######## block 1 ########
**Block 1: placed cells, one colour a class**

Scale bar: 50 um.
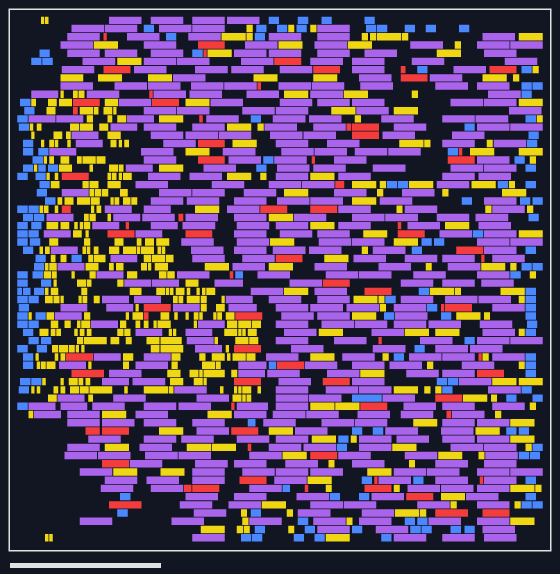

### src/rtl/inst_prefetch_buf.sv
// Instruction prefetch queue: issues sequential word fetches, buffers returned
// words with their PCs, and hands them to the core over a valid/ready handshake.
module inst_prefetch_buf #(
    parameter int unsigned DEPTH    = 4,
    parameter logic [31:0] RESET_PC = 32'h0000_0000,
    parameter logic [31:0] NOP_INST = 32'h0000_0013
) (
    input  logic        clk,
    input  logic        rst,
    input  logic        flush_i,
    input  logic [31:0] flush_addr_i,
    output logic        mem_req_o,
    output logic [31:0] mem_addr_o,
    input  logic        mem_gnt_i,
    input  logic        mem_rvalid_i,
    input  logic [31:0] mem_rdata_i,
    output logic        inst_valid_o,
    output logic [31:0] inst_o,
    output logic [31:0] inst_addr_o,
    input  logic        inst_ready_i
);

    localparam int unsigned PTR_W = (DEPTH > 1) ? $clog2(DEPTH) : 1;
    localparam int unsigned CNT_W = PTR_W + 1;
    localparam int unsigned OCC_W = CNT_W + 1;
    localparam logic [OCC_W-1:0] DEPTH_OCC = OCC_W'(DEPTH);

    typedef enum logic [1:0] {
        S_BOOT  = 2'd0,
        S_FETCH = 2'd1,
        S_DRAIN = 2'd2
    } state_e;

    state_e             state_q, state_d;
    logic [31:0]        fetch_pc_q, fetch_pc_d;
    logic [CNT_W-1:0]   count_q, count_d;
    logic [CNT_W-1:0]   outst_q, outst_d;
    logic [CNT_W-1:0]   stale_q, stale_d;
    logic [PTR_W-1:0]   wr_ptr_q, wr_ptr_d;
    logic [PTR_W-1:0]   rd_ptr_q, rd_ptr_d;
    logic [PTR_W-1:0]   trk_wr_q, trk_wr_d;
    logic [PTR_W-1:0]   trk_rd_q, trk_rd_d;
    logic               flush_q;

    logic [31:0]        fifo_inst_q [DEPTH];
    logic [31:0]        fifo_pc_q   [DEPTH];
    logic [31:0]        trk_pc_q    [DEPTH];

    logic               gnt;
    logic               rvalid_eff;
    logic               push;
    logic               pop;
    logic [OCC_W-1:0]   occupancy;

    // Requests in flight plus buffered words never exceed DEPTH, so a push never overflows.
    assign occupancy  = OCC_W'(count_q) + OCC_W'(outst_q);
    assign gnt        = mem_req_o && mem_gnt_i;
    assign rvalid_eff = mem_rvalid_i && (outst_q != '0);
    assign push       = rvalid_eff && (stale_q == '0) && !flush_i;
    assign pop        = inst_valid_o && inst_ready_i && !flush_i;
    assign mem_addr_o = fetch_pc_q;

    // State register
    always_ff @(posedge clk or posedge rst) begin
        if (rst) begin
            state_q <= S_BOOT;
        end else begin
            state_q <= state_d;
        end
    end

    // Next-state logic; a redirect overrides every state including BOOT
    always_comb begin
        state_d = state_q;
        if (flush_i) begin
            state_d = (stale_d != '0) ? S_DRAIN : S_FETCH;
        end else begin
            case (state_q)
                S_BOOT:  state_d = S_FETCH;
                S_FETCH: state_d = S_FETCH;
                S_DRAIN: if (stale_d == '0) state_d = S_FETCH;
                default: state_d = S_BOOT;
            endcase
        end
    end

    // Request output; a held redirect suppresses issue from its second cycle on
    always_comb begin
        mem_req_o = 1'b0;
        if ((state_q == S_FETCH) && (occupancy < DEPTH_OCC) && !(flush_i && flush_q)) begin
            mem_req_o = 1'b1;
        end
    end

    // Counter, pointer and fetch-PC updates
    always_comb begin
        fetch_pc_d = fetch_pc_q;
        count_d    = count_q;
        stale_d    = stale_q;
        wr_ptr_d   = wr_ptr_q;
        rd_ptr_d   = rd_ptr_q;
        trk_wr_d   = trk_wr_q;
        trk_rd_d   = trk_rd_q;
        outst_d    = outst_q + CNT_W'(gnt) - CNT_W'(rvalid_eff);

        if (gnt)        trk_wr_d = trk_wr_q + PTR_W'(1);
        if (rvalid_eff) trk_rd_d = trk_rd_q + PTR_W'(1);

        if (flush_i) begin
            fetch_pc_d = {flush_addr_i[31:2], 2'b00};
            count_d    = '0;
            wr_ptr_d   = '0;
            rd_ptr_d   = '0;
            stale_d    = outst_d;
        end else begin
            if (gnt)  fetch_pc_d = fetch_pc_q + 32'd4;
            if (push) wr_ptr_d   = wr_ptr_q + PTR_W'(1);
            if (pop)  rd_ptr_d   = rd_ptr_q + PTR_W'(1);
            count_d = count_q + CNT_W'(push) - CNT_W'(pop);
            if (rvalid_eff && (stale_q != '0)) stale_d = stale_q - CNT_W'(1);
        end
    end

    // Control registers
    always_ff @(posedge clk or posedge rst) begin
        if (rst) begin
            fetch_pc_q <= RESET_PC;
            count_q    <= '0;
            outst_q    <= '0;
            stale_q    <= '0;
            wr_ptr_q   <= '0;
            rd_ptr_q   <= '0;
            trk_wr_q   <= '0;
            trk_rd_q   <= '0;
            flush_q    <= 1'b0;
        end else begin
            fetch_pc_q <= fetch_pc_d;
            count_q    <= count_d;
            outst_q    <= outst_d;
            stale_q    <= stale_d;
            wr_ptr_q   <= wr_ptr_d;
            rd_ptr_q   <= rd_ptr_d;
            trk_wr_q   <= trk_wr_d;
            trk_rd_q   <= trk_rd_d;
            flush_q    <= flush_i;
        end
    end

    // Storage: in-flight PC tracker and the instruction FIFO; only read behind valid pointers
    always_ff @(posedge clk) begin
        if (gnt) begin
            trk_pc_q[trk_wr_q] <= fetch_pc_q;
        end
        if (push) begin
            fifo_inst_q[wr_ptr_q] <= mem_rdata_i;
            fifo_pc_q[wr_ptr_q]   <= trk_pc_q[trk_rd_q];
        end
    end

    // Core-facing head of the FIFO
    always_comb begin
        inst_valid_o = (count_q != '0);
        inst_o       = NOP_INST;
        inst_addr_o  = '0;
        if (inst_valid_o) begin
            inst_o      = fifo_inst_q[rd_ptr_q];
            inst_addr_o = fifo_pc_q[rd_ptr_q];
        end
    end

`ifndef SYNTHESIS
    a_rvalid_has_request: assert property (@(posedge clk) disable iff (rst)
        mem_rvalid_i |-> (outst_q != '0))
        else $error("rvalid received with no request outstanding");
`endif

endmodule

### config.mk
export PLATFORM = sky130hd
export DESIGN_NAME = inst_prefetch_buf
export DESIGN_NICKNAME = d
export VERILOG_FILES = /design/src/rtl/inst_prefetch_buf.sv
export SDC_FILE = /design/constraint.sdc
export NUM_CORES = 1
export LEC_CHECK = 0
export CAP_MARGIN = 20
export CORE_MARGIN = 2
export CORE_UTILIZATION = 55
export CTS_CLUSTER_DIAMETER = 100
export DETAILED_ROUTE_END_ITERATION = 6
export GPL_TIMING_DRIVEN = 1
export PLACE_DENSITY_LB_ADDON = 0.15
export SLEW_MARGIN = 15
export SYNTH_ARGS = -nofsm -noshare
export SYNTH_HDL_FRONTEND = slang
export SYNTH_SLANG_ARGS = --single-unit
### constraint.sdc
create_clock -name clk -period 10.14 [get_ports clk]
set_input_delay 1.521 -clock clk [delete_from_list [all_inputs] [get_ports clk]]
set_output_delay 1.521 -clock clk [all_outputs]
set_load 0.02 [all_outputs]
######## block 2 ########
<file path="config.mk">
export PLATFORM = sky130hd
export DESIGN_NAME = multimode_modem_core
export DESIGN_NICKNAME = d
export VERILOG_FILES = /design/src/rtl/multimode_modem_core.sv
export SDC_FILE = /design/constraint.sdc
export NUM_CORES = 1
export LEC_CHECK = 0
export CAP_MARGIN = 20
export CORE_MARGIN = 2
export CORE_UTILIZATION = 35
export CTS_BUF_LIST = sky130_fd_sc_hd__clkbuf_4 sky130_fd_sc_hd__clkbuf_8 sky130_fd_sc_hd__clkbuf_16
export CTS_CLUSTER_SIZE = 20
export DETAILED_ROUTE_END_ITERATION = 6
export GPL_ROUTABILITY_DRIVEN = 0
export GPL_TIMING_DRIVEN = 1
export SLEW_MARGIN = 20
export SYNTH_ARGS = -nofsm -noshare
export SYNTH_HDL_FRONTEND = slang
export SYNTH_SLANG_ARGS = --single-unit
</file>
<file path="constraint.sdc">
create_clock -name clk -period 3.1 [get_ports clk]
set_clock_uncertainty 0.05 [all_clocks]
set_input_delay 0.31 -clock clk [delete_from_list [all_inputs] [get_ports clk]]
set_output_delay 0.31 -clock clk [all_outputs]
set_load 0.02 [all_outputs]
</file>
<file path="src/rtl/multimode_modem_core.sv">
// multimode_modem_core: four-mode modulator (OOK, BFSK, BPSK, QPSK) fed by a
// valid/ready bit FIFO and driving an unsigned DAC bus, plus a coherent
// symbol-window demodulator. Timers, the NCO and demod windows advance only
// on samp_en.
// Optional feature macro: LOOPBACK_EN -- when defined, the demodulator input
// is taken from mod_out instead of rx_sample (self-test path).
module multimode_modem_core #(
    parameter int DAC_W      = 7,
    parameter int PHASE_W    = 8,
    parameter int SPS        = 16,
    parameter int F0_INC     = 16,
    parameter int F1_INC     = 32,
    parameter int FIFO_DEPTH = 4,
    parameter int ASK_TH     = 16,
    parameter int FSK_TH     = 3
) (
    input  logic             clk,
    input  logic             rst_n,
    input  logic             samp_en,
    input  logic [1:0]       mode,
    input  logic             in_bit,
    input  logic             in_valid,
    output logic             in_ready,
    output logic [DAC_W-1:0] mod_out,
    output logic             tx_busy,
    input  logic [DAC_W-1:0] rx_sample,
    output logic [1:0]       demod_bits,
    output logic             demod_valid
);

    typedef enum logic [1:0] {
        MODE_OOK  = 2'b00,
        MODE_BFSK = 2'b01,
        MODE_BPSK = 2'b10,
        MODE_QPSK = 2'b11
    } mode_e;

    typedef enum logic {
        ST_IDLE = 1'b0,
        ST_SYM  = 1'b1
    } tx_state_e;

    localparam int PTR_W = $clog2(FIFO_DEPTH);
    localparam int CNT_W = $clog2(SPS);
    localparam int ACC_W = $clog2(SPS) + 1;

    localparam logic [DAC_W-1:0]        MID       = {1'b1, {(DAC_W-1){1'b0}}};
    localparam logic [DAC_W-1:0]        ASK_TH_V  = DAC_W'(ASK_TH);
    localparam logic [PHASE_W-1:0]      INC0      = PHASE_W'(F0_INC);
    localparam logic [PHASE_W-1:0]      INC1      = PHASE_W'(F1_INC);
    localparam logic [PHASE_W-1:0]      QTR       = {2'b01, {(PHASE_W-2){1'b0}}};
    localparam logic [CNT_W-1:0]        LAST_CNT  = CNT_W'(SPS - 1);
    localparam logic [PTR_W:0]          FULL_OCC  = (PTR_W+1)'(FIFO_DEPTH);
    localparam logic [ACC_W-1:0]        OOK_CNT_TH = ACC_W'(SPS / 4);
    localparam logic [ACC_W-1:0]        FSK_TH_V  = ACC_W'(FSK_TH);
    localparam logic [ACC_W-1:0]        HALF_V    = ACC_W'(SPS / 2);
    localparam logic signed [ACC_W:0]   HALF_S    = (ACC_W+1)'(SPS / 2);

    // Triangle carrier: fold the phase around its MSB, keep the top DAC_W bits.
    function automatic logic [DAC_W-1:0] carrier(input logic [PHASE_W-1:0] ph);
        logic [PHASE_W-2:0] tri_v;
        tri_v = ph[PHASE_W-1] ? ~ph[PHASE_W-2:0] : ph[PHASE_W-2:0];
        return tri_v[PHASE_W-2 -: DAC_W];
    endfunction

    // ---------------- bit FIFO ----------------
    logic [FIFO_DEPTH-1:0] fifo_q;
    logic [PTR_W-1:0]      wr_ptr_q, rd_ptr_q, rd_nxt;
    logic [PTR_W:0]        occ_q, need, pop_n;
    logic                  rdy_en_q, push, head0, head1;

    // ---------------- transmitter ----------------
    tx_state_e             state_q;
    mode_e                 mode_q;
    logic [1:0]            sym_q;
    logic [CNT_W-1:0]      cnt_q;
    logic [PHASE_W-1:0]    phase_q, inc;
    logic [DAC_W-1:0]      mod_out_q, samp_d;
    logic                  boundary, start;

    assign in_ready = rdy_en_q && (occ_q != FULL_OCC);
    assign push     = in_valid && in_ready;
    assign rd_nxt   = rd_ptr_q + PTR_W'(1);
    assign head0    = fifo_q[rd_ptr_q];
    assign head1    = fifo_q[rd_nxt];
    assign need     = (mode_e'(mode) == MODE_QPSK) ? (PTR_W+1)'(2) : (PTR_W+1)'(1);
    assign boundary = samp_en && ((state_q == ST_IDLE) || (cnt_q == LAST_CNT));
    assign start    = boundary && (occ_q >= need);
    assign pop_n    = start ? need : '0;
    assign inc      = (mode_q == MODE_BFSK && sym_q[0]) ? INC1 : INC0;
    assign tx_busy  = (state_q == ST_SYM);
    assign mod_out  = mod_out_q;

    // FIFO storage and pointers; occupancy uses pre-pop value for in_ready
    always_ff @(posedge clk) begin
        if (push) begin
            fifo_q[wr_ptr_q] <= in_bit;
        end
        if (!rst_n) begin
            wr_ptr_q <= '0;
            rd_ptr_q <= '0;
            occ_q    <= '0;
            rdy_en_q <= 1'b0;
        end else begin
            rdy_en_q <= 1'b1;
            if (push) begin
                wr_ptr_q <= wr_ptr_q + PTR_W'(1);
            end
            rd_ptr_q <= rd_ptr_q + pop_n[PTR_W-1:0];
            occ_q    <= occ_q + {{PTR_W{1'b0}}, push} - pop_n;
        end
    end

    // Symbol FSM: latch mode and pop bits at each boundary, else run timer/NCO
    always_ff @(posedge clk) begin
        if (!rst_n) begin
            state_q <= ST_IDLE;
            mode_q  <= MODE_OOK;
            cnt_q   <= '0;
            phase_q <= '0;
        end else if (boundary) begin
            mode_q  <= mode_e'(mode);
            cnt_q   <= '0;
            phase_q <= '0;
            if (start) begin
                state_q <= ST_SYM;
                sym_q   <= (mode_e'(mode) == MODE_QPSK) ? {head0, head1} : {1'b0, head0};
            end else begin
                state_q <= ST_IDLE;
            end
        end else if (samp_en) begin
            cnt_q   <= cnt_q + CNT_W'(1);
            phase_q <= phase_q + inc;
        end
    end

    // Per-mode sample for the current phase
    always_comb begin
        samp_d = MID;
        if (state_q == ST_SYM) begin
            case (mode_q)
                MODE_OOK:  samp_d = sym_q[0] ? carrier(phase_q) : MID;
                MODE_BFSK: samp_d = carrier(phase_q);
                MODE_BPSK: samp_d = carrier(phase_q + {sym_q[0], {(PHASE_W-1){1'b0}}});
                default:   samp_d = carrier(phase_q + {sym_q, {(PHASE_W-2){1'b0}}});
            endcase
        end
    end

    // Output sample register
    always_ff @(posedge clk) begin
        if (!rst_n) begin
            mod_out_q <= MID;
        end else begin
            mod_out_q <= samp_d;
        end
    end

    // ---------------- demodulator ----------------
    logic [DAC_W-1:0]   rx_v;

`ifdef LOOPBACK_EN
    logic unused_rx;
    assign unused_rx = ^rx_sample;
    assign rx_v      = mod_out_q;
`else
    assign rx_v      = rx_sample;
`endif

    logic               busy_dly_q, prev_sign_q, valid_q;
    logic [CNT_W-1:0]   cnt_dly_q;
    logic [PHASE_W-1:0] phase_dly_q;
    mode_e              mode_dly_q;
    logic [ACC_W-1:0]   amp_q, zc_q, ai_q, aq_q;
    logic [ACC_W-1:0]   amp_n, zc_n, ai_n, aq_n;
    logic [1:0]         bits_q, dec;
    logic               rx_sign, i_sign, q_sign, amp_hit, zc_hit;
    logic signed [ACC_W:0] di, dq;
    logic [ACC_W:0]     adi, adq;

    assign demod_bits  = bits_q;
    assign demod_valid = valid_q;

    // Tx state delayed by one sample strobe to match loopback latency
    always_ff @(posedge clk) begin
        if (!rst_n) begin
            busy_dly_q  <= 1'b0;
            cnt_dly_q   <= '0;
            phase_dly_q <= '0;
            mode_dly_q  <= MODE_OOK;
        end else if (samp_en) begin
            busy_dly_q  <= tx_busy;
            cnt_dly_q   <= cnt_q;
            phase_dly_q <= phase_q;
            mode_dly_q  <= mode_q;
        end
    end

    // Per-sample statistics folded into the running window and the decision
    always_comb begin
        rx_sign = (rx_v >= MID);
        i_sign  = (carrier(phase_dly_q) >= MID);
        q_sign  = (carrier(phase_dly_q + QTR) >= MID);
        amp_hit = (rx_v >= MID) ? ((rx_v - MID) > ASK_TH_V) : ((MID - rx_v) > ASK_TH_V);
        zc_hit  = (cnt_dly_q != '0) && (rx_sign != prev_sign_q);
        amp_n   = amp_q + {{(ACC_W-1){1'b0}}, amp_hit};
        zc_n    = zc_q  + {{(ACC_W-1){1'b0}}, zc_hit};
        ai_n    = ai_q  + {{(ACC_W-1){1'b0}}, (rx_sign == i_sign)};
        aq_n    = aq_q  + {{(ACC_W-1){1'b0}}, (rx_sign == q_sign)};
        di      = $signed({1'b0, ai_n}) - HALF_S;
        dq      = $signed({1'b0, aq_n}) - HALF_S;
        adi     = (di < 0) ? -di : di;
        adq     = (dq < 0) ? -dq : dq;
        dec     = 2'b00;
        case (mode_dly_q)
            MODE_OOK:  dec = {1'b0, (amp_n > OOK_CNT_TH)};
            MODE_BFSK: dec = {1'b0, (zc_n > FSK_TH_V)};
            MODE_BPSK: dec = {1'b0, (ai_n < HALF_V)};
            default: begin
                if (adi >= adq) begin
                    dec = (di > 0) ? 2'd0 : 2'd2;
                end else begin
                    dec = (dq > 0) ? 2'd1 : 2'd3;
                end
            end
        endcase
    end

    // Window accumulators; decide and clear on the window's last sample
    always_ff @(posedge clk) begin
        if (!rst_n) begin
            amp_q       <= '0;
            zc_q        <= '0;
            ai_q        <= '0;
            aq_q        <= '0;
            prev_sign_q <= 1'b0;
            valid_q     <= 1'b0;
            bits_q      <= 2'b00;
        end else begin
            valid_q <= 1'b0;
            if (samp_en && busy_dly_q) begin
                prev_sign_q <= rx_sign;
                if (cnt_dly_q == LAST_CNT) begin
                    amp_q   <= '0;
                    zc_q    <= '0;
                    ai_q    <= '0;
                    aq_q    <= '0;
                    valid_q <= 1'b1;
                    bits_q  <= dec;
                end else begin
                    amp_q <= amp_n;
                    zc_q  <= zc_n;
                    ai_q  <= ai_n;
                    aq_q  <= aq_n;
                end
            end
        end
    end

endmodule

</file>
**Block 2: cell outlines without signal wires**

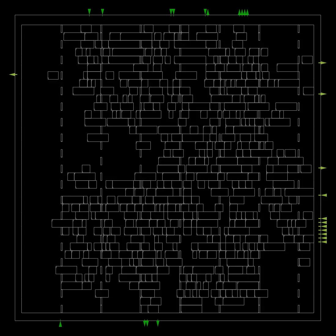
Tapcells: 136
fillers: 1,002
number of flip-flops and latches: 62
area of the placeable core: 10,280 um^2
Seq/total area: 28.44%

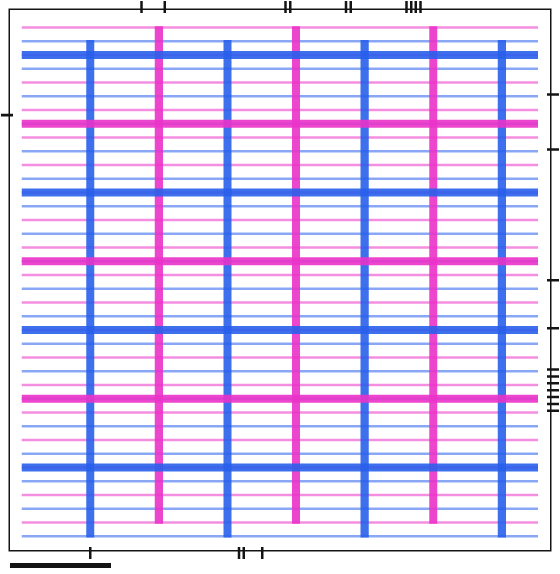
**Above:** block 2 (supply network).
Scale bar: 20 um. Pins as bars on the die edge.
- blue: VSS
- magenta: VDD
- met1 rails: 38
- signal pins: 26
- met4 straps: 7

==> results.txt, block 2 <==
Notes from the flow run.

Cells and area:
- The run gives the area of all placed cells without fillers as 4589 um^2.
- The run gives the area taken by flip-flops and latches as between 1000 and 1500 um^2.
- Per the run report, area growth between synthesis and finish was 24.04%.
- Leaving out fill and tap cells, the most frequent cells in the layout are dfxtp_1 (55), buf_4 (38), ha_1 (33).

Synthesis:
- The run gives the main logic family after synthesis as simple AND/OR/NAND/NOR gates.
- The run puts the net count entering floorplan at around 450.
- The run puts the fraction of the mapped netlist area in compound gates at 12.78%.
- The run gives the synthesized-area fraction occupied by adder cells as roughly 14%.
- The run gives the leading register cell type out of synthesis as dfxtp_1.

Status:
- The run finished with clean final reports.

Pwr:
- The run puts the clock distribution power at between 0.6 and 0.7 mW.
- The run gives the highest ir drop seen on vdd as between 0.2 and 0.25 mV.
- The run gives the internal power summed over all cells as approximately 1.5 mW.

Clocking:
- The run puts the cell resize tally after clock tree synthesis at 11.

Detailed routing:
- The run gives the number of DRC violations after detailed-routing iteration 0 as about 110.
- The run puts the total DRC errors in the routed layout at 0.

Final timing:
- Setup repair after global routing could not meet its margin everywhere.
- The run gives the maximum achievable frequency as 323.1 MHz.

Place:
- Input and output buffers added on the ports amount to 25.

Worst hold path:
- The run gives the endpoint with the worst hold slack as prev_sign_q.
- The startpoint identified for the worst hold timing path is prev_sign_q.

Run:
- The run gives the max-cap check violation count as 0.

Setup path:
- OpenSTA lists the critical path endpoint as demod_bits[1].
==> block 2: flip-flops by register name (all words and copies together) (netlist names), 2 cells and up <==
| signal | cells |
|---|---|
| ai_q | 5 |
| amp_q | 5 |
| aq_q | 5 |
| zc_q | 5 |
| cnt_dly_q | 4 |
| cnt_q | 4 |
| fifo_q | 4 |
| mod_out | 4 |
| phase_q | 4 |
| occ_q | 3 |
| demod_bits | 2 |
| mode_dly_q | 2 |
| mode_q | 2 |
| phase_dly_q | 2 |
| rd_ptr_q | 2 |
| sym_q | 2 |
| wr_ptr_q | 2 |
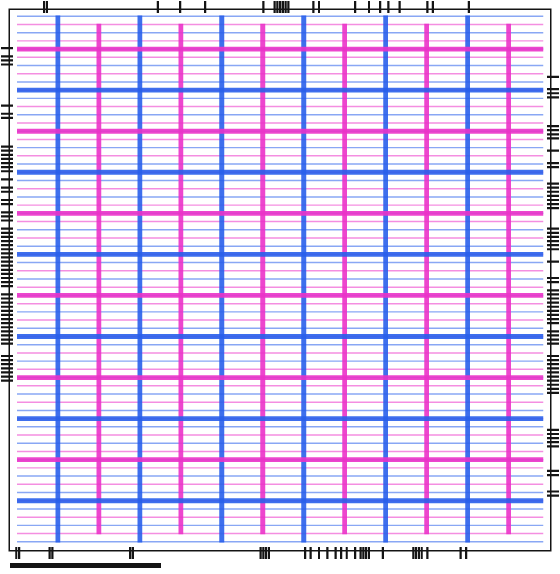
**Above:** block 1 (supply network).
Scale bar: 50 um. Pins as bars on the die edge.
- blue: VSS
- magenta: VDD
- met4 straps: 12
- rows: 64
- signal pins: 168

## Picture notes: 'placed cells, one colour a class' of block 1
- purple: registers (cells 418)
- yellow: remaining logic cells (cells 416)
- blue: remaining buffers and delay cells (cells 168)
- red: clock drivers and dummy loads (cells 75)

==> results.txt, block 1 <==
Notes from the flow run.

Clocking:
- The run puts the total CTS buffers at roughly 42.
- The run gives the hold buffer count at cts as 0.

Pwr:
- The run puts the power consumed by combinational cells at 1.32 mW.
- The run puts the highest ir drop seen on vdd at 0.1255 mV.
- The run puts the clock distribution power at 1.47 mW.
- The run gives the sequential fraction of design power as between 40% and 50%.

Synthesis:
- A synthesized cell averages 19.13 um^2.
- The run gives the area fraction of the dominant cell type after synthesis as 65.70%.
- For reference, the top cells by area after synthesis are edfxtp_1 (66%), mux4_2 (12%), dfrtp_1 (7.4%).

Worst hold path:
- STA lists the startpoint of the worst hold path as wr_ptr_q[1].

Detailed routing:
- The detailed router reported a total wirelength of 31,550 um.
- The first routing iteration left 610 violations.

Final timing:
- The run gives the transition time at the pin with the least slew margin as between 1 and 1.5 ns.
- Measured against its own limit, the worst slew margin works out to 29.89%.
- The run gives the worst path setup slack after routing as 5.151 ns.
- After layout, the setup clock skew is reported as roughly 0.013 ns.

Cells and area:
- The final report lists a non-filler cell total of 1,473.
- From synthesis to final layout, the design area changed by 19.19%.

Global route:
- The initial antenna violation count is 0.

Status:
- The run finished with clean final reports.

Place:
- The placement summary gives the final routability congestion estimate as ~0.77.

Die:
- The run puts the initial cell density of the core at a little under three fifths.

Setup path:
- The run puts the delay of the slowest critical-path stage at between 0.6 and 0.7 ns.
[block 1: metal layers]
layer  vias up  part of all wire (%)  global-route usage (%)
met3        35                   5.3                   3.435
li1       3788                     -                       -
met4         0                   1.4                   4.675
met2       236                    48                   32.47
met5         -                     0                       0
met1      4286                    45                   29.58
[block 1: cell type report]
type / instances / area (um^2)
tap: 396 / 495.5
timing repair buffer: 168 / 1679
inverter: 23 / 86.33
clock buffer: 53 / 1124
fill: 2062 / 10300
clock inverter: 22 / 182.7
sequential: 418 / 12310
multi-input combinational: 393 / 4169

==> notes/layouts.md <==
Pictures saved along the way, in no particular order.

Routed metal, one colour a layer.
Only two layers are drawn.
Plate I
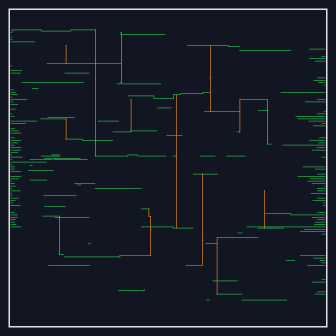
Plate II
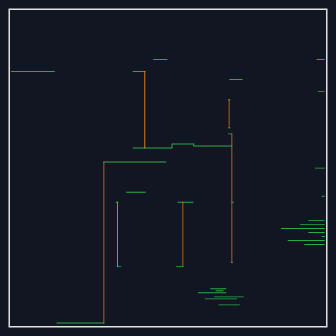
| picture | from |
|---|---|
| Plate I | block 1 |
| Plate II | block 2 |


######## block 3 ########
**Block 3: supply network**

Scale bar: 50 um. Pins as bars on the die edge.
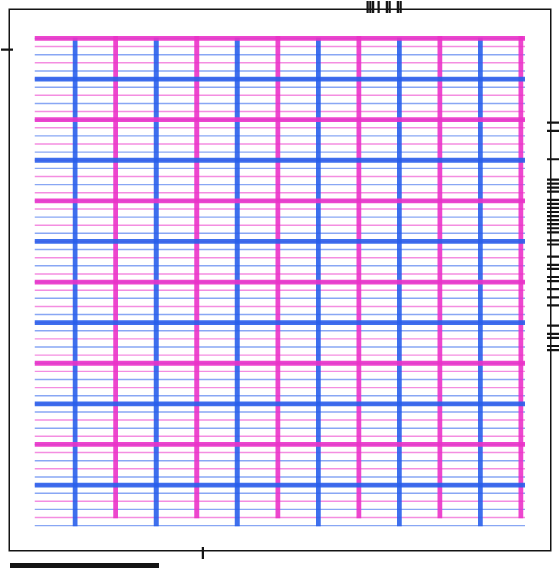

[src/rtl/snake_engine.sv]
`default_nettype none
// ============================================================================
// snake_engine: snake game core with head move, growth, and segment scan-out.
// Optional macro SNAKE_WRAP_EN selects wrap-around walls instead of fatal walls.
// Revision: 1.0
// ============================================================================
module snake_engine #(
  parameter int GRID_W    = 16,
  parameter int GRID_H    = 14,
  parameter int MAX_LEN   = 64,
  parameter int GROW_STEP = 1,
  parameter int START_X   = 8,
  parameter int START_Y   = 7,
  localparam int XW = $clog2(GRID_W + 2),
  localparam int YW = $clog2(GRID_H + 2),
  localparam int LW = $clog2(MAX_LEN + 1)
) (
  input  logic          clk,
  input  logic          rst,
  input  logic          i_tick,
  input  logic [1:0]    i_dir,
  input  logic          i_eat,
  output logic          o_tick_done,
  output logic [XW-1:0] o_head_x,
  output logic [YW-1:0] o_head_y,
  output logic [1:0]    o_head_dir,
  output logic [XW-1:0] o_pos_x,
  output logic [YW-1:0] o_pos_y,
  output logic [1:0]    o_pos_dir,
  output logic          o_pos_first,
  output logic          o_pos_last,
  output logic          o_pos_valid,
  output logic [LW-1:0] o_length,
  output logic          o_failure,
  output logic          o_success
);

  localparam int HN = 1 << LW;
  localparam int PW = LW + 5;

  typedef enum logic [1:0] {WAIT = 2'd0, MOVE = 2'd1, SCAN = 2'd2} state_t;

  state_t        state;
  logic [1:0]    hist [HN];
  logic [LW-1:0] pending;
  logic [LW-1:0] idx;

  // back=1 steps against the direction, used when walking from head to tail
  function automatic logic [XW-1:0] mv_x(input logic [XW-1:0] x, input logic [1:0] d,
                                         input logic back);
    logic          inc;
    logic [XW-1:0] r;
    inc = d[0] ^ back;
    r   = x;
    if (d[1]) begin
`ifdef SNAKE_WRAP_EN
      if (inc) r = (x == XW'(GRID_W)) ? XW'(1) : x + XW'(1);
      else     r = (x == XW'(1)) ? XW'(GRID_W) : x - XW'(1);
`else
      r = inc ? x + XW'(1) : x - XW'(1);
`endif
    end
    return r;
  endfunction

  function automatic logic [YW-1:0] mv_y(input logic [YW-1:0] y, input logic [1:0] d,
                                         input logic back);
    logic          inc;
    logic [YW-1:0] r;
    inc = d[0] ^ back;
    r   = y;
    if (!d[1]) begin
`ifdef SNAKE_WRAP_EN
      if (inc) r = (y == YW'(GRID_H)) ? YW'(1) : y + YW'(1);
      else     r = (y == YW'(1)) ? YW'(GRID_H) : y - YW'(1);
`else
      r = inc ? y + YW'(1) : y - YW'(1);
`endif
    end
    return r;
  endfunction

  logic [1:0]    eff_dir;
  logic [XW-1:0] nx, sx;
  logic [YW-1:0] ny, sy;
  logic          grow;
  logic [LW-1:0] new_len, nidx;
  logic [PW-1:0] psum;
  logic          wall_hit;

  always_comb begin
    eff_dir  = ((i_dir ^ o_head_dir) == 2'b01) ? o_head_dir : i_dir;
    nx       = mv_x(o_head_x, eff_dir, 1'b0);
    ny       = mv_y(o_head_y, eff_dir, 1'b0);
    sx       = mv_x(o_pos_x, o_pos_dir, 1'b1);
    sy       = mv_y(o_pos_y, o_pos_dir, 1'b1);
    grow     = (state == MOVE) && (pending != '0) && (o_length < LW'(MAX_LEN));
    new_len  = o_length + LW'(grow);
    psum     = PW'(pending) - PW'(grow) + (i_eat ? PW'(GROW_STEP) : PW'(0));
    nidx     = idx + LW'(1);
`ifdef SNAKE_WRAP_EN
    wall_hit = 1'b0;
`else
    wall_hit = (nx == '0) || (nx == XW'(GRID_W + 1)) || (ny == '0) || (ny == YW'(GRID_H + 1));
`endif
  end

  always_ff @(posedge clk) begin
    if (rst) begin
      state       <= WAIT;
      o_head_x    <= XW'(START_X);
      o_head_y    <= YW'(START_Y);
      o_head_dir  <= 2'b11;
      o_pos_x     <= XW'(START_X);
      o_pos_y     <= YW'(START_Y);
      o_pos_dir   <= 2'b11;
      o_pos_first <= 1'b0;
      o_pos_last  <= 1'b0;
      o_pos_valid <= 1'b0;
      o_length    <= LW'(1);
      pending     <= '0;
      idx         <= '0;
      o_failure   <= 1'b0;
      o_success   <= 1'b0;
      o_tick_done <= 1'b0;
      for (int i = 0; i < HN; i++) hist[i] <= 2'b11;
    end else begin
      o_tick_done <= 1'b0;
      pending     <= (psum > PW'(MAX_LEN)) ? LW'(MAX_LEN) : psum[LW-1:0];
      case (state)
        WAIT: begin
          o_pos_valid <= 1'b0;
          o_pos_first <= 1'b0;
          o_pos_last  <= 1'b0;
          if (i_tick && !o_failure && !o_success) state <= MOVE;
        end
        MOVE: begin
          o_head_x    <= nx;
          o_head_y    <= ny;
          o_head_dir  <= eff_dir;
          hist[0]     <= eff_dir;
          for (int i = 1; i < HN; i++) hist[i] <= hist[i-1];
          o_length    <= new_len;
          if (new_len == LW'(MAX_LEN)) o_success <= 1'b1;
          if (wall_hit) o_failure <= 1'b1;
          o_tick_done <= 1'b1;
          o_pos_x     <= nx;
          o_pos_y     <= ny;
          o_pos_dir   <= eff_dir;
          idx         <= '0;
          o_pos_valid <= 1'b1;
          o_pos_first <= 1'b1;
          o_pos_last  <= (new_len == LW'(1));
          state       <= SCAN;
        end
        SCAN: begin
          if (!o_pos_first && o_pos_x == o_head_x && o_pos_y == o_head_y) o_failure <= 1'b1;
          if (o_pos_last) begin
            o_pos_valid <= 1'b0;
            o_pos_first <= 1'b0;
            o_pos_last  <= 1'b0;
            state       <= WAIT;
          end else begin
            o_pos_x     <= sx;
            o_pos_y     <= sy;
            o_pos_dir   <= hist[nidx];
            idx         <= nidx;
            o_pos_first <= 1'b0;
            o_pos_last  <= (nidx == o_length - LW'(1));
          end
        end
        default: state <= WAIT;
      endcase
    end
  end

endmodule
`default_nettype wire

[config.mk]
export PLATFORM = sky130hd
export DESIGN_NAME = snake_engine
export DESIGN_NICKNAME = d
export VERILOG_FILES = /design/src/rtl/snake_engine.sv
export SDC_FILE = /design/constraint.sdc
export NUM_CORES = 1
export LEC_CHECK = 0
export ABC_AREA = 0
export CORE_MARGIN = 8
export CORE_UTILIZATION = 56
export CTS_CLUSTER_DIAMETER = 120
export DETAILED_ROUTE_END_ITERATION = 6
export GPL_TIMING_DRIVEN = 1
export PLACE_DENSITY_LB_ADDON = 0.25
export SETUP_SLACK_MARGIN = 0.5
export SLEW_MARGIN = 30
export SYNTH_ARGS = -nofsm -noshare
export SYNTH_HDL_FRONTEND = slang
export SYNTH_SLANG_ARGS = --single-unit
[constraint.sdc]
create_clock -name clk -period 6.9 [get_ports clk]
set_input_delay 0.69 -clock clk [delete_from_list [all_inputs] [get_ports clk]]
set_output_delay 0.69 -clock clk [all_outputs]
set_load 0.02 [all_outputs]
######## block 4 ########
**src/rtl/pipe_stage_fifo.sv**
```systemverilog
// Elastic pipeline-stage register: DEPTH-entry circular buffer under a valid/ready
// handshake, with synchronous squash and an all-zero bubble when empty.
module pipe_stage_fifo #(
  parameter int WIDTH        = 161,
  parameter int DEPTH        = 2,
  parameter int BYPASS_READY = 1
) (
  input  logic                       clk,
  input  logic                       reset,
  input  logic                       flush,
  input  logic                       in_valid,
  output logic                       in_ready,
  input  logic [WIDTH-1:0]           in_data,
  output logic                       out_valid,
  input  logic                       out_ready,
  output logic [WIDTH-1:0]           out_data,
  output logic [$clog2(DEPTH+1)-1:0] count
);

  localparam int PTR_W = (DEPTH > 1) ? $clog2(DEPTH) : 1;
  localparam int CNT_W = $clog2(DEPTH + 1);
  localparam logic [PTR_W-1:0] LAST_PTR = PTR_W'(DEPTH - 1);
  localparam logic [CNT_W-1:0] FULL_CNT = CNT_W'(DEPTH);

  logic [WIDTH-1:0] mem [DEPTH];
  logic [PTR_W-1:0] rd_ptr;
  logic [PTR_W-1:0] wr_ptr;
  logic             full;
  logic             empty;
  logic             push;
  logic             pop;

  // Pointers wrap modulo DEPTH, which need not fill the pointer's binary range.
  function automatic logic [PTR_W-1:0] next_ptr(input logic [PTR_W-1:0] p);
    return (p == LAST_PTR) ? '0 : p + 1'b1;
  endfunction

  assign full      = (count == FULL_CNT);
  assign empty     = (count == '0);
  assign out_valid = !empty;
  assign out_data  = out_valid ? mem[rd_ptr] : '0;
  assign in_ready  = (BYPASS_READY != 0) ? (!full || out_ready) : !full;
  assign push      = in_valid && in_ready;
  assign pop       = out_valid && out_ready;

  always_ff @(posedge clk or negedge reset) begin
    if (!reset) begin
      rd_ptr <= '0;
      wr_ptr <= '0;
      count  <= '0;
    end else if (flush) begin
      rd_ptr <= '0;
      wr_ptr <= '0;
      count  <= '0;
    end else begin
      if (push) wr_ptr <= next_ptr(wr_ptr);
      if (pop)  rd_ptr <= next_ptr(rd_ptr);
      case ({push, pop})
        2'b10:   count <= count + 1'b1;
        2'b01:   count <= count - 1'b1;
        default: count <= count;
      endcase
    end
  end

  // Payload storage carries no reset; a squashed push must not land in the buffer.
  always_ff @(posedge clk) begin
    if (push && !flush) mem[wr_ptr] <= in_data;
  end

endmodule

```
**config.mk**
```make
export PLATFORM = sky130hd
export DESIGN_NAME = pipe_stage_fifo
export DESIGN_NICKNAME = d
export VERILOG_FILES = /design/src/rtl/pipe_stage_fifo.sv
export SDC_FILE = /design/constraint.sdc
export NUM_CORES = 1
export LEC_CHECK = 0
export CORE_AREA = 4 4 193 195
export DETAILED_ROUTE_END_ITERATION = 6
export DIE_AREA = 0 0 197 199
export PLACE_DENSITY = 0.65
export SLEW_MARGIN = 15
export SYNTH_ARGS = -nofsm -noshare
export SYNTH_HDL_FRONTEND = slang
export SYNTH_SLANG_ARGS = --single-unit
```
**constraint.sdc**
```tcl
create_clock -name clk -period 14.16 [get_ports clk]
set_input_delay 4.248 -clock clk [delete_from_list [all_inputs] [get_ports clk]]
set_output_delay 4.248 -clock clk [all_outputs]
set_load 0.02 [all_outputs]
```
######## block 5 ########
==> src/rtl/coax_pkg.sv <==
`default_nettype none
// +----------------------------------------------------------------------+
// | Module      : coax_pkg                                               |
// | Description : Shared frame-status codes, controller state encoding   |
// |               and receiver error codes for the coax receive path.    |
// | Revision    : 1.0 - initial release                                  |
// +----------------------------------------------------------------------+
package coax_pkg;

    localparam logic [1:0] c_status_ok        = 2'b00;
    localparam logic [1:0] c_status_truncated = 2'b01;
    localparam logic [1:0] c_status_error     = 2'b10;
    localparam logic [1:0] c_status_aborted   = 2'b11;

    localparam logic [2:0] c_st_idle    = 3'd0;
    localparam logic [2:0] c_st_receive = 3'd1;
    localparam logic [2:0] c_st_error   = 3'd2;
    localparam logic [2:0] c_st_recover = 3'd3;
    localparam logic [2:0] c_st_quiet   = 3'd4;

    // Code presented on rx_data by coax_buffered_rx when its FIFO overflows.
    localparam logic [9:0] c_err_overflow = 10'b0000001000;

endpackage : coax_pkg
`default_nettype wire

==> src/rtl/coax_rx_frame_ctrl.sv <==
`default_nettype none
// +----------------------------------------------------------------------+
// | Module      : coax_rx_frame_ctrl                                     |
// | Description : Frame sequencer between coax_buffered_rx and the host: |
// |               streams FIFO words, counts/limits frames, recovers.    |
// | Revision    : 1.0 - initial release                                  |
// +----------------------------------------------------------------------+
module coax_rx_frame_ctrl
    import coax_pkg::*;
#(
    parameter int MAX_WORDS    = 1024,
    parameter int QUIET_CYCLES = 64
) (
    input  logic        clk,
    input  logic        reset,
    input  logic        enable,
    input  logic        abort,
    input  logic        rx_active,
    input  logic        rx_error,
    input  logic [9:0]  rx_data,
    input  logic        rx_empty,
    output logic        rx_read_strobe,
    output logic        rx_reset,
    output logic [9:0]  out_data,
    output logic        out_valid,
    input  logic        out_ready,
    output logic        frame_done,
    output logic [10:0] frame_words,
    output logic [1:0]  frame_status,
    output logic [9:0]  error_code,
    output logic        busy
);

    localparam int          c_qw          = (QUIET_CYCLES > 1) ? $clog2(QUIET_CYCLES) : 1;
    localparam logic [c_qw-1:0] c_quiet_last = c_qw'(QUIET_CYCLES - 1);
    localparam logic [10:0] c_max_words   = 11'(MAX_WORDS);

    logic [2:0]      r_state;
    logic [2:0]      w_state_next;
    logic [10:0]     r_count;
    logic            r_trunc;
    logic [c_qw-1:0] r_quiet;
    logic [9:0]      r_out_data;
    logic            r_out_valid;
    logic            r_frame_done;
    logic [10:0]     r_frame_words;
    logic [1:0]      r_frame_status;
    logic [9:0]      r_error_code;
    logic            r_rx_reset;
    logic            r_busy;

    logic            w_strobe;
    logic            w_start;
    logic            w_load;
    logic            w_discard;
    logic            w_flush;
    logic            w_done;
    logic [1:0]      w_done_status;
    logic            w_capture_err;
    logic            w_rx_reset;
    logic            w_quiet_clr;
    logic            w_quiet_inc;

    always_ff @(posedge clk) begin
        if (reset) begin
            r_state <= c_st_idle;
        end else begin
            r_state <= w_state_next;
        end
    end

    always_comb begin
        w_state_next  = r_state;
        w_strobe      = 1'b0;
        w_start       = 1'b0;
        w_load        = 1'b0;
        w_discard     = 1'b0;
        w_flush       = 1'b0;
        w_done        = 1'b0;
        w_done_status = c_status_ok;
        w_capture_err = 1'b0;
        w_rx_reset    = 1'b0;
        w_quiet_clr   = 1'b0;
        w_quiet_inc   = 1'b0;
        case (r_state)
            c_st_idle: begin
                if (rx_error) begin
                    w_start      = 1'b1;
                    w_state_next = c_st_error;
                end else if (enable && (rx_active || !rx_empty)) begin
                    w_start      = 1'b1;
                    w_state_next = c_st_receive;
                end
            end
            c_st_receive: begin
                if (rx_error) begin
                    w_state_next = c_st_error;
                end else begin
                    w_strobe = !rx_empty && (!r_out_valid || out_ready);
                    if (!rx_active && rx_empty && !r_out_valid) begin
                        w_done        = 1'b1;
                        w_done_status = r_trunc ? c_status_truncated : c_status_ok;
                        w_state_next  = c_st_idle;
                    end else if (abort) begin
                        // A word popped in this cycle is lost; rx_reset flushes the rest.
                        w_done        = 1'b1;
                        w_done_status = c_status_aborted;
                        w_flush       = 1'b1;
                        w_state_next  = c_st_recover;
                    end else if (w_strobe) begin
                        if (r_count < c_max_words) begin
                            w_load = 1'b1;
                        end else begin
                            w_discard = 1'b1;
                        end
                    end
                end
            end
            c_st_error: begin
                w_capture_err = 1'b1;
                w_flush       = 1'b1;
                w_done        = 1'b1;
                w_done_status = c_status_error;
                w_state_next  = c_st_recover;
            end
            c_st_recover: begin
                w_rx_reset   = 1'b1;
                w_quiet_clr  = 1'b1;
                w_state_next = c_st_quiet;
            end
            c_st_quiet: begin
                if (rx_active) begin
                    w_quiet_clr = 1'b1;
                end else if (r_quiet == c_quiet_last) begin
                    w_state_next = c_st_idle;
                end else begin
                    w_quiet_inc = 1'b1;
                end
            end
            default: begin
                w_state_next = c_st_idle;
            end
        endcase
    end

    always_ff @(posedge clk) begin
        if (reset) begin
            r_count        <= 11'd0;
            r_trunc        <= 1'b0;
            r_quiet        <= '0;
            r_out_data     <= 10'd0;
            r_out_valid    <= 1'b0;
            r_frame_done   <= 1'b0;
            r_frame_words  <= 11'd0;
            r_frame_status <= c_status_ok;
            r_error_code   <= 10'd0;
            r_rx_reset     <= 1'b0;
            r_busy         <= 1'b0;
        end else begin
            r_frame_done <= w_done;
            r_rx_reset   <= w_rx_reset;
            r_busy       <= (w_state_next != c_st_idle);

            // Loads stop at c_max_words, so the counter saturates without a wrap check.
            if (w_start) begin
                r_count <= 11'd0;
                r_trunc <= 1'b0;
            end else begin
                if (w_load) begin
                    r_count <= r_count + 11'd1;
                end
                if (w_discard) begin
                    r_trunc <= 1'b1;
                end
            end

            // A load only happens when the register is empty or being drained.
            if (w_flush) begin
                r_out_valid <= 1'b0;
            end else if (w_load) begin
                r_out_valid <= 1'b1;
                r_out_data  <= rx_data;
            end else if (r_out_valid && out_ready) begin
                r_out_valid <= 1'b0;
            end

            if (w_done) begin
                r_frame_words  <= r_count;
                r_frame_status <= w_done_status;
            end

            if (w_capture_err) begin
                r_error_code <= rx_data;
            end

            if (w_quiet_clr) begin
                r_quiet <= '0;
            end else if (w_quiet_inc) begin
                r_quiet <= r_quiet + 1'b1;
            end
        end
    end

    assign rx_read_strobe = w_strobe;
    assign rx_reset       = r_rx_reset;
    assign out_data       = r_out_data;
    assign out_valid      = r_out_valid;
    assign frame_done     = r_frame_done;
    assign frame_words    = r_frame_words;
    assign frame_status   = r_frame_status;
    assign error_code     = r_error_code;
    assign busy           = r_busy;

endmodule : coax_rx_frame_ctrl
`default_nettype wire

==> config.mk <==
export PLATFORM = sky130hd
export DESIGN_NAME = coax_rx_frame_ctrl
export DESIGN_NICKNAME = d
export VERILOG_FILES = /design/src/rtl/coax_pkg.sv /design/src/rtl/coax_rx_frame_ctrl.sv
export SDC_FILE = /design/constraint.sdc
export NUM_CORES = 1
export LEC_CHECK = 0
export CAP_MARGIN = 0
export CORE_MARGIN = 2
export CORE_UTILIZATION = 31
export CTS_CLUSTER_SIZE = 14
export DETAILED_ROUTE_END_ITERATION = 10
export GPL_TIMING_DRIVEN = 0
export PLACE_DENSITY = 0.55
export SLEW_MARGIN = 0
export SYNTH_ARGS = -nofsm -noshare
export SYNTH_HDL_FRONTEND = slang
export SYNTH_SLANG_ARGS = --single-unit
==> constraint.sdc <==
create_clock -name clk -period 4 [get_ports clk]
set_clock_uncertainty 0.1 [all_clocks]
set_input_delay 0.8 -clock clk [delete_from_list [all_inputs] [get_ports clk]]
set_output_delay 0.8 -clock clk [all_outputs]
set_load 0.02 [all_outputs]
**Block 5: placed cells, one colour a class**

Scale bar: 20 um.
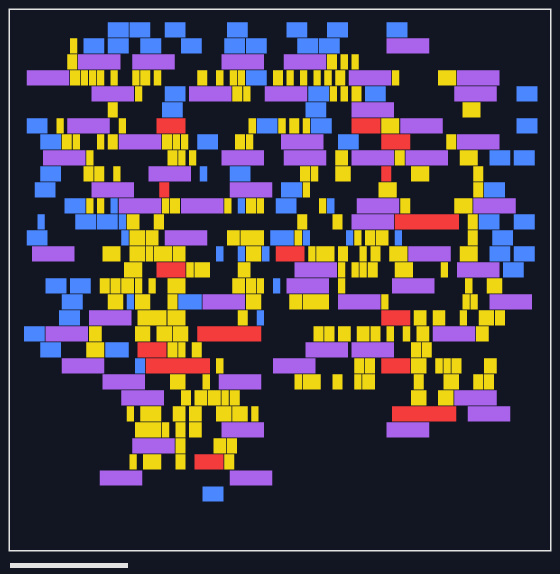
- red: clock drivers and dummy loads (cells 15)
- blue: remaining buffers and delay cells (cells 74)
- purple: registers (cells 58)
- yellow: remaining logic cells (cells 207)

==> results.txt, block 5 <==
Notes from the flow run.

Final timing:
- The slew check shows that the tightest pin keeps a relative margin of a little over two fifths.

Cells and area:
- In the layout the commonest cells are nand2_1 (61), dfxtp_1 (58), clkdlybuf4s50_1 (54).
- The run gives the fraction of layout cells with a size suffix above 1 as 9.605%.
- The run gives the cell kind with the greatest summed area as registers.

Synthesis:
- The run gives the leading register cell type out of synthesis as dfxtp_1.
- The run puts the area fraction of the dominant cell type after synthesis at about 49%.

Setup path:
- The run gives the endpoint class of the critical path as an output pin.
- By instance count, the cell type seen most on the critical path is clkdlybuf4s50_1.
- The critical path is of the input pin to output pin type.
- The run puts the cell depth of the worst flop-to-flop path at 7.
- For this design, the slowest cell found on the critical path is clkdlybuf4s50_1.

Pwr:
- The run gives the net switching component of the power as roughly 0.34 mW.
- Per report_power, the clock group accounts for a little under 50% of the total.

Die:
- The run gives the initial cell density of the core as about a third.

Run:
- The run gives the max-cap check violation count as 0.

Detailed routing:
- The run puts the routed metal-1 wire length at just over 3000 um.

Global route:
- The first global-routing pass estimated between 10,000 and 15,000 um of wire.
- The run gives the number of global-route vias before repair as ~2,200.

Status:
- The run finished with clean final reports.

Clocking:
- The run gives the cell resize tally after clock tree synthesis as 0.
==> block 5: tightest hold or removal path: cells and delay by family (launching register included) <==
family / cells / cell delay, ns
AND/OR/NAND/NOR: 1 / 0.05
AND-OR/OR-AND: 1 / 0.05
flip-flops: 1 / 0.31
==> block 5: cells in the mapped netlist, drive strengths merged (2+ instances only) <==
library cell	n
ha	2
nand3	4
nor2	9
nand2	61
nor3	2
dfxtp	58
a31o	10
o21ai	7
or2	2
inv	6
nor3b	3
a21oi	49
nand2b	2
nor4b	2
and2	2
or4	6
xor2	2
a31oi	3
clkbuf	15
or3	8
o31ai	8
and3	2
buf	5
nand4	4
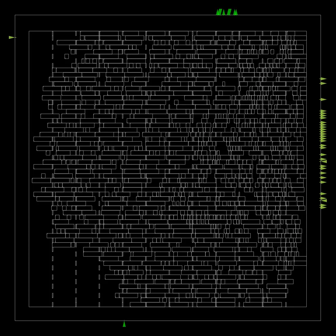
**Above:** block 3 (cell outlines without signal wires).
number of flip-flops and latches: 307
area of the placeable core: 26,800 um^2
Final Util: 63.10%
final instance count without filler cells: 1,544

Notes on 'supply network' of block 3 above:
- magenta: VDD
- blue: VSS
- rows: 60
- met4 straps: 12

==> results.txt, block 3 <==
Notes from the flow run.

Setup path:
- Tracing the worst setup path back leads to its startpoint at state[1].
- The run gives the required arrival time at the worst endpoint as between 7 and 8 ns.
- Looking at the reg2reg group, the worst path starts from state[1].
- In this run the number of cells on the critical path is 13.
- The run gives the cell depth of the worst flop-to-flop path as 13.

Cells and area:
- The run gives the number of antenna repair diodes as 0.
- The run gives the number of fill cells as just over 2,000.
- Counting only logic cells after layout, the most numerous master is edfxtp_1.

Synthesis:
- The run gives the synthesized area as roughly 15,000 um^2.
- The run puts the sequential share of the synthesized area at between 50% and 60%.
- Yosys reports that the leading cell type by area covers roughly half of the netlist area.
- After synthesis, the share of flip-flops with an asynchronous set or reset is 0%.

Clocking:
- The run puts the hold buffer count at cts at 0.
- The run puts the cell resize tally after clock tree synthesis at 0.
- The run puts the clock insertion delay at the later pin of the skew report at 0.51 ns.

Final timing:
- The run puts the final setup TNS at 0 ns.
- The run gives the transition time at the pin with the least slew margin as about 0.88 ns.
- The run gives the final setup skew as 0.01627 ns.
- The run gives the maximum achievable frequency as about 230 MHz.

Detailed routing:
- The run gives the wire length on met2 as roughly 14,000 um.
- The run gives the total DRC errors in the routed layout as 0.
- The run puts the total number of vias at between 9,000 and 10,000.

Pwr:
- The run gives the power density over cell area as ~290 nW/um^2.
- The run puts the power consumed by combinational cells at between 0.9 and 1 mW.

Global route:
- Global routing used between 20% and 30% of the available met2 tracks.
- The run puts the routing usage on met1 at between 20% and 30%.
- The run gives the initial antenna violation count as 0.

Status:
- The run finished with clean final reports.

Worst hold path:
- The run gives the cell count of the worst hold path as 2.

Die:
- The run puts the number of standard-cell rows in the floorplan at 60.
==> block 3: cell families (layout without fill, tap and decap cells) <==
group	after synthesis	in the layout	share of synthesized area [%]
simple gates	473	473	17.42
mux	86	86	11.04
fa+ha+maj	27	27	2.416
buf+inv	105	137	3.164
flops	307	307	57.19
xor+xnor	66	66	4.109
compound gates	107	107	4.667
==> block 3: cell type report <==
class	instances	area [um^2]	area share, %
Clock buffer	44	952.2	5.631
Sequential cell	307	8712	51.52
Tap cell	341	426.7	2.523
Multi-Input combinational cell	759	6088	36.00
Timing Repair Buffer	52	488.0	2.886
Clock inverter	14	141.4	0.8361
Inverter	27	101.3	0.5993
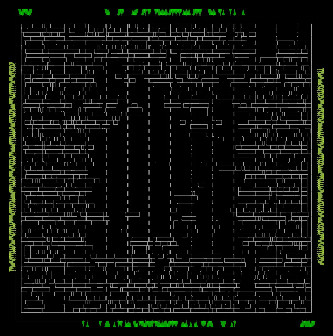
**Above:** block 4 (cell outlines without signal wires).
fillers: 3,047
Tapcells: 461
area of the placeable core: 35,400 um^2
final instance count without filler cells: 1,532

==> results.txt, block 4 <==
Notes from the flow run.

Setup path:
- The run gives the endpoint class of the critical path as an output pin.
- The endpoint identified for the worst register-to-register timing path is mem[1][120].
- Among cell families on the critical path, the largest total delay comes from buffers and inverters.
- The run gives the register-to-register setup slack as about 11 ns.
- The run puts the total number of cells along the worst setup path at 3.

Synthesis:
- The run puts the register bit count reported by yosys at ~330.
- The run puts the chip area line of the yosys report at approximately 12,000 um^2.
- Before any placement, the netlist area is recorded as roughly 12,000 um^2.
- The run puts the synthesized-area fraction occupied by adder cells at 0%.

Detailed routing:
- The run puts the first-pass detailed-route iteration total at 4.
- The run puts the detailed-routed wire length on met3 at between 2000 and 3000 um.
- The run puts the via-per-instance ratio at about 4.6.

Cells and area:
- The run puts the non-clock inverter count in the final layout at 1.
- Leaving out buffers and inverters, the combinational logic in the layout accounts for ~2400 um^2.
- The run gives the final-layout clock buffer total as 48.
- Compared with the post-synthesis result, the final layout area differs by 39.10%.
- After routing the design area is around 17,000 um^2.

Die:
- The run gives the vertical die size as around 200 um.

Status:
- The flow ran to the end, and the final reports show no timing, DRC or antenna violations.

Final timing:
- Summed over all failing endpoints, the final setup total negative slack is 0 ns.
- The run gives the remaining max-slew budget at the tightest pin as 28.73%.
- The run gives the worst path setup slack after routing as between 4 and 5 ns.

Place:
- Logged for this run, the post-placement worst setup slack is 4.179 ns.
- The run puts the routability congestion estimate at between 0.7 and 0.8.

Clocking:
- The run gives the clock root buffer master as clkbuf_16.
- In this run the post-CTS setup repair buffer count came out at 0.

Pwr:
- Summing internal, switching and leakage power gives 2.232 mW.
==> block 4: layout by cell type (no fill, tap or decap), drive strengths merged, types with 2 or more instances in the layout <==
| cell type | instances |
|---|---|
| buf | 9 |
| nor2b | 2 |
| a21oi | 2 |
| clkbuf | 48 |
| clkinv | 12 |
| nor2 | 166 |
| dfrtp | 4 |
| mux2i | 161 |
| edfxtp | 322 |
| clkdlybuf4s50 | 330 |
==> block 4: where the power goes <==
part           leakage (nW)  internal, mW  total [mW]  switching [mW]
Clock                 0.519         0.497       0.846           0.349
Sequential             3.01          1.10        1.11          0.0114
Combinational          2.04         0.130       0.272           0.141

## Gallery

Clock distribution.
panel A
Scale bar: 50 um.
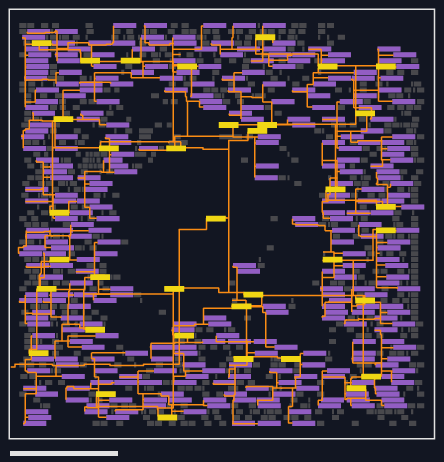
panel B
Scale bar: 20 um.
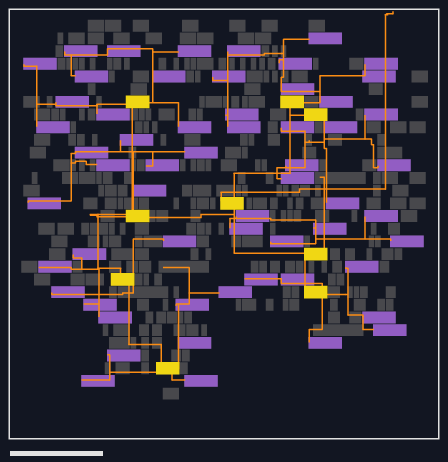
panel C
Scale bar: 50 um.
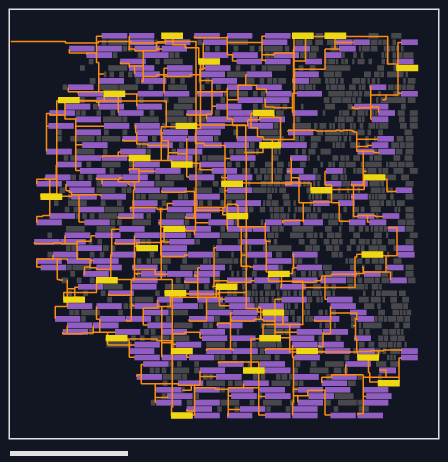
| picture | from |
|---|---|
| panel B | block 5 |
| panel A | block 4 |
| panel C | block 3 |
- largest die: panel A
- smallest die: panel B


######## block 6 ########
[config.mk]
export PLATFORM = sky130hd
export DESIGN_NAME = periph_bus_arbiter_flat
export DESIGN_NICKNAME = d
export VERILOG_FILES = /design/src/rtl/periph_bus_arbiter_if.sv /design/src/rtl/periph_bus_arbiter.sv /design/src/flat_wrapper.sv
export SDC_FILE = /design/constraint.sdc
export NUM_CORES = 1
export LEC_CHECK = 0
export ABC_AREA = 1
export CAP_MARGIN = 5
export CORE_MARGIN = 10
export CORE_UTILIZATION = 43
export CTS_CLUSTER_SIZE = 30
export DETAILED_ROUTE_END_ITERATION = 8
export GPL_ROUTABILITY_DRIVEN = 0
export PLACE_DENSITY = 0.9
export RECOVER_POWER = 100
export SETUP_SLACK_MARGIN = 0.05
export SLEW_MARGIN = 20
export SYNTH_ARGS = -nofsm -noshare
export SYNTH_HDL_FRONTEND = slang
export SYNTH_SLANG_ARGS = --single-unit
[constraint.sdc]
create_clock -name clk -period 1.8 [get_ports clk]
set_input_delay 0.54 -clock clk [delete_from_list [all_inputs] [get_ports clk]]
set_output_delay 0.54 -clock clk [all_outputs]
set_load 0.05 [all_outputs]
[src/rtl/periph_bus_arbiter_if.sv]
// Bundle of the two master request ports and the shared peripheral bus.
// The slave modport is the arbiter's view; the master modport is the requester/peripheral side.
interface periph_bus_arbiter_if;
    localparam int unsigned AW = 32;
    localparam int unsigned DW = 32;

    logic          m0_req;
    logic          m0_we;
    logic [AW-1:0] m0_addr;
    logic [DW-1:0] m0_wdata;
    logic          m0_ack;
    logic [DW-1:0] m0_rdata;

    logic          m1_req;
    logic          m1_we;
    logic [AW-1:0] m1_addr;
    logic [DW-1:0] m1_wdata;
    logic          m1_ack;
    logic [DW-1:0] m1_rdata;

    logic [AW-1:0] sys_w_addr;
    logic [AW-1:0] sys_r_addr;
    logic [DW-1:0] sys_w_line;
    logic [DW-1:0] sys_r_line;
    logic          sys_w;
    logic          sys_r;
    logic          busy;

    modport slave (
        input  m0_req, m0_we, m0_addr, m0_wdata,
        input  m1_req, m1_we, m1_addr, m1_wdata,
        input  sys_r_line,
        output m0_ack, m0_rdata, m1_ack, m1_rdata,
        output sys_w_addr, sys_r_addr, sys_w_line, sys_w, sys_r, busy
    );

    modport master (
        output m0_req, m0_we, m0_addr, m0_wdata,
        output m1_req, m1_we, m1_addr, m1_wdata,
        output sys_r_line,
        input  m0_ack, m0_rdata, m1_ack, m1_rdata,
        input  sys_w_addr, sys_r_addr, sys_w_line, sys_w, sys_r, busy
    );
endinterface

[src/rtl/periph_bus_arbiter.sv]
// Two-master round-robin arbiter onto a single peripheral read/write strobe bus.
// One transaction at a time; every output is a flop loaded from its next-state value.
module periph_bus_arbiter #(
    parameter int unsigned READ_LAT = 1
) (
    input  logic                 clk,
    input  logic                 rst,
    periph_bus_arbiter_if.slave  bus
);
    localparam int unsigned AW = 32;
    localparam int unsigned DW = 32;
    localparam int unsigned CW = 4;

    localparam logic [2:0] IDLE    = 3'd0;
    localparam logic [2:0] WRITE   = 3'd1;
    localparam logic [2:0] READ    = 3'd2;
    localparam logic [2:0] CAPTURE = 3'd3;
    localparam logic [2:0] RESP    = 3'd4;

    logic [2:0]    state,    state_nxt;
    logic [CW-1:0] cnt,      cnt_nxt;
    logic          last_gnt, last_gnt_nxt;
    logic          gnt,      gnt_nxt;
    logic [AW-1:0] w_addr,   w_addr_nxt;
    logic [AW-1:0] r_addr,   r_addr_nxt;
    logic [DW-1:0] w_line,   w_line_nxt;
    logic          sys_w,    sys_w_nxt;
    logic          sys_r,    sys_r_nxt;
    logic          ack0,     ack0_nxt;
    logic          ack1,     ack1_nxt;
    logic [DW-1:0] rdata0,   rdata0_nxt;
    logic [DW-1:0] rdata1,   rdata1_nxt;
    logic          busy,     busy_nxt;
    logic          pick;

    // State and output registers
    always_ff @(posedge clk) begin
        if (rst) begin
            state    <= IDLE;
            cnt      <= '0;
            last_gnt <= 1'b1;
            gnt      <= 1'b0;
            w_addr   <= '0;
            r_addr   <= '0;
            w_line   <= '0;
            sys_w    <= 1'b0;
            sys_r    <= 1'b0;
            ack0     <= 1'b0;
            ack1     <= 1'b0;
            rdata0   <= '0;
            rdata1   <= '0;
            busy     <= 1'b0;
        end else begin
            state    <= state_nxt;
            cnt      <= cnt_nxt;
            last_gnt <= last_gnt_nxt;
            gnt      <= gnt_nxt;
            w_addr   <= w_addr_nxt;
            r_addr   <= r_addr_nxt;
            w_line   <= w_line_nxt;
            sys_w    <= sys_w_nxt;
            sys_r    <= sys_r_nxt;
            ack0     <= ack0_nxt;
            ack1     <= ack1_nxt;
            rdata0   <= rdata0_nxt;
            rdata1   <= rdata1_nxt;
            busy     <= busy_nxt;
        end
    end

    // Next-state and next-output logic; strobes and acks are single-cycle by default
    always_comb begin
        state_nxt    = state;
        cnt_nxt      = cnt;
        last_gnt_nxt = last_gnt;
        gnt_nxt      = gnt;
        w_addr_nxt   = w_addr;
        r_addr_nxt   = r_addr;
        w_line_nxt   = w_line;
        rdata0_nxt   = rdata0;
        rdata1_nxt   = rdata1;
        sys_w_nxt    = 1'b0;
        sys_r_nxt    = 1'b0;
        ack0_nxt     = 1'b0;
        ack1_nxt     = 1'b0;

        // On a tie the master that did not win last time goes next
        if (bus.m0_req && bus.m1_req) pick = ~last_gnt;
        else                          pick = bus.m1_req;

        case (state)
            IDLE: begin
                if (bus.m0_req || bus.m1_req) begin
                    gnt_nxt      = pick;
                    last_gnt_nxt = pick;
                    if (pick ? bus.m1_we : bus.m0_we) begin
                        state_nxt  = WRITE;
                        sys_w_nxt  = 1'b1;
                        w_addr_nxt = pick ? bus.m1_addr  : bus.m0_addr;
                        w_line_nxt = pick ? bus.m1_wdata : bus.m0_wdata;
                    end else begin
                        state_nxt  = READ;
                        sys_r_nxt  = 1'b1;
                        r_addr_nxt = pick ? bus.m1_addr : bus.m0_addr;
                        cnt_nxt    = CW'(READ_LAT - 1);
                    end
                end
            end
            WRITE: begin
                state_nxt = RESP;
                ack0_nxt  = ~gnt;
                ack1_nxt  = gnt;
            end
            READ: begin
                if (cnt == '0) begin
                    state_nxt = CAPTURE;
                end else begin
                    cnt_nxt   = cnt - CW'(1);
                    sys_r_nxt = 1'b1;
                end
            end
            CAPTURE: begin
                if (gnt) rdata1_nxt = bus.sys_r_line;
                else     rdata0_nxt = bus.sys_r_line;
                state_nxt = RESP;
                ack0_nxt  = ~gnt;
                ack1_nxt  = gnt;
            end
            RESP: begin
                state_nxt = IDLE;
            end
            default: begin
                state_nxt = IDLE;
            end
        endcase

        busy_nxt = (state_nxt != IDLE);
    end

    assign bus.m0_ack     = ack0;
    assign bus.m1_ack     = ack1;
    assign bus.m0_rdata   = rdata0;
    assign bus.m1_rdata   = rdata1;
    assign bus.sys_w_addr = w_addr;
    assign bus.sys_r_addr = r_addr;
    assign bus.sys_w_line = w_line;
    assign bus.sys_w      = sys_w;
    assign bus.sys_r      = sys_r;
    assign bus.busy       = busy;
endmodule

[src/flat_wrapper.sv]
// flat-port wrapper written by rule: the top's interface ports become plain ports
module periph_bus_arbiter_flat 
#(
    parameter int unsigned READ_LAT = 1
)
  (clk, rst, bus_m0_req, bus_m0_we, bus_m0_addr, bus_m0_wdata, bus_m1_req, bus_m1_we, bus_m1_addr, bus_m1_wdata, bus_sys_r_line, bus_m0_ack, bus_m0_rdata, bus_m1_ack, bus_m1_rdata, bus_sys_w_addr, bus_sys_r_addr, bus_sys_w_line, bus_sys_w, bus_sys_r, bus_busy);
  periph_bus_arbiter_if bus_i ();
  input  logic clk;
  input  logic rst;
  input wire logic [$bits(bus_i.m0_req)-1:0] bus_m0_req;
  input wire logic [$bits(bus_i.m0_we)-1:0] bus_m0_we;
  input wire logic [$bits(bus_i.m0_addr)-1:0] bus_m0_addr;
  input wire logic [$bits(bus_i.m0_wdata)-1:0] bus_m0_wdata;
  input wire logic [$bits(bus_i.m1_req)-1:0] bus_m1_req;
  input wire logic [$bits(bus_i.m1_we)-1:0] bus_m1_we;
  input wire logic [$bits(bus_i.m1_addr)-1:0] bus_m1_addr;
  input wire logic [$bits(bus_i.m1_wdata)-1:0] bus_m1_wdata;
  input wire logic [$bits(bus_i.sys_r_line)-1:0] bus_sys_r_line;
  output wire logic [$bits(bus_i.m0_ack)-1:0] bus_m0_ack;
  output wire logic [$bits(bus_i.m0_rdata)-1:0] bus_m0_rdata;
  output wire logic [$bits(bus_i.m1_ack)-1:0] bus_m1_ack;
  output wire logic [$bits(bus_i.m1_rdata)-1:0] bus_m1_rdata;
  output wire logic [$bits(bus_i.sys_w_addr)-1:0] bus_sys_w_addr;
  output wire logic [$bits(bus_i.sys_r_addr)-1:0] bus_sys_r_addr;
  output wire logic [$bits(bus_i.sys_w_line)-1:0] bus_sys_w_line;
  output wire logic [$bits(bus_i.sys_w)-1:0] bus_sys_w;
  output wire logic [$bits(bus_i.sys_r)-1:0] bus_sys_r;
  output wire logic [$bits(bus_i.busy)-1:0] bus_busy;
  assign bus_i.m0_req = bus_m0_req;
  assign bus_i.m0_we = bus_m0_we;
  assign bus_i.m0_addr = bus_m0_addr;
  assign bus_i.m0_wdata = bus_m0_wdata;
  assign bus_i.m1_req = bus_m1_req;
  assign bus_i.m1_we = bus_m1_we;
  assign bus_i.m1_addr = bus_m1_addr;
  assign bus_i.m1_wdata = bus_m1_wdata;
  assign bus_i.sys_r_line = bus_sys_r_line;
  assign bus_m0_ack = bus_i.m0_ack;
  assign bus_m0_rdata = bus_i.m0_rdata;
  assign bus_m1_ack = bus_i.m1_ack;
  assign bus_m1_rdata = bus_i.m1_rdata;
  assign bus_sys_w_addr = bus_i.sys_w_addr;
  assign bus_sys_r_addr = bus_i.sys_r_addr;
  assign bus_sys_w_line = bus_i.sys_w_line;
  assign bus_sys_w = bus_i.sys_w;
  assign bus_sys_r = bus_i.sys_r;
  assign bus_busy = bus_i.busy;
  periph_bus_arbiter #(.READ_LAT(READ_LAT)) u_core (.clk(clk), .rst(rst), .bus(bus_i));
endmodule
######## block 7 ########
### config.mk
export PLATFORM = sky130hd
export DESIGN_NAME = link_master_burst
export DESIGN_NICKNAME = d
export VERILOG_FILES = /design/src/rtl/link_master_burst.sv
export SDC_FILE = /design/constraint.sdc
export NUM_CORES = 1
export LEC_CHECK = 0
export CAP_MARGIN = 5
export CORE_AREA = 2 2 61 63
export DETAILED_ROUTE_END_ITERATION = 16
export DIE_AREA = 0 0 63 65
export GPL_ROUTABILITY_DRIVEN = 0
export HOLD_SLACK_MARGIN = 0.02
export PLACE_DENSITY_LB_ADDON = 0.05
export SYNTH_ARGS = -nofsm -noshare
export SYNTH_HDL_FRONTEND = slang
export SYNTH_SLANG_ARGS = --single-unit
### constraint.sdc
create_clock -name clk -period 5.1 [get_ports clk]
set_input_delay 0.51 -clock clk [delete_from_list [all_inputs] [get_ports clk]]
set_output_delay 0.51 -clock clk [all_outputs]
set_load 0.02 [all_outputs]
### src/rtl/link_master_burst.sv
// Four-phase req/ack link master streaming a burst of upstream valid/ready words to a slave,
// with per-phase ack timeout, abort-and-drain recovery and a completed-word count.
module link_master_burst #(
  parameter int DATA_W    = 8,
  parameter int MAX_BURST = 16,
  parameter int TIMEOUT   = 255,
  parameter int TO_W      = 8,
  localparam int CNT_W    = $clog2(MAX_BURST + 1)
) (
  input  logic              clk,
  input  logic              rst_n,
  input  logic              start,
  input  logic [CNT_W-1:0]  burst_len,
  input  logic              src_valid,
  input  logic [DATA_W-1:0] src_data,
  output logic              src_ready,
  input  logic              ack,
  output logic              req,
  output logic [DATA_W-1:0] data,
  output logic              done,
  output logic              err,
  output logic              busy,
  output logic [CNT_W-1:0]  xfer_count
);

  typedef enum logic [2:0] {
    S_IDLE   = 3'd0,
    S_LOAD   = 3'd1,
    S_REQ    = 3'd2,
    S_WAIT   = 3'd3,
    S_FINISH = 3'd4,
    S_ERR    = 3'd5,
    S_DRAIN  = 3'd6
  } state_t;

  localparam logic [CNT_W-1:0] MAX_LEN = CNT_W'(MAX_BURST);
  // The abort fires on the cycle the counter would step to TIMEOUT, so err lands TIMEOUT cycles after phase entry.
  localparam logic [TO_W-1:0]  TO_LIM  = (TIMEOUT == 0) ? {TO_W{1'b0}} : TO_W'(TIMEOUT - 1);

  state_t              state_q, state_d;
  logic [CNT_W-1:0]    len_q, len_d;
  logic [CNT_W-1:0]    cnt_q, cnt_d;
  logic [TO_W-1:0]     phase_q, phase_d;
  logic [DATA_W-1:0]   data_q, data_d;
  logic                req_q, done_q, err_q, busy_q, src_ready_q;
  logic                to_hit;

  assign to_hit = (TIMEOUT != 0) && (phase_q == TO_LIM);

  // Next-state, burst length, word count, phase counter and data capture.
  always_comb begin
    state_d = state_q;
    len_d   = len_q;
    cnt_d   = cnt_q;
    phase_d = phase_q;
    data_d  = data_q;
    case (state_q)
      S_IDLE: begin
        if (start) begin
          cnt_d = {CNT_W{1'b0}};
          if (burst_len == {CNT_W{1'b0}}) begin
            state_d = S_FINISH;
          end else begin
            len_d   = (burst_len > MAX_LEN) ? MAX_LEN : burst_len;
            state_d = S_LOAD;
          end
        end else begin
          state_d = S_IDLE;
        end
      end
      S_LOAD: begin
        if (src_valid) begin
          data_d  = src_data;
          phase_d = {TO_W{1'b0}};
          state_d = S_REQ;
        end else begin
          state_d = S_LOAD;
        end
      end
      S_REQ: begin
        if (ack) begin
          cnt_d   = cnt_q + CNT_W'(1);
          phase_d = {TO_W{1'b0}};
          state_d = S_WAIT;
        end else if (to_hit) begin
          state_d = S_ERR;
        end else begin
          phase_d = phase_q + TO_W'(1);
        end
      end
      S_WAIT: begin
        if (!ack) begin
          state_d = (cnt_q == len_q) ? S_FINISH : S_LOAD;
        end else if (to_hit) begin
          state_d = S_ERR;
        end else begin
          phase_d = phase_q + TO_W'(1);
        end
      end
      S_FINISH: state_d = S_IDLE;
      S_ERR:    state_d = S_DRAIN;
      S_DRAIN: begin
        if (!ack) begin
          state_d = S_IDLE;
        end else begin
          state_d = S_DRAIN;
        end
      end
      default: state_d = S_IDLE;
    endcase
  end

  // State and datapath registers; outputs are decoded from the next state so they are registered.
  always_ff @(posedge clk or negedge rst_n) begin
    if (!rst_n) begin
      state_q     <= S_IDLE;
      len_q       <= {CNT_W{1'b0}};
      cnt_q       <= {CNT_W{1'b0}};
      phase_q     <= {TO_W{1'b0}};
      data_q      <= {DATA_W{1'b0}};
      req_q       <= 1'b0;
      done_q      <= 1'b0;
      err_q       <= 1'b0;
      busy_q      <= 1'b0;
      src_ready_q <= 1'b0;
    end else begin
      state_q     <= state_d;
      len_q       <= len_d;
      cnt_q       <= cnt_d;
      phase_q     <= phase_d;
      data_q      <= data_d;
      req_q       <= (state_d == S_REQ);
      done_q      <= (state_d == S_FINISH);
      err_q       <= (state_d == S_ERR);
      busy_q      <= (state_d != S_IDLE);
      src_ready_q <= (state_d == S_LOAD);
    end
  end

  assign req        = req_q;
  assign done       = done_q;
  assign err        = err_q;
  assign busy       = busy_q;
  assign src_ready  = src_ready_q;
  assign data       = data_q;
  assign xfer_count = cnt_q;

endmodule

**Block 6: supply network**

Scale bar: 50 um. Pins as bars on the die edge.
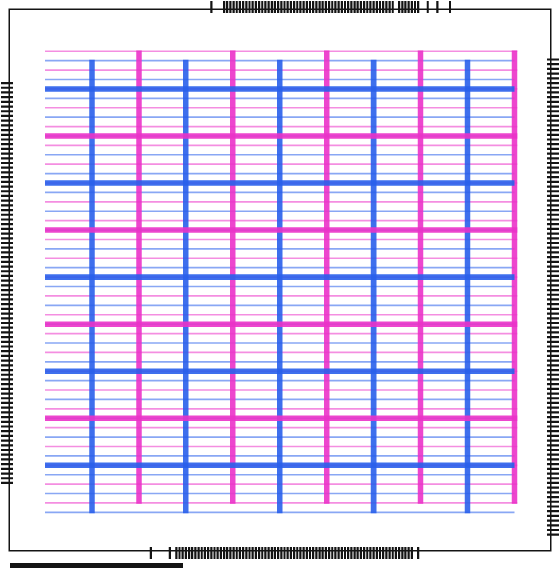
- blue: VSS
- magenta: VDD
- met1 rails: 50
- met5 straps: 9
- met4 straps: 10
- rows: 49

==> results.txt, block 6 <==
Notes from the flow run.

Worst hold path:
- The min-delay analysis places its worst path in the category flip-flop to flip-flop.

Synthesis:
- The cell-mix breakdown from Yosys lists the adder-cell area share as 0.3142%.
- The run gives the main logic family after synthesis as simple AND/OR/NAND/NOR gates.
- For this run, the leading register cell type out of synthesis is dfxtp_1.
- The run gives the post-synthesis instance total as ~1,200.

Pwr:
- Summed over all combinational cells, the power is 4.54 mW.
- The run puts the relative contribution of the clock network to total power at 30.7%.
- The run gives the leakage component of the power as around 5.7 nW.
- The run puts the internal power summed over all cells at 7.897 mW.

Die:
- According to the floorplan log, the row count is 49.
- The run gives the vertical die size as between 150 and 200 um.

Place:
- The run puts the worst-case setup slack after placement at -0.3802 ns.

Cells and area:
- The run puts the logic area at roughly 3600 um^2.
- The run puts the number of standard cells in the final layout excluding fillers at about 1,800.

Setup path:
- The number of buffers and inverters on the critical path is 1.
- In this run the number of cells on the critical path is 1.

Global route:
- The run puts the initial antenna violation count at 2.
- The run gives the number of global-route vias before repair as between 8,000 and 9,000.
- The run gives the remaining global-route overflow as 0.

Run:
- The run puts the max-cap check violation count at 0.

Detailed routing:
- The run puts the total DRC errors in the routed layout at 0.

Status:
- The run finished with clean final reports.

Final timing:
- The run gives the final max-slew violation count as 0.
-- block 6: per-layer routing --
layer  up-vias  wire length [um]
met3        91              3374
met5         -                32
met4         4              1165
met1      4096             11190
li1       4380                 -
met2       480             14940
-- block 6: layout make-up --
cell class | instances | share of cell area, %
inverters | 144 | 4.761
clock buffers | 17 | 3.696
flip-flops and latches | 174 | 30.26
repair buffers | 382 | 25.73
multi-input cells | 803 | 31.08
well taps | 229 | 2.489
clock inverters | 15 | 1.989
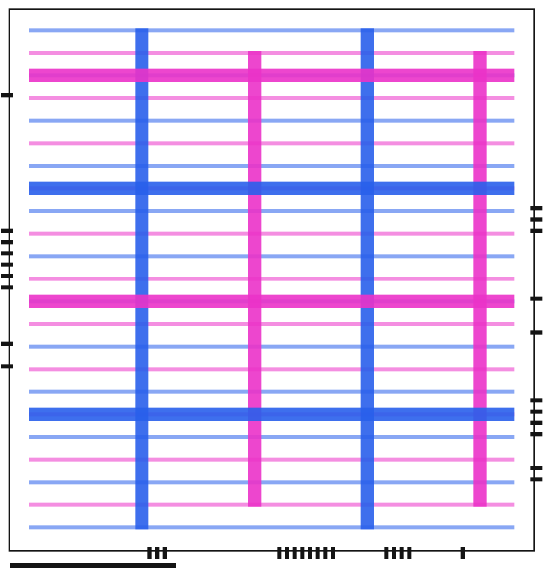
**Above:** block 7 (supply network).
Scale bar: 20 um. Pins as bars on the die edge.
- magenta: VDD
- blue: VSS
- met4 straps: 4
- signal pins: 36

==> results.txt, block 7 <==
Notes from the flow run.

Status:
- The run finished with clean final reports.

Detailed routing:
- The run puts the average detailed-routed wire length per instance at about 14 um.
- The run puts the number of DRC violations after detailed-routing iteration 0 at approximately 43.

Clocking:
- The run gives the total CTS buffers as 5.
- According to the CTS report, the clock sink count is 34.
- The run gives the hold buffer count at cts as 0.

Global route:
- The initial antenna violation count was 0.
- The run gives the number of global-route vias before repair as 1,282.

Place:
- Per the placement report, the placed cell count is 237.

Cells and area:
- The run gives the leading cell type in the layout, fill and taps excluded as clkdlybuf4s50_1.
- The run gives the clock-cell share of area as 2.815%.
- The finished cells cover 2133 um^2.
- The run puts the number of multi-input logic gates at around 110.

Synthesis:
- The run gives the sequential share of the synthesized area as 50.86%.
- Ranked by instance count, the synthesized netlist is headed by dfrtp_1 (34), nand2_1 (16), nor2_1 (14).
- The run gives the chip area line of the yosys report as approximately 1700 um^2.
- The run gives the total of warnings raised by yosys as 0.

Final timing:
- Setup repair after global routing left no endpoint under its margin.

Setup path:
- The run puts the number of buffers and inverters on the critical path at 1.
- The run gives the critical path data arrival time as between 1 and 1.5 ns.
- The run gives the delay of the slowest critical-path stage as around 0.65 ns.

Die:
- The run gives the I/O pin count as 36.
==> block 7: sequential cells by signal (all words and copies together) (netlist names) <==
signal and count:
busy 1, data 8, done 1, err 1, len_q 5, phase_q 8, req 1, src_ready 1
state_q 3, xfer_count 5
==> block 7: cells by family after synthesis <==
| group | after synthesis | share of synthesized area, % |
|---|---|---|
| adders and majority gates | 3 | 2.244 |
| buffers and inverters | 9 | 2.917 |
| muxes | 9 | 6.059 |
| xor gates and xnor gates | 8 | 4.189 |
| and+or+nand+nor | 61 | 19.37 |
| DFF | 34 | 50.86 |
| AOI/OAI and AO/OA | 32 | 14.36 |


==> screenshots <==
Cell outlines without signal wires.
(a)
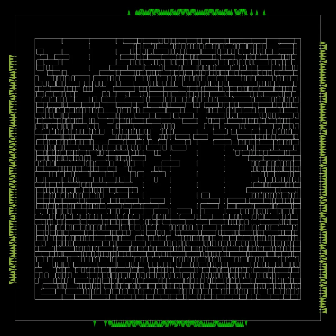
(b)
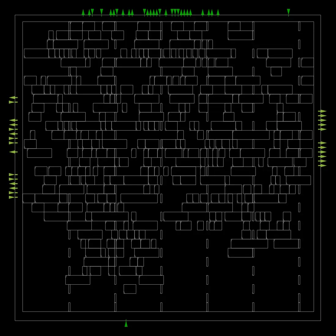
(c)
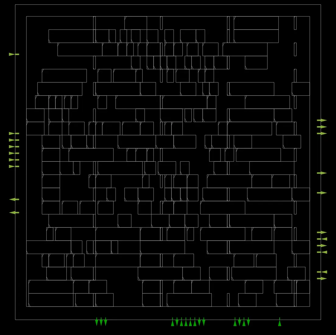
(d)
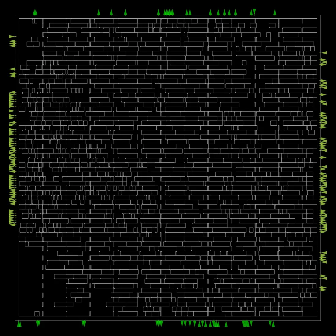
- fewest cells: (c)
- fewest sequential cells: (c)
Block 5 is (b).
Block 7 is (c).
Block 1 is (d).
Block 6 is (a).


==> layout pictures side by side <==
Placed cells, one colour a class.
picture 1
Scale bar: 50 um.
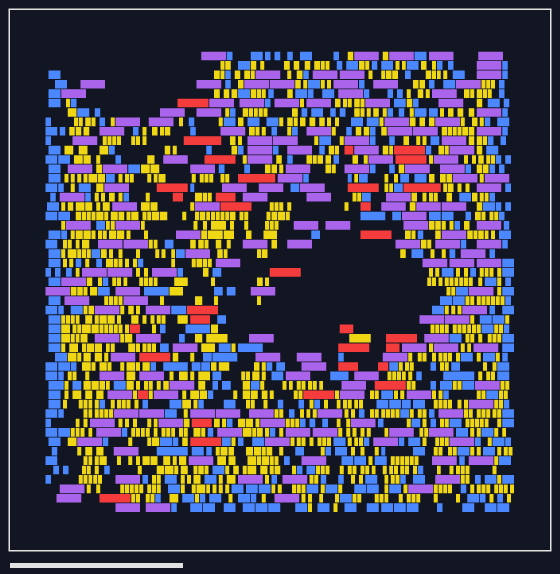
picture 2
Scale bar: 20 um.
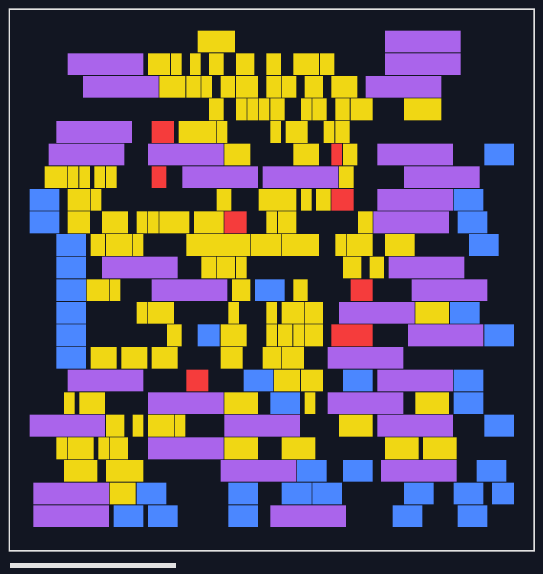
picture 3
Scale bar: 50 um.
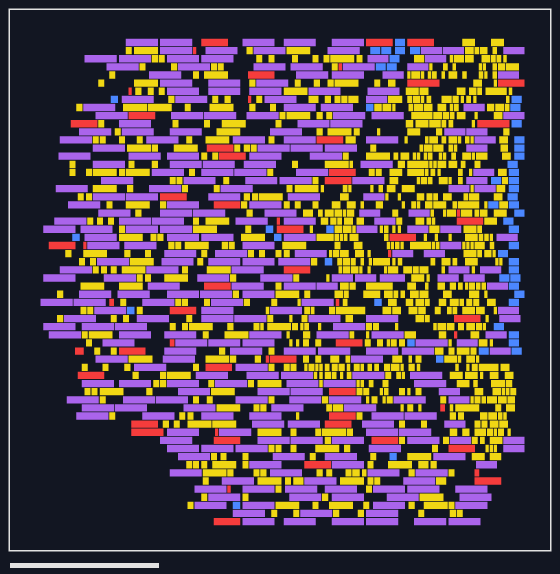
picture 4
Scale bar: 20 um.
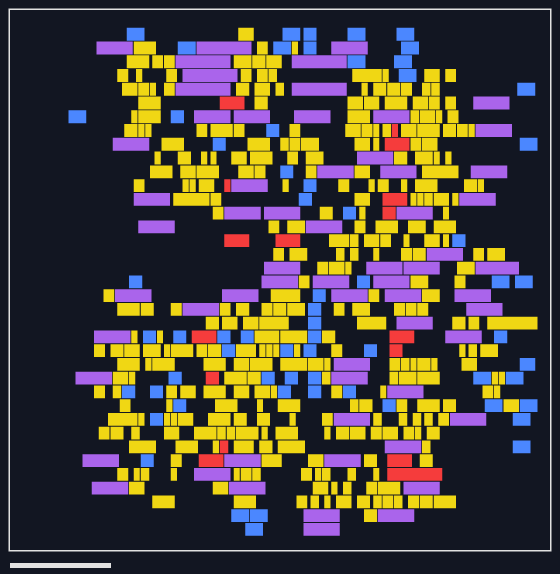
picture 5
Scale bar: 50 um.
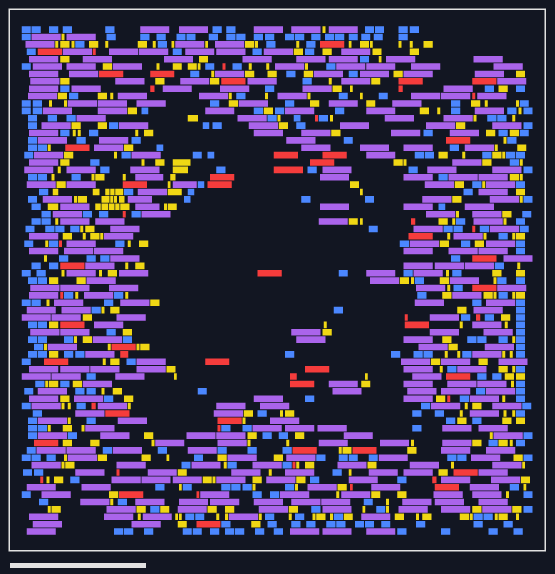
block 2 -> picture 4
block 6 -> picture 1
block 4 -> picture 5
block 3 -> picture 3
block 7 -> picture 2
Of these, fewest sequential cells: picture 2
Of these, fewest cells: picture 2

Key to picture 4:
- red: clock drivers and dummy loads (cells 16)
- purple: registers (cells 62)
- blue: remaining buffers and delay cells (cells 63)
- yellow: remaining logic cells (cells 319)

Power is estimated from default activity; no workload was simulated.
